# ---- block 1 ----
Fig. 1: block 1, floorplan with the power grid
Bar = 50 um. Pins as bars on the die edge. Tap cells in gray.
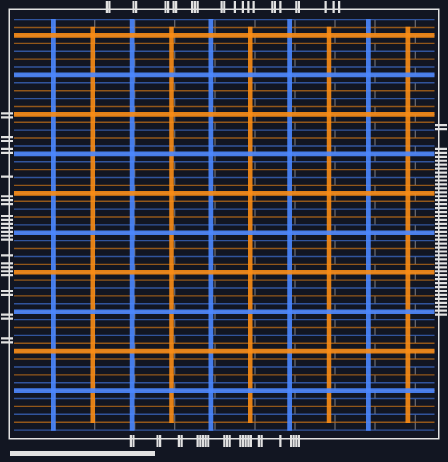

==> src/rtl/alu_pkg.sv <==
// rtl/alu_pkg.sv - shared opcode constants, stage FSM encoding and opcode helper
package alu_pkg;

   localparam logic [2:0] OP_AND = 3'b000;
   localparam logic [2:0] OP_OR  = 3'b001;
   localparam logic [2:0] OP_ADD = 3'b010;
   localparam logic [2:0] OP_NOR = 3'b100;
   localparam logic [2:0] OP_XOR = 3'b101;
   localparam logic [2:0] OP_SUB = 3'b110;

   typedef enum logic {
      ST_EMPTY = 1'b0,
      ST_FULL  = 1'b1
   } state_t;

   function automatic logic is_addsub(input logic [2:0] op);
      return (op == OP_ADD) || (op == OP_SUB);
   endfunction

endpackage

==> src/rtl/alu.sv <==
// rtl/alu.sv - combinational 32-bit ALU; unknown opcodes (011, 111) yield all-zero outputs
// compout is the a<b comparison from SUB; overflow is only reported for signed ADD/SUB.
module Alu
   import alu_pkg::*;
(
   input  logic [31:0] a,
   input  logic [31:0] b,
   input  logic [2:0]  op,
   input  logic        unsig,
   output logic [31:0] aluout,
   output logic        compout,
   output logic        overflow
);

   logic [31:0] sum;
   logic [32:0] diff;
   logic        add_ovf;
   logic        sub_ovf;

   always_comb begin
      sum     = a + b;
      diff    = {1'b0, a} - {1'b0, b};
      add_ovf = (a[31] == b[31]) && (sum[31] != a[31]);
      sub_ovf = (a[31] != b[31]) && (diff[31] != a[31]);
   end

   always_comb begin
      aluout   = 32'd0;
      compout  = 1'b0;
      overflow = 1'b0;
      case (op)
         OP_AND: aluout = a & b;
         OP_OR:  aluout = a | b;
         OP_NOR: aluout = ~(a | b);
         OP_XOR: aluout = a ^ b;
         OP_ADD: begin
            aluout   = sum;
            overflow = !unsig && add_ovf;
         end
         OP_SUB: begin
            aluout   = diff[31:0];
            overflow = !unsig && sub_ovf;
            // unsigned less-than is the borrow; signed is sign corrected by overflow
            compout  = unsig ? diff[32] : (diff[31] ^ sub_ovf);
         end
         default: ;
      endcase
   end

endmodule

==> src/rtl/alu_exec_stage.sv <==
// rtl/alu_exec_stage.sv - one-entry registered ALU execute stage with valid/ready handshakes
// Optional overflow trap enabled by defining ALU_EXEC_OVF_TRAP_EN.
module alu_exec_stage
   import alu_pkg::*;
#(
   parameter int CNT_W = 16
) (
   input  logic             clk,
   input  logic             rst_n,
   input  logic             in_valid,
   output logic             in_ready,
   input  logic [31:0]      in_a,
   input  logic [31:0]      in_b,
   input  logic [2:0]       in_op,
   input  logic             in_unsig,
   output logic             out_valid,
   input  logic             out_ready,
   output logic [31:0]      out_result,
   output logic             out_compout,
   output logic             out_overflow,
   output logic [CNT_W-1:0] ops_done
`ifdef ALU_EXEC_OVF_TRAP_EN
   ,
   output logic             trap,
   input  logic             trap_clr
`endif
);

   logic [31:0] alu_out;
   logic        alu_comp;
   logic        alu_ovf;
   state_t      state;
   state_t      state_nxt;
   logic        accept;
   logic        drain;
   logic        blocked;

   Alu u_alu (
      .a        (in_a),
      .b        (in_b),
      .op       (in_op),
      .unsig    (in_unsig),
      .aluout   (alu_out),
      .compout  (alu_comp),
      .overflow (alu_ovf)
   );

`ifdef ALU_EXEC_OVF_TRAP_EN
   assign blocked = trap;

   // a new trapping result outranks a simultaneous clear
   always_ff @(posedge clk) begin
      if (!rst_n) begin
         trap <= 1'b0;
      end else if (accept && alu_ovf && !in_unsig && is_addsub(in_op)) begin
         trap <= 1'b1;
      end else if (trap_clr) begin
         trap <= 1'b0;
      end
   end
`else
   assign blocked = 1'b0;
`endif

   always_comb begin
      out_valid = (state == ST_FULL);
      in_ready  = rst_n && !blocked && ((state == ST_EMPTY) || out_ready);
      drain     = out_valid && out_ready;
      accept    = in_valid && in_ready;
      state_nxt = state;
      case (state)
         ST_EMPTY: if (accept) state_nxt = ST_FULL;
         ST_FULL:  if (drain && !accept) state_nxt = ST_EMPTY;
         default:  state_nxt = ST_EMPTY;
      endcase
   end

   always_ff @(posedge clk) begin
      if (!rst_n) begin
         state        <= ST_EMPTY;
         out_result   <= 32'd0;
         out_compout  <= 1'b0;
         out_overflow <= 1'b0;
         ops_done     <= '0;
      end else begin
         state <= state_nxt;
         if (accept) begin
            out_result   <= alu_out;
            out_compout  <= alu_comp;
            out_overflow <= alu_ovf;
         end
         if (drain) begin
            ops_done <= ops_done + {{(CNT_W-1){1'b0}}, 1'b1};
         end
      end
   end

endmodule

==> config.mk <==
export PLATFORM = sky130hd
export DESIGN_NAME = alu_exec_stage
export DESIGN_NICKNAME = d
export VERILOG_FILES = /design/src/rtl/alu_pkg.sv /design/src/rtl/alu.sv /design/src/rtl/alu_exec_stage.sv
export SDC_FILE = /design/constraint.sdc
export NUM_CORES = 1
export LEC_CHECK = 0
export ABC_CLOCK_PERIOD_IN_PS = 9700
export CAP_MARGIN = 30
export CORE_UTILIZATION = 35
export DETAILED_ROUTE_END_ITERATION = 10
export PLACE_DENSITY = 0.68
export SLEW_MARGIN = 20
export SYNTH_ARGS = -nofsm -noshare
export SYNTH_HDL_FRONTEND = slang
export SYNTH_SLANG_ARGS = --single-unit
==> constraint.sdc <==
create_clock -name clk -period 9.7 [get_ports clk]
set_input_delay 1.94 -clock clk [delete_from_list [all_inputs] [get_ports clk]]
set_output_delay 1.94 -clock clk [all_outputs]
set_load 0.005 [all_outputs]
# ---- block 2 ----
`src/rtl/systolic_operand_feeder_pkg.sv`:
```
`default_nettype none
// +--------------------------------------------------------------------+
// | systolic_operand_feeder_pkg: shared constants and FSM encoding      |
// | Rev 1.0                                                             |
// +--------------------------------------------------------------------+
package systolic_operand_feeder_pkg;

  localparam logic [31:0] FP_ZERO = 32'h0000_0000;

  typedef enum logic [2:0] {
    ST_LOAD  = 3'd0,
    ST_ARMED = 3'd1,
    ST_BEAT  = 3'd2,
    ST_GAP   = 3'd3,
    ST_DRAIN = 3'd4,
    ST_DONE  = 3'd5
  } state_e;

endpackage
`default_nettype wire

```
`src/rtl/systolic_operand_feeder_operand_bank.sv`:
```
`default_nettype none
// +--------------------------------------------------------------------+
// | systolic_operand_feeder_operand_bank: NxN FP32 operand store        |
// | Rev 1.0                                                             |
// +--------------------------------------------------------------------+
module systolic_operand_feeder_operand_bank
  import systolic_operand_feeder_pkg::*;
#(
  parameter int N        = 4,
  parameter bit ROW_READ = 1'b0
) (
  input  logic                     CLK,
  input  logic                     wr_en_i,
  input  logic [$clog2(N*N)-1:0]   wr_idx_i,
  input  logic [31:0]              wr_data_i,
  input  logic [$clog2(N)-1:0]     k_i,
  output logic [N*32-1:0]          rd_data_o
);

  localparam int IW = $clog2(N*N);

  logic [31:0] mem_q [N*N];

  // Contents deliberately survive reset; every run fully reloads them.
  always_ff @(posedge CLK) begin
    if (wr_en_i) begin
      mem_q[wr_idx_i] <= wr_data_i;
    end
  end

  for (genvar i = 0; i < N; i++) begin : g_rd
    logic [IW-1:0] rd_idx;
    if (ROW_READ) begin : g_row
      assign rd_idx = IW'(k_i) * IW'(N) + IW'(i);
    end else begin : g_col
      assign rd_idx = IW'(i * N) + IW'(k_i);
    end
    assign rd_data_o[32*i +: 32] = mem_q[rd_idx];
  end

endmodule
`default_nettype wire

```
`src/rtl/systolic_operand_feeder.sv`:
```
`default_nettype none
// +--------------------------------------------------------------------+
// | systolic_operand_feeder: loads A/B, streams k-beats with gap/drain  |
// | Rev 1.0                                                             |
// +--------------------------------------------------------------------+
module systolic_operand_feeder
  import systolic_operand_feeder_pkg::*;
#(
  parameter int N     = 4,
  parameter int GAP   = 2,
  parameter int DRAIN = 4
) (
  input  logic            CLK,
  input  logic            RST_N,
  input  logic [31:0]     LOAD_DATA,
  input  logic            LOAD_VALID,
  output logic            LOAD_READY,
  input  logic            START,
  output logic [N*32-1:0] LEFT_OUT,
  output logic [N*32-1:0] TOP_OUT,
  output logic            BEAT,
  output logic            BUSY,
  output logic            DONE
);

  localparam int WORDS = 2 * N * N;
  localparam int LW    = $clog2(WORDS);
  localparam int IW    = $clog2(N * N);
  localparam int KW    = $clog2(N);
  localparam int GW    = (GAP > 0) ? $clog2(GAP + 1) : 1;
  localparam int DW    = (DRAIN > 0) ? $clog2(DRAIN + 1) : 1;

  localparam logic [LW-1:0] LAST_WORD  = LW'(WORDS - 1);
  localparam logic [LW-1:0] HALF       = LW'(N * N);
  localparam logic [KW-1:0] K_LAST     = KW'(N - 1);
  localparam logic [GW-1:0] GAP_LAST   = GW'(GAP - 1);
  localparam logic [DW-1:0] DRAIN_LAST = DW'(DRAIN - 1);

  state_e              state_q, state_d;
  logic [LW-1:0]       load_q, load_d;
  logic [KW-1:0]       k_q, k_d;
  logic [GW-1:0]       gap_q, gap_d;
  logic [DW-1:0]       drain_q, drain_d;
  logic [N*32-1:0]     left_q, left_d, top_q, top_d;
  logic                beat_q, beat_d, busy_q, busy_d, done_q, done_d;

  logic                xfer;
  logic                in_a;
  logic [N*32-1:0]     a_col, b_row;

  assign LOAD_READY = (state_q == ST_LOAD);
  assign xfer       = LOAD_READY & LOAD_VALID;
  assign in_a       = (load_q < HALF);

  // Banks are read with next-state k so the registered outputs line up with the state.
  systolic_operand_feeder_operand_bank #(.N(N), .ROW_READ(1'b0)) u_bank_a (
    .CLK       (CLK),
    .wr_en_i   (xfer & in_a),
    .wr_idx_i  (IW'(load_q)),
    .wr_data_i (LOAD_DATA),
    .k_i       (k_d),
    .rd_data_o (a_col)
  );

  systolic_operand_feeder_operand_bank #(.N(N), .ROW_READ(1'b1)) u_bank_b (
    .CLK       (CLK),
    .wr_en_i   (xfer & ~in_a),
    .wr_idx_i  (IW'(load_q - HALF)),
    .wr_data_i (LOAD_DATA),
    .k_i       (k_d),
    .rd_data_o (b_row)
  );

  always_comb begin
    state_d = state_q;
    load_d  = load_q;
    k_d     = k_q;
    gap_d   = gap_q;
    drain_d = drain_q;
    case (state_q)
      ST_LOAD: begin
        if (LOAD_VALID) begin
          if (load_q == LAST_WORD) begin
            load_d  = '0;
            state_d = ST_ARMED;
          end else begin
            load_d = load_q + LW'(1);
          end
        end
      end
      ST_ARMED: begin
        if (START) begin
          state_d = ST_BEAT;
          k_d     = '0;
        end
      end
      ST_BEAT: begin
        if (k_q != K_LAST) begin
          if (GAP > 0) begin
            state_d = ST_GAP;
            gap_d   = '0;
          end else begin
            k_d = k_q + KW'(1);
          end
        end else if (DRAIN > 0) begin
          state_d = ST_DRAIN;
          drain_d = '0;
        end else begin
          state_d = ST_DONE;
        end
      end
      ST_GAP: begin
        if (gap_q == GAP_LAST) begin
          state_d = ST_BEAT;
          k_d     = k_q + KW'(1);
        end else begin
          gap_d = gap_q + GW'(1);
        end
      end
      ST_DRAIN: begin
        if (drain_q == DRAIN_LAST) begin
          state_d = ST_DONE;
        end else begin
          drain_d = drain_q + DW'(1);
        end
      end
      ST_DONE:  state_d = ST_LOAD;
      default:  state_d = ST_LOAD;
    endcase

    beat_d = (state_d == ST_BEAT);
    busy_d = beat_d | (state_d == ST_GAP) | (state_d == ST_DRAIN);
    done_d = (state_d == ST_DONE);
    left_d = beat_d ? a_col : {N{FP_ZERO}};
    top_d  = beat_d ? b_row : {N{FP_ZERO}};
  end

  always_ff @(posedge CLK or negedge RST_N) begin
    if (!RST_N) begin
      state_q <= ST_LOAD;
      load_q  <= '0;
      k_q     <= '0;
      gap_q   <= '0;
      drain_q <= '0;
      left_q  <= {N{FP_ZERO}};
      top_q   <= {N{FP_ZERO}};
      beat_q  <= 1'b0;
      busy_q  <= 1'b0;
      done_q  <= 1'b0;
    end else begin
      state_q <= state_d;
      load_q  <= load_d;
      k_q     <= k_d;
      gap_q   <= gap_d;
      drain_q <= drain_d;
      left_q  <= left_d;
      top_q   <= top_d;
      beat_q  <= beat_d;
      busy_q  <= busy_d;
      done_q  <= done_d;
    end
  end

  assign LEFT_OUT = left_q;
  assign TOP_OUT  = top_q;
  assign BEAT     = beat_q;
  assign BUSY     = busy_q;
  assign DONE     = done_q;

endmodule
`default_nettype wire

```
`config.mk`:
```
export PLATFORM = sky130hd
export DESIGN_NAME = systolic_operand_feeder
export DESIGN_NICKNAME = d
export VERILOG_FILES = /design/src/rtl/systolic_operand_feeder_pkg.sv /design/src/rtl/systolic_operand_feeder_operand_bank.sv /design/src/rtl/systolic_operand_feeder.sv
export SDC_FILE = /design/constraint.sdc
export NUM_CORES = 1
export LEC_CHECK = 0
export CAP_MARGIN = 10
export CORE_AREA = 2 2 292 294
export CTS_CLUSTER_DIAMETER = 30
export DETAILED_ROUTE_END_ITERATION = 10
export DIE_AREA = 0 0 294 296
export GPL_ROUTABILITY_DRIVEN = 0
export GPL_TIMING_DRIVEN = 0
export MAX_ROUTING_LAYER = met4
export PLACE_DENSITY_LB_ADDON = 0.05
export SLEW_MARGIN = 30
export SYNTH_ARGS = -nofsm -noshare
export SYNTH_HDL_FRONTEND = slang
export SYNTH_SLANG_ARGS = --single-unit
```
`constraint.sdc`:
```
create_clock -name CLK -period 12.6 [get_ports CLK]
set_clock_uncertainty 0.2 [all_clocks]
set_input_delay 1.26 -clock CLK [delete_from_list [all_inputs] [get_ports CLK]]
set_output_delay 1.26 -clock CLK [all_outputs]
set_load 0.1 [all_outputs]
```
# ---- block 3 ----
$ cat config.mk
export PLATFORM = sky130hd
export DESIGN_NAME = pc_ctrl_flat
export DESIGN_NICKNAME = d
export VERILOG_FILES = /design/src/rtl/pc_ctrl_pkg.sv /design/src/rtl/pc_ctrl_if.sv /design/src/rtl/pc_ctrl_ret_stack.sv /design/src/rtl/pc_ctrl.sv /design/src/flat_wrapper.sv
export SDC_FILE = /design/constraint.sdc
export NUM_CORES = 1
export LEC_CHECK = 0
export ABC_AREA = 1
export CORE_UTILIZATION = 50
export DETAILED_ROUTE_END_ITERATION = 10
export GPL_TIMING_DRIVEN = 0
export HOLD_SLACK_MARGIN = 0.15
export PLACE_DENSITY = 0.73
export SKIP_LAST_GASP = 1
export SYNTH_ARGS = -nofsm -noshare
export SYNTH_HDL_FRONTEND = slang
export SYNTH_SLANG_ARGS = --single-unit
$ cat constraint.sdc
create_clock -name clk -period 3.5 [get_ports clk]
set_clock_uncertainty 0.05 [all_clocks]
set_input_delay 0.7 -clock clk [delete_from_list [all_inputs] [get_ports clk]]
set_output_delay 0.7 -clock clk [all_outputs]
set_load 0.03 [all_outputs]
$ cat src/rtl/pc_ctrl_pkg.sv
// pc_ctrl_pkg
//   Shared types for the picoMIPS program-counter sequencer.
//   op_t    : control opcode carried by the fetched instruction.
//   state_t : sequencer mode (running, waiting on go, halted).
package pc_ctrl_pkg;

  typedef enum logic [2:0] {
    OP_ALU  = 3'd0,
    OP_JMP  = 3'd1,
    OP_BEQ  = 3'd2,
    OP_BNE  = 3'd3,
    OP_CALL = 3'd4,
    OP_RET  = 3'd5,
    OP_WAIT = 3'd6,
    OP_HALT = 3'd7
  } op_t;

  typedef enum logic [1:0] {
    S_RUN  = 2'd0,
    S_WAIT = 2'd1,
    S_HALT = 2'd2
  } state_t;

endpackage

$ cat src/rtl/pc_ctrl_if.sv
// pc_ctrl_if
//   Bundle between the program ROM/decoder, the sequencer and the pc block.
//   Inputs to the sequencer : PCin, op, target, zero, go
//   Outputs of the sequencer: PCincr, Branchaddr, stall, halted, stk_err
//   modport master : the fetch/decode side (drives instruction fields, sees decisions)
//   modport slave  : the sequencer itself
interface pc_ctrl_if import pc_ctrl_pkg::*; #(
  parameter int Psize = 6
);

  logic [Psize-1:0] PCin;
  op_t              op;
  logic [Psize-1:0] target;
  logic             zero;
  logic             go;
  logic             PCincr;
  logic [Psize-1:0] Branchaddr;
  logic             stall;
  logic             halted;
  logic             stk_err;

  modport master (
    output PCin, op, target, zero, go,
    input  PCincr, Branchaddr, stall, halted, stk_err
  );

  modport slave (
    input  PCin, op, target, zero, go,
    output PCincr, Branchaddr, stall, halted, stk_err
  );

endinterface

$ cat src/rtl/pc_ctrl_ret_stack.sv
// ret_stack
//   LIFO of return addresses for CALL/RET.
//   clk, reset : clock, synchronous active-high reset (clears the entry count only)
//   push, din  : store din on top (ignored when full)
//   pop        : discard top entry (ignored when empty)
//   dout       : current top entry (meaningless when empty)
//   full/empty : count==STK_DEPTH / count==0
module ret_stack #(
  parameter int Psize     = 6,
  parameter int STK_DEPTH = 4
) (
  input  logic             clk,
  input  logic             reset,
  input  logic             push,
  input  logic             pop,
  input  logic [Psize-1:0] din,
  output logic [Psize-1:0] dout,
  output logic             full,
  output logic             empty
);

  localparam int AW = $clog2(STK_DEPTH);
  localparam logic [AW:0] DEPTH_C = STK_DEPTH[AW:0];

  logic [AW:0]      cnt_q;
  logic [Psize-1:0] mem [STK_DEPTH];
  logic [AW-1:0]    wr_idx;
  logic [AW-1:0]    rd_idx;

  // With a power-of-2 depth the low count bits wrap to 0 when full, so
  // wr_idx-1 still names the top entry in that case.
  assign wr_idx = cnt_q[AW-1:0];
  assign rd_idx = wr_idx - 1'b1;
  assign full   = (cnt_q == DEPTH_C);
  assign empty  = (cnt_q == '0);
  assign dout   = mem[rd_idx];

  always_ff @(posedge clk) begin
    if (reset) begin
      cnt_q <= '0;
    end else if (push && !full) begin
      cnt_q <= cnt_q + 1'b1;
    end else if (pop && !empty) begin
      cnt_q <= cnt_q - 1'b1;
    end
  end

  always_ff @(posedge clk) begin
    if (push && !full) begin
      mem[wr_idx] <= din;
    end
  end

endmodule

$ cat src/rtl/pc_ctrl.sv
// pc_ctrl
//   Program-counter sequencer for picoMIPS. Each cycle it looks at the current
//   PC and the control fields of the fetched instruction and tells the pc block
//   either to increment (PCincr=1) or to load Branchaddr (PCincr=0). Decisions
//   are combinational from state and inputs; the PC changes on the next edge.
//   clk, reset : clock, synchronous active-high reset
//   bus        : pc_ctrl_if.slave (PCin, op, target, zero, go in;
//                PCincr, Branchaddr, stall, halted, stk_err out)
module pc_ctrl import pc_ctrl_pkg::*; #(
  parameter int Psize     = 6,
  parameter int STK_DEPTH = 4
) (
  input  logic        clk,
  input  logic        reset,
  pc_ctrl_if.slave    bus
);

  state_t                  state_q, state_d;
  logic                    go_meta_q, go_s_q;
  logic                    err_q;
  logic                    push, pop, err_set;
  logic                    full, empty;
  logic [Psize-1:0]        stk_top;
  logic signed [Psize-1:0] add_b;
  logic [Psize-1:0]        sum;
  logic                    incr, stall, halted;
  logic [Psize-1:0]        baddr;

  // Two's-complement add truncated to Psize bits: a sign-extended offset
  // and a plain unsigned add give the same wrapped result.
  function automatic logic [Psize-1:0] wrap_add(input logic [Psize-1:0] a,
                                                input logic signed [Psize-1:0] b);
    return a + $unsigned(b);
  endfunction

  // One shared adder: relative offset for conditional branches, +1 otherwise
  // (the +1 result is the CALL return address).
  assign add_b = (bus.op == OP_BEQ || bus.op == OP_BNE) ? $signed(bus.target)
                                                         : {{(Psize-1){1'b0}}, 1'b1};
  assign sum   = wrap_add(bus.PCin, add_b);

  ret_stack #(.Psize(Psize), .STK_DEPTH(STK_DEPTH)) u_stack (
    .clk   (clk),
    .reset (reset),
    .push  (push),
    .pop   (pop),
    .din   (sum),
    .dout  (stk_top),
    .full  (full),
    .empty (empty)
  );

  // go is asynchronous: two flops before any decision looks at it.
  always_ff @(posedge clk) begin
    if (reset) begin
      go_meta_q <= 1'b0;
      go_s_q    <= 1'b0;
    end else begin
      go_meta_q <= bus.go;
      go_s_q    <= go_meta_q;
    end
  end

  always_ff @(posedge clk) begin
    if (reset) begin
      state_q <= S_RUN;
      err_q   <= 1'b0;
    end else begin
      state_q <= state_d;
      if (err_set) err_q <= 1'b1;
    end
  end

  always_comb begin
    state_d = state_q;
    incr    = 1'b1;
    baddr   = sum;
    stall   = 1'b0;
    halted  = 1'b0;
    push    = 1'b0;
    pop     = 1'b0;
    err_set = 1'b0;
    if (reset) begin
      incr    = 1'b0;
      baddr   = '0;
      state_d = S_RUN;
    end else begin
      unique case (state_q)
        S_RUN: begin
          case (bus.op)
            OP_ALU: incr = 1'b1;
            OP_JMP: begin
              incr  = 1'b0;
              baddr = bus.target;
            end
            OP_BEQ: incr = !bus.zero;
            OP_BNE: incr = bus.zero;
            OP_CALL: begin
              // Overflow drops the return address but still takes the jump.
              incr    = 1'b0;
              baddr   = bus.target;
              push    = !full;
              err_set = full;
            end
            OP_RET: begin
              if (empty) begin
                incr    = 1'b1;
                err_set = 1'b1;
              end else begin
                incr  = 1'b0;
                baddr = stk_top;
                pop   = 1'b1;
              end
            end
            OP_WAIT: begin
              if (go_s_q != bus.target[0]) begin
                incr    = 1'b0;
                baddr   = bus.PCin;
                stall   = 1'b1;
                state_d = S_WAIT;
              end
            end
            OP_HALT: begin
              incr    = 1'b0;
              baddr   = bus.PCin;
              stall   = 1'b1;
              state_d = S_HALT;
            end
          endcase
        end
        S_WAIT: begin
          // PC is held, so op/target still describe the WAIT instruction.
          if (go_s_q == bus.target[0]) begin
            state_d = S_RUN;
          end else begin
            incr  = 1'b0;
            baddr = bus.PCin;
            stall = 1'b1;
          end
        end
        S_HALT: begin
          incr   = 1'b0;
          baddr  = bus.PCin;
          stall  = 1'b1;
          halted = 1'b1;
        end
        default: state_d = S_RUN;
      endcase
    end
  end

  assign bus.PCincr     = incr;
  assign bus.Branchaddr = baddr;
  assign bus.stall      = stall;
  assign bus.halted     = halted;
  assign bus.stk_err    = err_q;

endmodule

$ cat src/flat_wrapper.sv
// flat-port wrapper written by rule: the top's interface ports become plain ports
module pc_ctrl_flat import pc_ctrl_pkg::*;
#(
  parameter int Psize     = 6,
  parameter int STK_DEPTH = 4
)
  (clk, reset, bus_PCin, bus_op, bus_target, bus_zero, bus_go, bus_PCincr, bus_Branchaddr, bus_stall, bus_halted, bus_stk_err);
  pc_ctrl_if #(.Psize(Psize)) bus_i ();
  input  logic clk;
  input  logic reset;
  input wire logic [$bits(bus_i.PCin)-1:0] bus_PCin;
  input wire logic [$bits(bus_i.op)-1:0] bus_op;
  input wire logic [$bits(bus_i.target)-1:0] bus_target;
  input wire logic [$bits(bus_i.zero)-1:0] bus_zero;
  input wire logic [$bits(bus_i.go)-1:0] bus_go;
  output wire logic [$bits(bus_i.PCincr)-1:0] bus_PCincr;
  output wire logic [$bits(bus_i.Branchaddr)-1:0] bus_Branchaddr;
  output wire logic [$bits(bus_i.stall)-1:0] bus_stall;
  output wire logic [$bits(bus_i.halted)-1:0] bus_halted;
  output wire logic [$bits(bus_i.stk_err)-1:0] bus_stk_err;
  assign bus_i.PCin = bus_PCin;
  assign bus_i.op = bus_op;
  assign bus_i.target = bus_target;
  assign bus_i.zero = bus_zero;
  assign bus_i.go = bus_go;
  assign bus_PCincr = bus_i.PCincr;
  assign bus_Branchaddr = bus_i.Branchaddr;
  assign bus_stall = bus_i.stall;
  assign bus_halted = bus_i.halted;
  assign bus_stk_err = bus_i.stk_err;
  pc_ctrl #(.Psize(Psize), .STK_DEPTH(STK_DEPTH)) u_core (.clk(clk), .reset(reset), .bus(bus_i));
endmodule
Fig. 2: block 3, routed metal, one color a layer
Bar = 20 um. Only two layers are drawn.
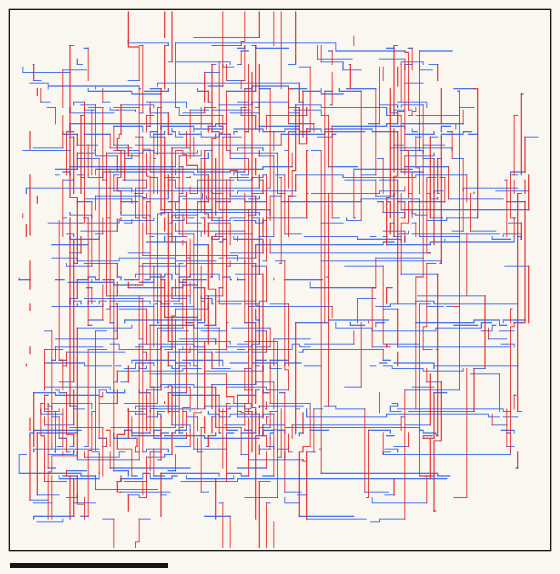
- blue: M1 (wire length 2560 um)
- red: M2 (wire length 2870 um)

Fig. 3: block 3, routed clock nets over the placement
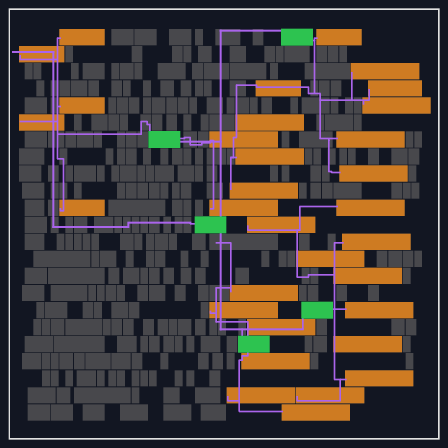
- orange: flip-flops (count 32)
- purple: clock wires (length 432 um)
- green: clock-net drivers (count 5)
- flops lie: all over the die
- routed clock nets: 6
clock latency (worst-skew pair): 0.29 ns
Clk. pwr: 0.353 mW
Clk pwr share: 33.7%

==> reports/metrics.cfg, block 3 <==
[synth]
ys_warn_count=0
syn_area_per_cell_um2=7.27
synth_cells=302
synth_top_cell_by_count=nand2_1

[critical_path]
path_depth=16
rr_endpoint=u_core.u_stack.cnt_q[2]
crit_buf_inv=5
cp.arrival_ns=2.69

[layout]
layout.comb_gates.multi_input=216
n_antenna_cell=0
clock_area_share_pct=3.79

[power]
peakVddDrop_v=0.000208
intPower_mw=0.737
power.group.top=registers

[placed_design]
place_ws_ns=-1.40

[drt]
drc=0

[outcome]
status=completed

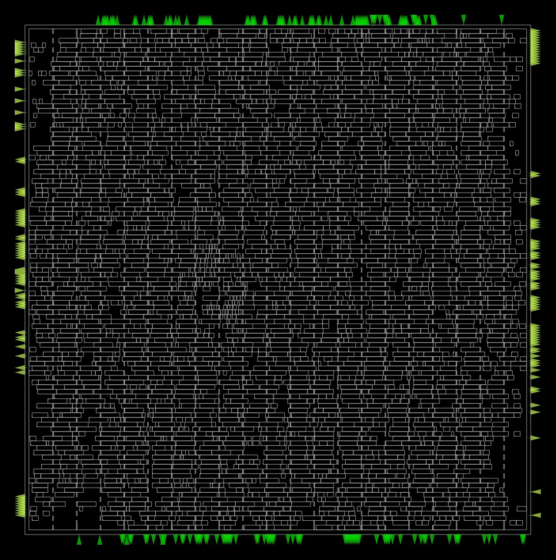
Fig. 4. Placement view (block 2).
sequential cell area share: 63.0%
core area: 84200 um^2
Flop Count: 1298
n_taps: 1090

==> reports/metrics.cfg, block 2 <==
[synth]
synth_seq_share_pct=80.8
yosys-top-cells-area=edfxtp_1 66%, dfrtp_1 15%, mux2i_1 11%
synthArstFlopShare_pct=21.1

[global_route]
antenna_found_initial=4
met1_usage_pct=37.1
grt_pass1_vias=24200
grtUsageMet2_pct=44.1
top_usage_layer=met2

[layout]
n_antenna_cell=5
layout.comb_gates.multi_input=883
most-common-layout-cells=1024 x edfxtp_1, 513 x mux2i_1, 274 x dfrtp_1, 260 x clkdlybuf4s50_1, 213 x clkbuf_16
fin_nets=2927

[drt]
antenna_left=0
drt_wl_total_mm=116
wirelength_met1_mm=47.6
highest_layer=met4
routedWlPerCell_um=27.8

[outcome]
status=completed

[critical_path]
crit_buf_inv=2

[cts]
cts_buffers=209
htree_levels=4

[power]
netSwitchingFraction_pct=36.5
pg_comb_mw=5.70
seqPwrFrac_pct=30.4

[timing]
whs_ns=0.174
rsz0062_at_grt=false
max_slew_margin_pct=32.3

Fig. 5: block 1, routed clock nets over the placement
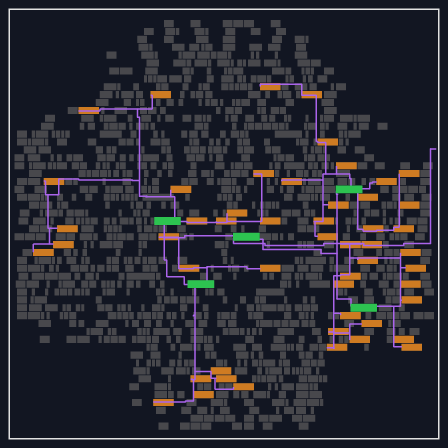
- purple: clock wires (length 899 um)
- green: clock-net drivers (count 5)
- orange: flip-flops (count 51)
- routed clock nets: 6
Clk. pwr: 0.222 mW
Clk pwr share: 26.4%
clock latency (worst-skew pair): 0.31 ns
Clock Skew: 0.0103 ns

Notes on Fig. 1 above:
- orange: VDD
- blue: VSS
- rows: 52
- met5 straps: 10
- met1 rails: 53
die width: 147 um
core area: 20500 um^2

==> reports/metrics.cfg, block 1 <==
[layout]
layout.comb_gates.multi_input=800
buf_share_pct=14.4
largest_reg_flops=32
utilization_pct=43.6
largestRegisters=out_result: 32 flops, ops_done: 16 flops
n_clock_buffer=6
dominant_cells=logic gates
most-common-layout-cells=120 x clkdlybuf4s50_1, 104 x ha_1, 97 x inv_1, 93 x a21oi_1, 74 x nand2_1
buffers_excl_clock=131

[drt]
drtIter0Drc=645

[flow_run]
cap_viol_max_count=0

[critical_path]
rr_endpoint=out_result[30]
cp-endpoint=out_overflow

[synth]
synthFlopType=dfxtp_1
synth_cells=1014
synth_top_area_share_pct=17.6
synth_nets=1193
aoi_share_pct=32.2

[global_route]
grt_start_max_net_pins=74
grt_usage_pct=21.2
met3_usage_pct=2.75

[outcome]
status=completed

[power]
power.group.top=combinational cells
netSwitchingFraction_pct=38.6

[timing]
rsz0062_at_grt=false

[cts]
clk_pin_slew_ns=0.08


# ---- block 4 ----
===== src/rtl/fm_stream_tap_pkg.sv =====
// Shared types and constants for the fast-monitoring stream tap.
package fm_stream_tap_pkg;

  // Record tag width (timestamp or zero).
  localparam int FM_TAG_WIDTH = 16;

  // Widest data word a record can carry; the top slices down to DATA_WIDTH.
  localparam int FM_DATA_MAX_WIDTH = 64;

  typedef enum logic [1:0] {
    IDLE  = 2'd0,
    ARMED = 2'd1,
    POST  = 2'd2,
    DONE  = 2'd3
  } tap_state_t;

  typedef enum logic {
    FREE_RUN = 1'b0,
    WINDOW   = 1'b1
  } tap_mode_t;

  typedef struct packed {
    logic [FM_DATA_MAX_WIDTH-1:0] data;
    logic                         valid;
    logic [FM_TAG_WIDTH-1:0]      tag;
  } fm_tap_rt;

endpackage


===== src/rtl/fm_tap_prescaler.sv =====
// Valid-word prescaler: selects one of every prescale+1 valid words.
// select is high while the count is 0; the caller qualifies it with in_valid.
module fm_tap_prescaler #(
  parameter int PRESCALE_WIDTH = 16
) (
  input  logic                      clk_hs,
  input  logic                      rst_hs,
  input  logic                      clear,
  input  logic                      advance,
  input  logic [PRESCALE_WIDTH-1:0] prescale,
  output logic                      select
);

  localparam logic [PRESCALE_WIDTH-1:0] CNT_ONE = PRESCALE_WIDTH'(1);

  logic [PRESCALE_WIDTH-1:0] count;

  // Count valid words, wrapping from the latched prescale back to 0.
  always_ff @(posedge clk_hs) begin
    // NOTE: sequential state uses non-blocking assignments so every register
    // samples pre-edge values regardless of block evaluation order.
    if (rst_hs || clear) begin
      count <= '0;
    end else if (advance) begin
      count <= (count == prescale) ? '0 : count + CNT_ONE;
    end
  end

  assign select = (count == '0);

endmodule


===== src/rtl/fm_stream_tap.sv =====
// Fast-monitoring stream tap: prescaled, optionally trigger-windowed capture of
// one data stream into a registered monitor record, with a freeze request on
// window completion.
// Optional feature macro: FM_STREAM_TAP_TIMESTAMP_EN (fm_tag = 16-bit cycle
// timestamp of each forwarded word; otherwise fm_tag is 0).
module fm_stream_tap
  import fm_stream_tap_pkg::*;
#(
  parameter int DATA_WIDTH     = 64,
  parameter int PRESCALE_WIDTH = 16,
  parameter int POST_WIDTH     = 10,
  parameter int TRIG_CNT_WIDTH = 8
) (
  input  logic                      clk_hs,
  input  logic                      rst_hs,
  input  logic                      enable,
  input  logic                      mode,
  input  logic [PRESCALE_WIDTH-1:0] prescale,
  input  logic [POST_WIDTH-1:0]     post_len,
  input  logic [DATA_WIDTH-1:0]     in_data,
  input  logic                      in_valid,
  input  logic                      trigger,
  output logic [DATA_WIDTH-1:0]     fm_data,
  output logic                      fm_valid,
  output logic [FM_TAG_WIDTH-1:0]   fm_tag,
  output logic                      freeze_req,
  output logic [TRIG_CNT_WIDTH-1:0] trig_count,
  output logic                      busy
);

  localparam logic [POST_WIDTH-1:0]     POST_ONE = POST_WIDTH'(1);
  localparam logic [TRIG_CNT_WIDTH-1:0] TRIG_ONE = TRIG_CNT_WIDTH'(1);

  tap_state_t                state, state_nxt;
  tap_mode_t                 mode_q;
  logic [PRESCALE_WIDTH-1:0] prescale_q;
  logic [POST_WIDTH-1:0]     post_len_q;
  logic [POST_WIDTH-1:0]     post_cnt, post_cnt_nxt;
  logic                      cfg_load;
  logic                      active;
  logic                      sel;
  logic                      fwd;
  logic [FM_TAG_WIDTH-1:0]   tag_now;
  fm_tap_rt                  rec_q, rec_d;
  logic [TRIG_CNT_WIDTH-1:0] trig_cnt_q;

  // Words are only forwarded while armed or in the post-trigger window.
  assign active = enable && ((state == ARMED) || (state == POST));
  assign fwd    = active && in_valid && sel;

  fm_tap_prescaler #(
    .PRESCALE_WIDTH (PRESCALE_WIDTH)
  ) u_prescaler (
    .clk_hs   (clk_hs),
    .rst_hs   (rst_hs),
    .clear    (!enable || (state == IDLE)),
    .advance  (active && in_valid),
    .prescale (prescale_q),
    .select   (sel)
  );

`ifdef FM_STREAM_TAP_TIMESTAMP_EN
  logic [FM_TAG_WIDTH-1:0] ts_q;

  // Free-running timestamp, wraps naturally at all-ones.
  always_ff @(posedge clk_hs) begin
    if (rst_hs) ts_q <= '0;
    else        ts_q <= ts_q + FM_TAG_WIDTH'(1);
  end

  assign tag_now = ts_q;
`else
  assign tag_now = '0;
`endif

  // Next-state, post-window countdown and config-latch strobe.
  always_comb begin
    // NOTE: every signal written here gets a default first so no path
    // through the case leaves one unassigned and infers a latch.
    state_nxt    = state;
    post_cnt_nxt = post_cnt;
    cfg_load     = 1'b0;
    if (!enable) begin
      state_nxt = IDLE;
    end else begin
      case (state)
        IDLE: begin
          state_nxt = ARMED;
          cfg_load  = 1'b1;
        end
        ARMED: begin
          if ((mode_q == WINDOW) && trigger) begin
            if (post_len_q == '0) begin
              state_nxt = DONE;
            end else begin
              state_nxt    = POST;
              post_cnt_nxt = post_len_q;
            end
          end
        end
        POST: begin
          // The trigger-cycle word never lands here, so only post words count.
          if (fwd) begin
            post_cnt_nxt = post_cnt - POST_ONE;
            if (post_cnt == POST_ONE) state_nxt = DONE;
          end
        end
        default: ;
      endcase
    end
  end

  // Output record: payload and tag hold when nothing is forwarded.
  always_comb begin
    rec_d       = rec_q;
    rec_d.valid = fwd;
    if (fwd) begin
      rec_d.data                 = '0;
      rec_d.data[DATA_WIDTH-1:0] = in_data;
      rec_d.tag                  = tag_now;
    end
  end

  // State, latched configuration and output record registers.
  always_ff @(posedge clk_hs) begin
    if (rst_hs) begin
      state      <= IDLE;
      post_cnt   <= '0;
      mode_q     <= FREE_RUN;
      prescale_q <= '0;
      post_len_q <= '0;
      rec_q      <= '0;
    end else begin
      state    <= state_nxt;
      post_cnt <= post_cnt_nxt;
      rec_q    <= rec_d;
      if (cfg_load) begin
        mode_q     <= tap_mode_t'(mode);
        prescale_q <= prescale;
        post_len_q <= post_len;
      end
    end
  end

  // Saturating count of every trigger seen while enabled.
  always_ff @(posedge clk_hs) begin
    if (rst_hs) begin
      trig_cnt_q <= '0;
    end else if (enable && trigger && (trig_cnt_q != '1)) begin
      trig_cnt_q <= trig_cnt_q + TRIG_ONE;
    end
  end

  assign fm_data    = rec_q.data[DATA_WIDTH-1:0];
  assign fm_valid   = rec_q.valid;
  assign fm_tag     = rec_q.tag;
  assign freeze_req = (state == DONE);
  assign busy       = (state == ARMED) || (state == POST);
  assign trig_count = trig_cnt_q;

endmodule


===== config.mk =====
export PLATFORM = sky130hd
export DESIGN_NAME = fm_stream_tap
export DESIGN_NICKNAME = d
export VERILOG_FILES = /design/src/rtl/fm_stream_tap_pkg.sv /design/src/rtl/fm_tap_prescaler.sv /design/src/rtl/fm_stream_tap.sv
export SDC_FILE = /design/constraint.sdc
export NUM_CORES = 1
export LEC_CHECK = 0
export CORE_MARGIN = 2
export CORE_UTILIZATION = 35
export DETAILED_ROUTE_END_ITERATION = 8
export DONT_BUFFER_PORTS = 1
export PLACE_DENSITY = 0.6
export SLEW_MARGIN = 10
export SYNTH_ARGS = -nofsm -noshare
export SYNTH_HDL_FRONTEND = slang
export SYNTH_SLANG_ARGS = --single-unit

===== constraint.sdc =====
create_clock -name clk_hs -period 2.18 [get_ports clk_hs]
set_input_delay 0.436 -clock clk_hs [delete_from_list [all_inputs] [get_ports clk_hs]]
set_output_delay 0.436 -clock clk_hs [all_outputs]
set_load 0.01 [all_outputs]

# ---- block 5 ----
### config.mk
export PLATFORM = sky130hd
export DESIGN_NAME = frame_formatter
export DESIGN_NICKNAME = d
export VERILOG_FILES = /design/src/rtl/frame_formatter.sv
export SDC_FILE = /design/constraint.sdc
export NUM_CORES = 1
export LEC_CHECK = 0
export CORE_MARGIN = 1.5
export CORE_UTILIZATION = 40
export CTS_BUF_LIST = sky130_fd_sc_hd__clkbuf_2 sky130_fd_sc_hd__clkbuf_4 sky130_fd_sc_hd__clkbuf_8
export CTS_CLUSTER_DIAMETER = 150
export DETAILED_ROUTE_END_ITERATION = 7
export PLACE_DENSITY_LB_ADDON = 0.15
export SKIP_CTS_REPAIR_TIMING = 1
export SLEW_MARGIN = 20
export SYNTH_ARGS = -nofsm -noshare
export SYNTH_HDL_FRONTEND = slang
export SYNTH_SLANG_ARGS = --single-unit
### constraint.sdc
create_clock -name CLK -period 27.7 [get_ports CLK]
set_clock_uncertainty 0.05 [all_clocks]
set_input_delay 8.31 -clock CLK [delete_from_list [all_inputs] [get_ports CLK]]
set_output_delay 8.31 -clock CLK [all_outputs]
set_load 0.1 [all_outputs]
### src/rtl/frame_formatter.sv
// ---------------------------------------------------------------------------
// frame_formatter
//
// Packs one CCD frame into the USB byte stream. A frame-start pulse snapshots
// the sensor geometry and tuning values, a fixed 32-byte header is emitted,
// and then exactly ACTIVE_X*ACTIVE_Y*2 ADC bytes are passed through
// combinationally to the FIFO. Bytes lost to FIFO back-pressure or strobed
// outside the pixel window are counted.
//
// FSM states:
//   state     | meaning
//   ----------+------------------------------------------------------------
//   ST_IDLE   | waiting for FRAME_START; PIX_W ignored
//   ST_HEADER | writing header bytes 0..31, stalls while FIFO_FULL
//   ST_PIXELS | pass-through of ADC bytes until the expected count is seen
//   ST_DONE   | one cycle; bumps FRAME_CNT
//
// Ports:
//   CLK, RST            system clock, asynchronous active-high reset
//   FRAME_START         one-cycle frame start pulse
//   PIX_W, PIX_DATA     ADC byte strobe and byte (high byte first)
//   PARAM_*             sensor geometry, latched at frame start
//   GAIN, OFFSET,
//   INTEGRATION         tuning values, latched at frame start
//   FIFO_FULL           USB FIFO full flag
//   FIFO_DIN, FIFO_WR   byte and write enable to the FIFO
//   BUSY                high while a frame is in progress
//   OVERFLOW            sticky dropped-byte flag (cleared only by RST)
//   FRAME_CNT           completed frames, wraps
//   DROP_CNT            dropped bytes in the current/last frame, saturates
// ---------------------------------------------------------------------------
module frame_formatter #(
    parameter int HDR_LEN = 32
) (
    input  logic        CLK,
    input  logic        RST,
    input  logic        FRAME_START,
    input  logic        PIX_W,
    input  logic [7:0]  PIX_DATA,
    input  logic [15:0] PARAM_X,
    input  logic [15:0] PARAM_Y,
    input  logic [15:0] PARAM_ACTIVE_X,
    input  logic [15:0] PARAM_ACTIVE_Y,
    input  logic [15:0] PARAM_OFFSET_X,
    input  logic [15:0] PARAM_OFFSET_Y,
    input  logic [5:0]  GAIN,
    input  logic [8:0]  OFFSET,
    input  logic [31:0] INTEGRATION,
    input  logic        FIFO_FULL,
    output logic [7:0]  FIFO_DIN,
    output logic        FIFO_WR,
    output logic        BUSY,
    output logic        OVERFLOW,
    output logic [15:0] FRAME_CNT,
    output logic [15:0] DROP_CNT
);

    typedef enum logic [1:0] {
        ST_IDLE,
        ST_HEADER,
        ST_PIXELS,
        ST_DONE
    } state_t;

    localparam logic [4:0] HDR_LAST = 5'(HDR_LEN - 1);

    state_t      state;
    state_t      state_nxt;

    logic [15:0] x_q;
    logic [15:0] y_q;
    logic [15:0] active_x_q;
    logic [15:0] active_y_q;
    logic [15:0] offset_x_q;
    logic [15:0] offset_y_q;
    logic [5:0]  gain_q;
    logic [8:0]  offset_q;
    logic [31:0] integration_q;
    logic [15:0] frame_snap_q;
    logic [32:0] bytes_q;

    logic [4:0]  hdr_idx;
    logic [32:0] pix_cnt;
    logic [15:0] frame_cnt;
    logic [15:0] drop_cnt;
    logic        overflow;

    logic [7:0]  hdr_byte;
    logic        pix_take;
    logic        drop;
    logic        start;

    assign start = (state == ST_IDLE) && FRAME_START;

    // Header byte mux; multi-byte fields are little-endian.
    always_comb begin
        hdr_byte = 8'h20;
        case (hdr_idx)
            5'd0:  hdr_byte = 8'h41;
            5'd1:  hdr_byte = 8'h43;
            5'd2:  hdr_byte = 8'h4D;
            5'd3:  hdr_byte = 8'h50;
            5'd4:  hdr_byte = x_q[7:0];
            5'd5:  hdr_byte = x_q[15:8];
            5'd6:  hdr_byte = y_q[7:0];
            5'd7:  hdr_byte = y_q[15:8];
            5'd8:  hdr_byte = active_x_q[7:0];
            5'd9:  hdr_byte = active_x_q[15:8];
            5'd10: hdr_byte = active_y_q[7:0];
            5'd11: hdr_byte = active_y_q[15:8];
            5'd12: hdr_byte = offset_x_q[7:0];
            5'd13: hdr_byte = offset_x_q[15:8];
            5'd14: hdr_byte = offset_y_q[7:0];
            5'd15: hdr_byte = offset_y_q[15:8];
            5'd16: hdr_byte = 8'h00;
            5'd17: hdr_byte = {2'b00, gain_q};
            5'd18: hdr_byte = offset_q[7:0];
            5'd19: hdr_byte = {7'b0, offset_q[8]};
            5'd20: hdr_byte = integration_q[7:0];
            5'd21: hdr_byte = integration_q[15:8];
            5'd22: hdr_byte = integration_q[23:16];
            5'd23: hdr_byte = integration_q[31:24];
            5'd24: hdr_byte = frame_snap_q[7:0];
            5'd25: hdr_byte = frame_snap_q[15:8];
            default: hdr_byte = 8'h20;
        endcase
    end

    always_comb begin
        state_nxt = state;
        FIFO_WR   = 1'b0;
        FIFO_DIN  = hdr_byte;
        pix_take  = 1'b0;
        drop      = 1'b0;
        case (state)
            ST_IDLE: begin
                if (FRAME_START) state_nxt = ST_HEADER;
            end
            ST_HEADER: begin
                FIFO_WR = ~FIFO_FULL;
                drop    = PIX_W;
                if (!FIFO_FULL && hdr_idx == HDR_LAST)
                    state_nxt = (bytes_q == 33'd0) ? ST_DONE : ST_PIXELS;
            end
            ST_PIXELS: begin
                FIFO_WR  = PIX_W & ~FIFO_FULL;
                FIFO_DIN = PIX_DATA;
                pix_take = PIX_W;
                drop     = PIX_W & FIFO_FULL;
                // Dropped strobes still count toward the frame length.
                if (PIX_W && pix_cnt == bytes_q - 33'd1) state_nxt = ST_DONE;
            end
            ST_DONE: begin
                drop      = PIX_W;
                state_nxt = ST_IDLE;
            end
            default: state_nxt = ST_IDLE;
        endcase
    end

    always_ff @(posedge CLK or posedge RST) begin
        if (RST) begin
            state         <= ST_IDLE;
            x_q           <= '0;
            y_q           <= '0;
            active_x_q    <= '0;
            active_y_q    <= '0;
            offset_x_q    <= '0;
            offset_y_q    <= '0;
            gain_q        <= '0;
            offset_q      <= '0;
            integration_q <= '0;
            frame_snap_q  <= '0;
            bytes_q       <= '0;
            hdr_idx       <= '0;
            pix_cnt       <= '0;
            frame_cnt     <= '0;
            drop_cnt      <= '0;
            overflow      <= 1'b0;
        end else begin
            state <= state_nxt;
            if (start) begin
                x_q           <= PARAM_X;
                y_q           <= PARAM_Y;
                active_x_q    <= PARAM_ACTIVE_X;
                active_y_q    <= PARAM_ACTIVE_Y;
                offset_x_q    <= PARAM_OFFSET_X;
                offset_y_q    <= PARAM_OFFSET_Y;
                gain_q        <= GAIN;
                offset_q      <= OFFSET;
                integration_q <= INTEGRATION;
                frame_snap_q  <= frame_cnt;
                bytes_q       <= ({17'b0, PARAM_ACTIVE_X} * {17'b0, PARAM_ACTIVE_Y}) << 1;
                hdr_idx       <= '0;
                pix_cnt       <= '0;
                drop_cnt      <= '0;
            end
            if (state == ST_HEADER && FIFO_WR) hdr_idx <= hdr_idx + 5'd1;
            if (pix_take) pix_cnt <= pix_cnt + 33'd1;
            if (drop) begin
                overflow <= 1'b1;
                if (drop_cnt != 16'hFFFF) drop_cnt <= drop_cnt + 16'd1;
            end
            if (state == ST_DONE) frame_cnt <= frame_cnt + 16'd1;
        end
    end

    assign BUSY      = (state != ST_IDLE);
    assign OVERFLOW  = overflow;
    assign FRAME_CNT = frame_cnt;
    assign DROP_CNT  = drop_cnt;

endmodule

Fig. 6: block 4, placement view
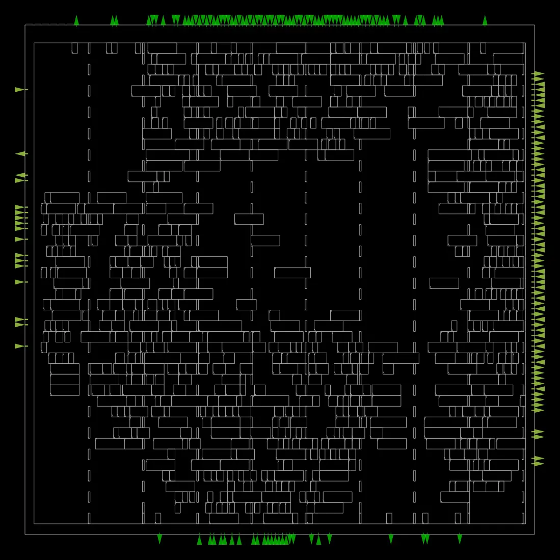
Final Core Density: 41.0%
n_taps: 211
Rows: 45
Finished Layout Cells: 898

==> reports/metrics.cfg, block 4 <==
[critical_path]
timing.critical_path.to_type=register
cp_slowest_cell=clkbuf_8
crit_type=register to register

[synth]
yosys-top-cells-area=dfxtp_1 46%, nand2_1 14%, a21oi_1 9.0%
ys_warn_count=0
yosysTopAreaCell=dfxtp_1
syn_area_um2=5530
ys_cells=684

[floorplan]
die_x_um=130
core_um2=15300
ios=187

[drt]
highest_layer=met4

[cts]
clock_latency_ns=0.41
cts_hold_buf=0
cts_tree=built

[power]
power.total_mw=5.90

[global_route]
grt_usage_pct=14.9

[outcome]
status=completed

[layout]
fill_cells=1549

[placed_design]
placed_cells=866

[min_path]
worstHoldStart=rst_hs

Fig. 7: block 5, placement view
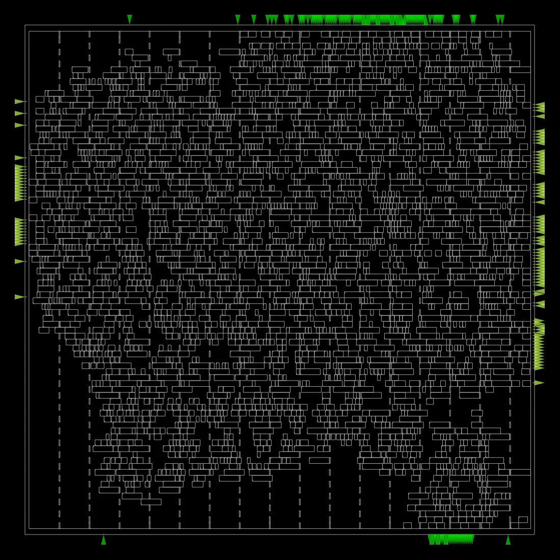
Finished Layout Cells: 3358
Rows: 84
core area: 52700 um^2
FILL cells: 5093

==> reports/metrics.cfg, block 5 <==
[timing]
tns_ns=0

[floorplan]
taps=688

[synth]
synth_seq_share_pct=30.9
synthArstFlopShare_pct=100

[outcome]
status=completed

[placed_design]
placed_cells=3268

[min_path]
worstHoldPathType=register to register

[cts]
cts_tree=built
cts_buffers=49
root_buffer=clkbuf_8

[layout]
final_common_cell=nand2_1
largest_reg_flops=33

[power]
p_seq_mw=0.640
pg_comb_mw=1.78

[global_route]
top_usage_layer=met2

[drt]
via_count=17900

[critical_path]
crit_buf_inv=2
path_depth=4
crit_required_ns=19.34


==> notes/layouts.md <==
Pictures saved along the way, in no particular order.

Placement by cell class.
Bar = 50 um.
Plate I
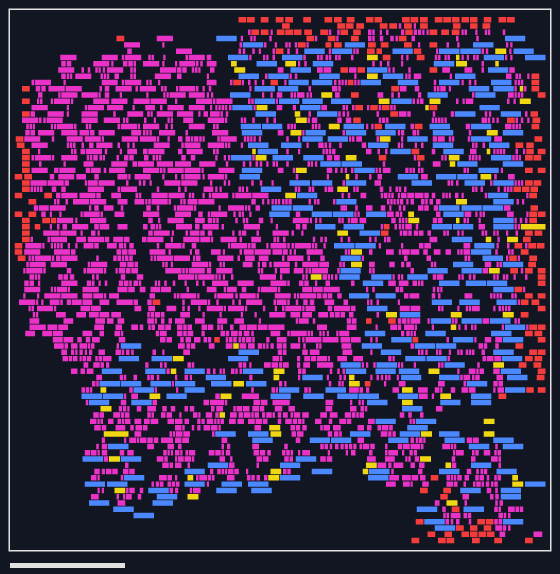
Plate II
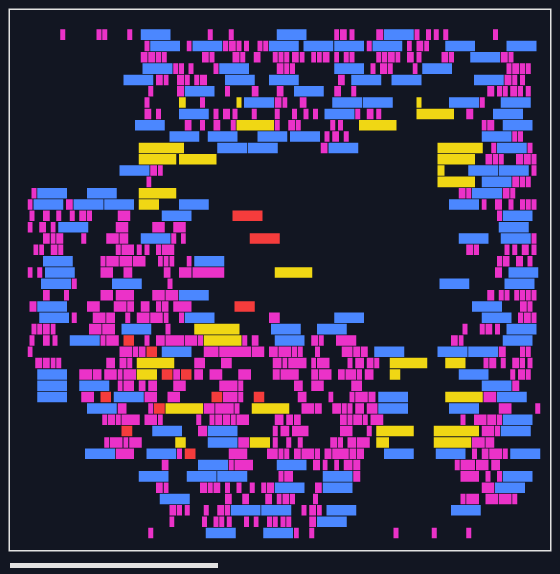
- block 4 = Plate II
- block 5 = Plate I

Key to Plate II:
- blue: sequential cells (cells 128; share of their area 43%)
- red: remaining buffers and delay cells (cells 13; share of their area 2.1%)
- magenta: remaining logic cells (cells 514; share of their area 45%)
- yellow: clock drivers and dummy loads (cells 32; share of their area 11%)


# ---- block 6 ----
Fig. 8: block 6, floorplan with the power grid
Bar = 50 um. Pins as bars on the die edge. Tap cells in gray.
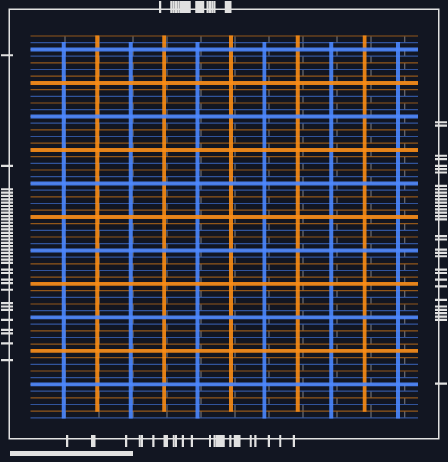

<file path="config.mk">
export PLATFORM = sky130hd
export DESIGN_NAME = card6_loader
export DESIGN_NICKNAME = d
export VERILOG_FILES = /design/src/rtl/card6_pkg.sv /design/src/rtl/card6_chunk_shifter.sv /design/src/rtl/card6_loader.sv
export SDC_FILE = /design/constraint.sdc
export NUM_CORES = 1
export LEC_CHECK = 0
export ABC_AREA = 1
export CELL_PAD_IN_SITES_DETAIL_PLACEMENT = 1
export CELL_PAD_IN_SITES_GLOBAL_PLACEMENT = 1
export CORE_MARGIN = 8
export CORE_UTILIZATION = 35
export DETAILED_ROUTE_END_ITERATION = 8
export PLACE_DENSITY = 0.78
export SYNTH_ARGS = -nofsm -noshare
export SYNTH_HDL_FRONTEND = slang
export SYNTH_SLANG_ARGS = --single-unit
</file>
<file path="constraint.sdc">
create_clock -name clock -period 8.3 [get_ports clock]
set_input_delay 1.66 -clock clock [delete_from_list [all_inputs] [get_ports clock]]
set_output_delay 1.66 -clock clock [all_outputs]
set_load 0.03 [all_outputs]
</file>
<file path="src/rtl/card6_pkg.sv">
// Shared constants, instruction-word field layout and loader state encoding for the CARD6 loader.
package card6_pkg;

  localparam int unsigned AWIDTH = 18;
  localparam int unsigned DWIDTH = 6;
  localparam int unsigned CWIDTH = 8;
  localparam int unsigned CHUNKS = 9;
  localparam int unsigned CNTW   = 4;

  localparam int unsigned WWIDTH = DWIDTH * CHUNKS;        // 54-bit collected word
  localparam int unsigned PWIDTH = CWIDTH + 2 * AWIDTH + DWIDTH;  // 50-bit payload

  localparam int unsigned PAD_MSB = 53;
  localparam int unsigned PAD_LSB = 50;
  localparam int unsigned C_MSB   = 49;
  localparam int unsigned C_LSB   = 42;
  localparam int unsigned A_MSB   = 41;
  localparam int unsigned A_LSB   = 24;
  localparam int unsigned R_MSB   = 23;
  localparam int unsigned R_LSB   = 6;
  localparam int unsigned D_MSB   = 5;
  localparam int unsigned D_LSB   = 0;

  typedef enum logic [1:0] {
    StIdle,
    StCollect,
    StWrite,
    StDone
  } state_e;

endpackage

</file>
<file path="src/rtl/card6_chunk_shifter.sv">
// Shifts host chunks (most-significant first) into a 54-bit word and counts them.
module card6_chunk_shifter
  import card6_pkg::*;
(
  input  logic              clock,
  input  logic              reset,
  input  logic              clear,
  input  logic              shift_en,
  input  logic [DWIDTH-1:0] chunk,
  output logic [PWIDTH-1:0] payload,
  output logic              word_full,
  output logic              pad_nonzero
);

  logic [WWIDTH-1:0] word_q;
  logic [CNTW-1:0]   count_q;

  always_ff @(posedge clock or posedge reset) begin
    if (reset) begin
      word_q  <= '0;
      count_q <= '0;
    end else if (clear) begin
      count_q <= '0;
    end else if (shift_en) begin
      word_q  <= {word_q[WWIDTH-DWIDTH-1:0], chunk};
      count_q <= count_q + 4'd1;
    end
  end

  // Asserted on the transfer that completes the word, so the FSM can move to WRITE next cycle.
  assign word_full   = shift_en && (count_q == 4'(CHUNKS - 1));
  assign payload     = word_q[PWIDTH-1:0];
  assign pad_nonzero = |word_q[PAD_MSB:PAD_LSB];

endmodule

</file>
<file path="src/rtl/card6_loader.sv">
// CARD6 program loader: packs 9 host chunks per instruction word and writes the four field
// memories at consecutive addresses while holding the CPU off the shared buses.
module card6_loader
  import card6_pkg::*;
(
  input  logic              clock,
  input  logic              reset,
  input  logic              start,
  input  logic              abort,
  input  logic [AWIDTH-1:0] base_adrs,
  input  logic [AWIDTH-1:0] length,
  input  logic              host_valid,
  input  logic [DWIDTH-1:0] host_data,
  output logic              host_ready,
  output logic [AWIDTH-1:0] mem_adrs,
  output logic [CWIDTH-1:0] mem_c,
  output logic [AWIDTH-1:0] mem_a,
  output logic [AWIDTH-1:0] mem_r,
  output logic [DWIDTH-1:0] mem_d,
  output logic              mem_we,
  output logic              cpu_hold,
  output logic              busy,
  output logic              done,
  output logic              pad_err
);

  state_e state_q, state_d;

  logic [AWIDTH-1:0] base_q, length_q, index_q;
  logic              pad_err_q;
  logic [AWIDTH-1:0] adrs_hold_q, a_hold_q, r_hold_q;
  logic [CWIDTH-1:0] c_hold_q;
  logic [DWIDTH-1:0] d_hold_q;

  logic [PWIDTH-1:0] payload;
  logic              word_full, pad_nonzero;
  logic              xfer, start_ok, in_write, last_word, shift_clear;
  logic [AWIDTH-1:0] cur_adrs;

  assign host_ready  = (state_q == StCollect);
  assign xfer        = host_ready && host_valid;
  assign start_ok    = (state_q == StIdle) && start && !abort;
  assign in_write    = (state_q == StWrite);
  assign cur_adrs    = base_q + index_q;
  assign last_word   = ({1'b0, index_q} + 19'd1) == {1'b0, length_q};
  assign shift_clear = (state_q == StIdle) || in_write || abort;

  card6_chunk_shifter u_shifter (
    .clock       (clock),
    .reset       (reset),
    .clear       (shift_clear),
    .shift_en    (xfer),
    .chunk       (host_data),
    .payload     (payload),
    .word_full   (word_full),
    .pad_nonzero (pad_nonzero)
  );

  always_comb begin
    state_d  = state_q;
    mem_we   = 1'b0;
    done     = 1'b0;
    busy     = (state_q != StIdle);
    cpu_hold = busy;
    unique case (state_q)
      StIdle: begin
        if (start_ok) state_d = (length == '0) ? StDone : StCollect;
      end
      StCollect: begin
        if (word_full) state_d = StWrite;
      end
      StWrite: begin
        mem_we  = 1'b1;
        state_d = last_word ? StDone : StCollect;
      end
      StDone: begin
        done    = 1'b1;
        state_d = StIdle;
      end
      default: state_d = StIdle;
    endcase
    // The current write still strobes; only the next state is overridden.
    if (abort) state_d = StIdle;
  end

  always_ff @(posedge clock or posedge reset) begin
    if (reset) begin
      state_q   <= StIdle;
      base_q    <= '0;
      length_q  <= '0;
      index_q   <= '0;
      pad_err_q <= 1'b0;
    end else begin
      state_q <= state_d;
      if (start_ok) begin
        base_q    <= base_adrs;
        length_q  <= length;
        index_q   <= '0;
        pad_err_q <= 1'b0;
      end else if (in_write) begin
        index_q <= index_q + 18'd1;
        if (pad_nonzero) pad_err_q <= 1'b1;
      end
    end
  end

  // Memory outputs show live data during WRITE and hold it afterwards.
  always_ff @(posedge clock or posedge reset) begin
    if (reset) begin
      adrs_hold_q <= '0;
      c_hold_q    <= '0;
      a_hold_q    <= '0;
      r_hold_q    <= '0;
      d_hold_q    <= '0;
    end else if (in_write) begin
      adrs_hold_q <= cur_adrs;
      c_hold_q    <= payload[C_MSB:C_LSB];
      a_hold_q    <= payload[A_MSB:A_LSB];
      r_hold_q    <= payload[R_MSB:R_LSB];
      d_hold_q    <= payload[D_MSB:D_LSB];
    end
  end

  assign mem_adrs = in_write ? cur_adrs              : adrs_hold_q;
  assign mem_c    = in_write ? payload[C_MSB:C_LSB]  : c_hold_q;
  assign mem_a    = in_write ? payload[A_MSB:A_LSB]  : a_hold_q;
  assign mem_r    = in_write ? payload[R_MSB:R_LSB]  : r_hold_q;
  assign mem_d    = in_write ? payload[D_MSB:D_LSB]  : d_hold_q;
  assign pad_err  = pad_err_q;

endmodule

</file>
# ---- block 7 ----
[src/rtl/shift_normalizer_seq_pkg.sv]
// Shared definitions for the iterative shift normalizer.
//   state_t    : FSM states (IDLE / SHIFT / DONE)
//   DIR_LEFT   : normalize toward the MSB (left shifts)
//   DIR_RIGHT  : normalize toward the LSB (right shifts)
//   cw_of()    : shift-count width able to hold WIDTH-1
package shift_normalizer_seq_pkg;

  typedef enum logic [1:0] {
    ST_IDLE  = 2'd0,
    ST_SHIFT = 2'd1,
    ST_DONE  = 2'd2
  } state_t;

  localparam logic DIR_LEFT  = 1'b0;
  localparam logic DIR_RIGHT = 1'b1;

  // Largest count needed is WIDTH-1, so $clog2(WIDTH) bits suffice.
  function automatic int cw_of(input int width);
    return (width < 2) ? 1 : $clog2(width);
  endfunction

endpackage

[src/rtl/shift_normalizer_seq.sv]
// Iterative normalizer: shifts a captured word one bit per cycle toward the
// selected end until the end bit is set, then presents the normalized word
// and the number of shifts applied. Shifting out_data back by out_shift in
// the opposite direction with zero fill restores the original word.
//
// Handshake: a transfer happens on a rising edge where valid && ready are
// both high; valid never depends on ready, and ready never depends on valid.
//
// Ports:
//   clk, rst        clock, synchronous active-high reset
//   in_valid/ready  upstream handshake; in_ready only in IDLE and not in reset
//   in_data         word to normalize (sampled only at the accept edge)
//   in_dir          0 = toward MSB, 1 = toward LSB (sampled at accept edge)
//   out_valid/ready downstream handshake; out_valid high only in DONE
//   out_data        normalized word
//   out_shift       number of single-bit shifts applied
//   out_zero        the captured word was all zeros
module shift_normalizer_seq
  import shift_normalizer_seq_pkg::*;
#(
  parameter  int WIDTH = 4,
  localparam int CW    = cw_of(WIDTH)
) (
  input  logic             clk,
  input  logic             rst,
  input  logic             in_valid,
  output logic             in_ready,
  input  logic [WIDTH-1:0] in_data,
  input  logic             in_dir,
  output logic             out_valid,
  input  logic             out_ready,
  output logic [WIDTH-1:0] out_data,
  output logic [CW-1:0]    out_shift,
  output logic             out_zero
);

  state_t           state_q, state_d;
  logic [WIDTH-1:0] data_q,  data_d;
  logic             dir_q,   dir_d;
  logic [CW-1:0]    shift_q, shift_d;
  logic             zero_q,  zero_d;
  logic             target_bit;

  assign target_bit = (dir_q == DIR_RIGHT) ? data_q[0] : data_q[WIDTH-1];

  always_ff @(posedge clk) begin
    if (rst) begin
      state_q <= ST_IDLE;
      data_q  <= '0;
      dir_q   <= DIR_LEFT;
      shift_q <= '0;
      zero_q  <= 1'b0;
    end else begin
      state_q <= state_d;
      data_q  <= data_d;
      dir_q   <= dir_d;
      shift_q <= shift_d;
      zero_q  <= zero_d;
    end
  end

  always_comb begin
    state_d = state_q;
    data_d  = data_q;
    dir_d   = dir_q;
    shift_d = shift_q;
    zero_d  = zero_q;
    unique case (state_q)
      ST_IDLE: begin
        if (in_valid && in_ready) begin
          data_d  = in_data;
          dir_d   = in_dir;
          shift_d = '0;
          zero_d  = (in_data == '0);
          // A zero word also takes one evaluation cycle in SHIFT, so every
          // result arrives shift_count+1 edges after the accept edge.
          state_d = ST_SHIFT;
        end
      end
      ST_SHIFT: begin
        if (zero_q || target_bit) begin
          state_d = ST_DONE;
        end else begin
          data_d  = (dir_q == DIR_RIGHT) ? (data_q >> 1) : (data_q << 1);
          shift_d = shift_q + CW'(1);
        end
      end
      ST_DONE: begin
        if (out_ready) state_d = ST_IDLE;
      end
      default: state_d = ST_IDLE;
    endcase
  end

  assign in_ready  = (state_q == ST_IDLE) && !rst;
  assign out_valid = (state_q == ST_DONE);
  assign out_data  = data_q;
  assign out_shift = shift_q;
  assign out_zero  = zero_q;

endmodule
[config.mk]
export PLATFORM = sky130hd
export DESIGN_NAME = shift_normalizer_seq
export DESIGN_NICKNAME = d
export VERILOG_FILES = /design/src/rtl/shift_normalizer_seq_pkg.sv /design/src/rtl/shift_normalizer_seq.sv
export SDC_FILE = /design/constraint.sdc
export NUM_CORES = 1
export LEC_CHECK = 0
export ABC_AREA = 0
export CORE_MARGIN = 2
export CORE_UTILIZATION = 30
export DETAILED_ROUTE_END_ITERATION = 12
export PLACE_DENSITY = 0.53
export SLEW_MARGIN = 40
export SYNTH_ARGS = -nofsm -noshare
export SYNTH_HDL_FRONTEND = slang
export SYNTH_SLANG_ARGS = --single-unit
[constraint.sdc]
create_clock -name clk -period 1.7 [get_ports clk]
set_input_delay 0.17 -clock clk [delete_from_list [all_inputs] [get_ports clk]]
set_output_delay 0.17 -clock clk [all_outputs]
set_load 0.005 [all_outputs]
Fig. 9: block 7, routed metal, one color a layer
Bar = 10 um. Only two layers are drawn.
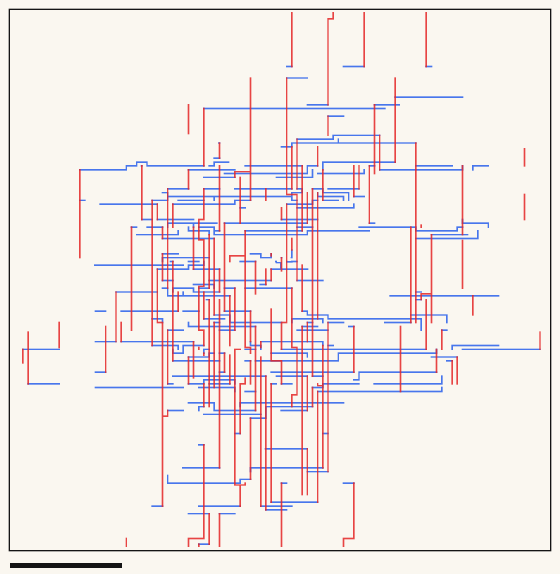
- blue: M1 (wire length 625 um)
- red: M2 (wire length 650 um)
Total GRT Usage: 13.3%
WL/cell: 13.1 um
total wire length: 1.38 mm

Fig. 10: block 7, routed clock nets over the placement
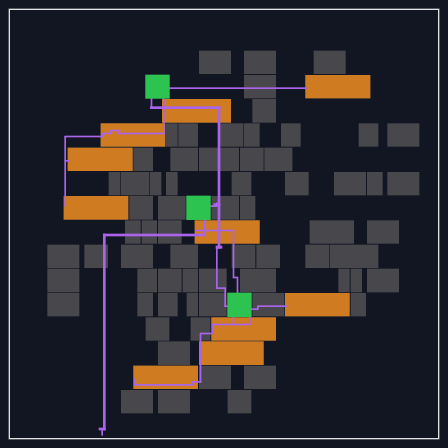
- green: clock-net drivers (count 3)
- orange: flip-flops (count 10)
- purple: clock wires (length 159 um)
- routed clock nets: 4

==> reports/metrics.cfg, block 7 <==
[layout]
largest_reg_flops=4
fin_nets=91
final_area_um2=782

[power]
pwr-share-clk_pct=26.6
power.group.top=registers

[cts]
cts_buffer_depth=2
cts_sinks=10

[min_path]
worstHoldPathType=primary input to register

[critical_path]
crit_buf_inv=1
cp-endpoint=in_ready

[timing]
max_slew_margin_pct=74.7

[outcome]
status=completed

[drt]
dr.pass1.iters=4

[floorplan]
dieArea_um2=2310
num_rows=15

[flow_run]
warnings=26
cap_viol_max_count=0

[global_route]
top_usage_layer=met2

Fig. 11: block 6, routed metal, one color a layer
Bar = 50 um. Only two layers are drawn.
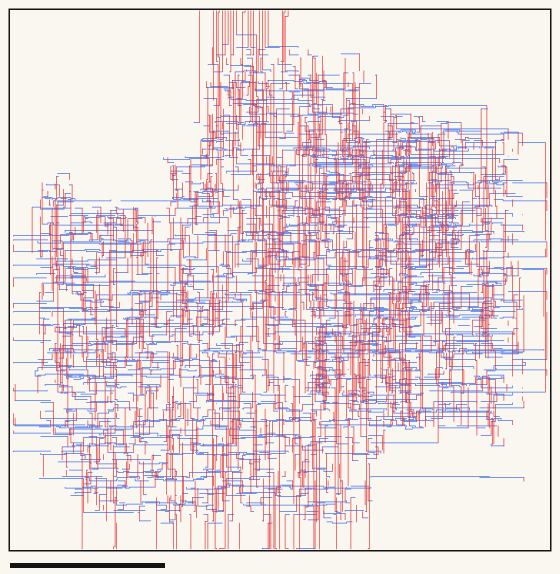
- blue: M1 (wire length 11600 um)
- red: M2 (wire length 12700 um)

## Picture notes: Fig. 8
- blue: VSS
- orange: VDD
- met4 straps: 11
- met1 rails: 58
- rows: 57
die width: 174 um
die height: 174 um
core area: 24400 um^2
VDD IR-drop max: 0.000211 V

==> reports/metrics.cfg, block 6 <==
[global_route]
grt_usage_pct=17.1
grt-ovfl-total=0

[critical_path]
reg2reg_slack_ns=5.41
crit_start=state_q[1]
crit_type=register to output pin
cp_max_fo=121
path_depth=6
r2r_start=state_q[1]

[drt]
wl_met3_mm=1.11
highest_layer=met4

[placed_design]
placed_cells=1462
place_congestion=0.837

[synth]
mux_share_pct=0
aoi_share_pct=12.1
ys_warn_count=0
synth_cell_type_count=41
synth_top_cell_by_count=nand2_1
logic_family=simple AND/OR/NAND/NOR gates

[outcome]
status=completed

[timing]
period_minus_slack_ns=5.61

[flow_run]
cap_viol_max_count=0

[cts]
postCtsResizedCells=0
clock_latency_ns=0.45
root_buffer=clkbuf_16

[power]
netSwitchingFraction_pct=43.5

[min_path]
worstHoldPathType=register to register

[layout]
syn_to_final_growth_pct=24.0


## Gallery

Placement by cell class.
image #1
Bar = 50 um.
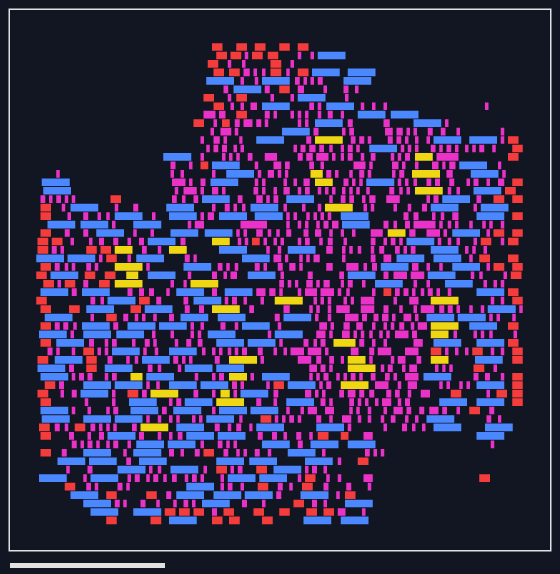
image #2
Bar = 10 um.
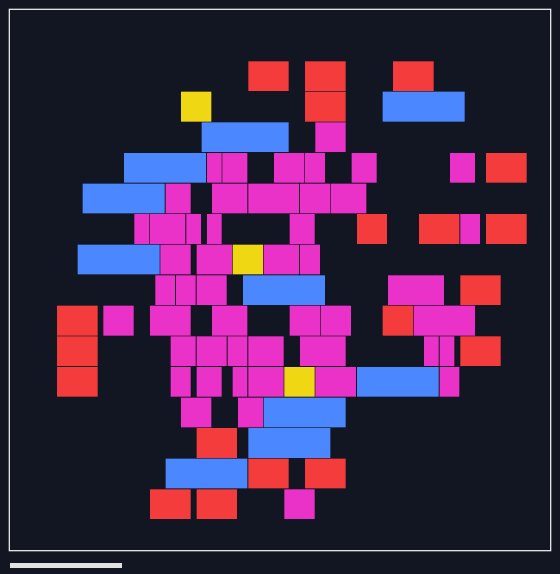
block 7 -> image #2
block 6 -> image #1
Of these, most cells: image #1

Key to image #2:
- red: remaining buffers and delay cells (cells 19; share of their area 25%)
- blue: sequential cells (cells 10; share of their area 27%)
- magenta: remaining logic cells (cells 48; share of their area 46%)
- yellow: clock-net drivers (cells 3; share of their area 3.0%)



==> notes/layouts.md <==
Pictures saved along the way, in no particular order.

Placement view.
picture 1
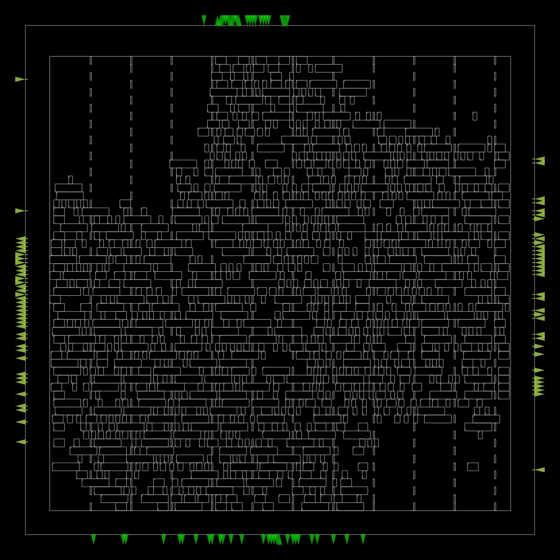
picture 2
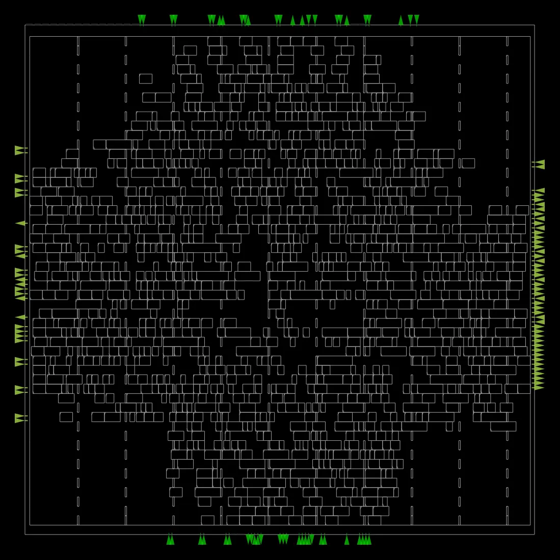
picture 3
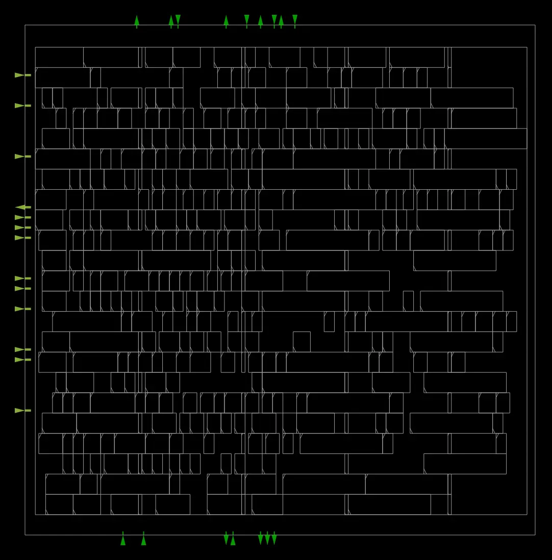
picture 4
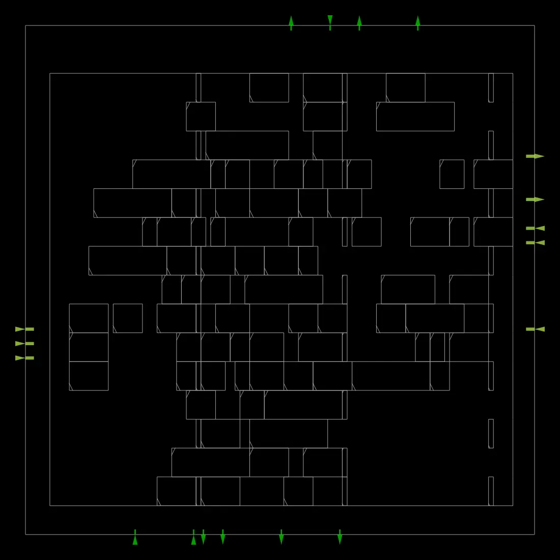
Picture 1 is block 6.
Picture 4 is block 7.
Picture 2 is block 1.
Picture 3 is block 3.
- highest utilization: picture 3
- fewest sequential cells: picture 4


## Gallery

Placement by cell class.
(a)
Bar = 100 um.
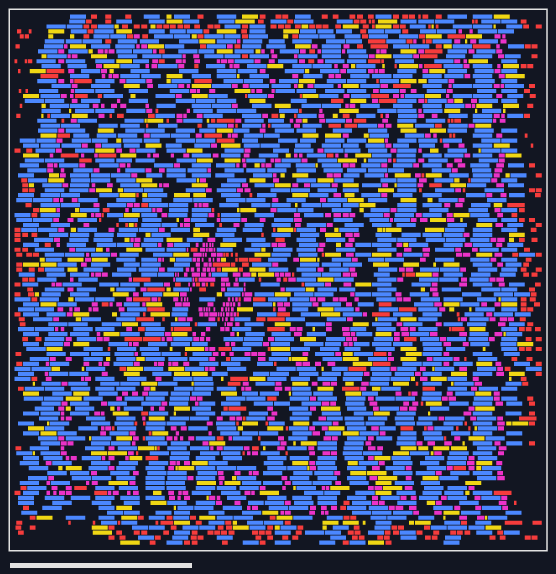
(b)
Bar = 50 um.
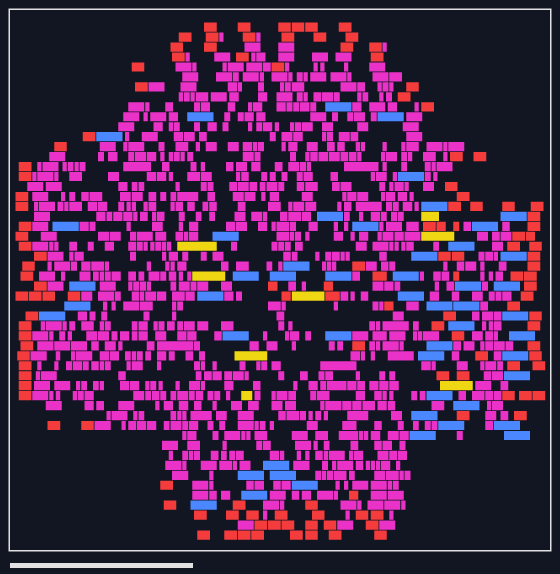
(c)
Bar = 20 um.
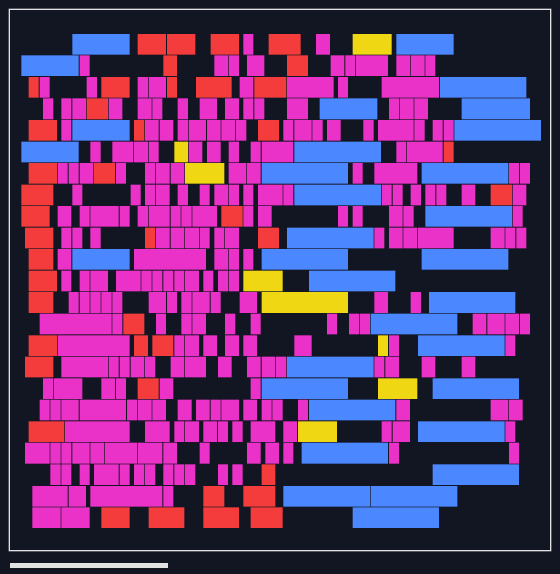
| from | picture |
|---|---|
| block 1 | (b) |
| block 3 | (c) |
| block 2 | (a) |
Of these, most cells: (a)

Power is estimated from default activity; no workload was simulated.
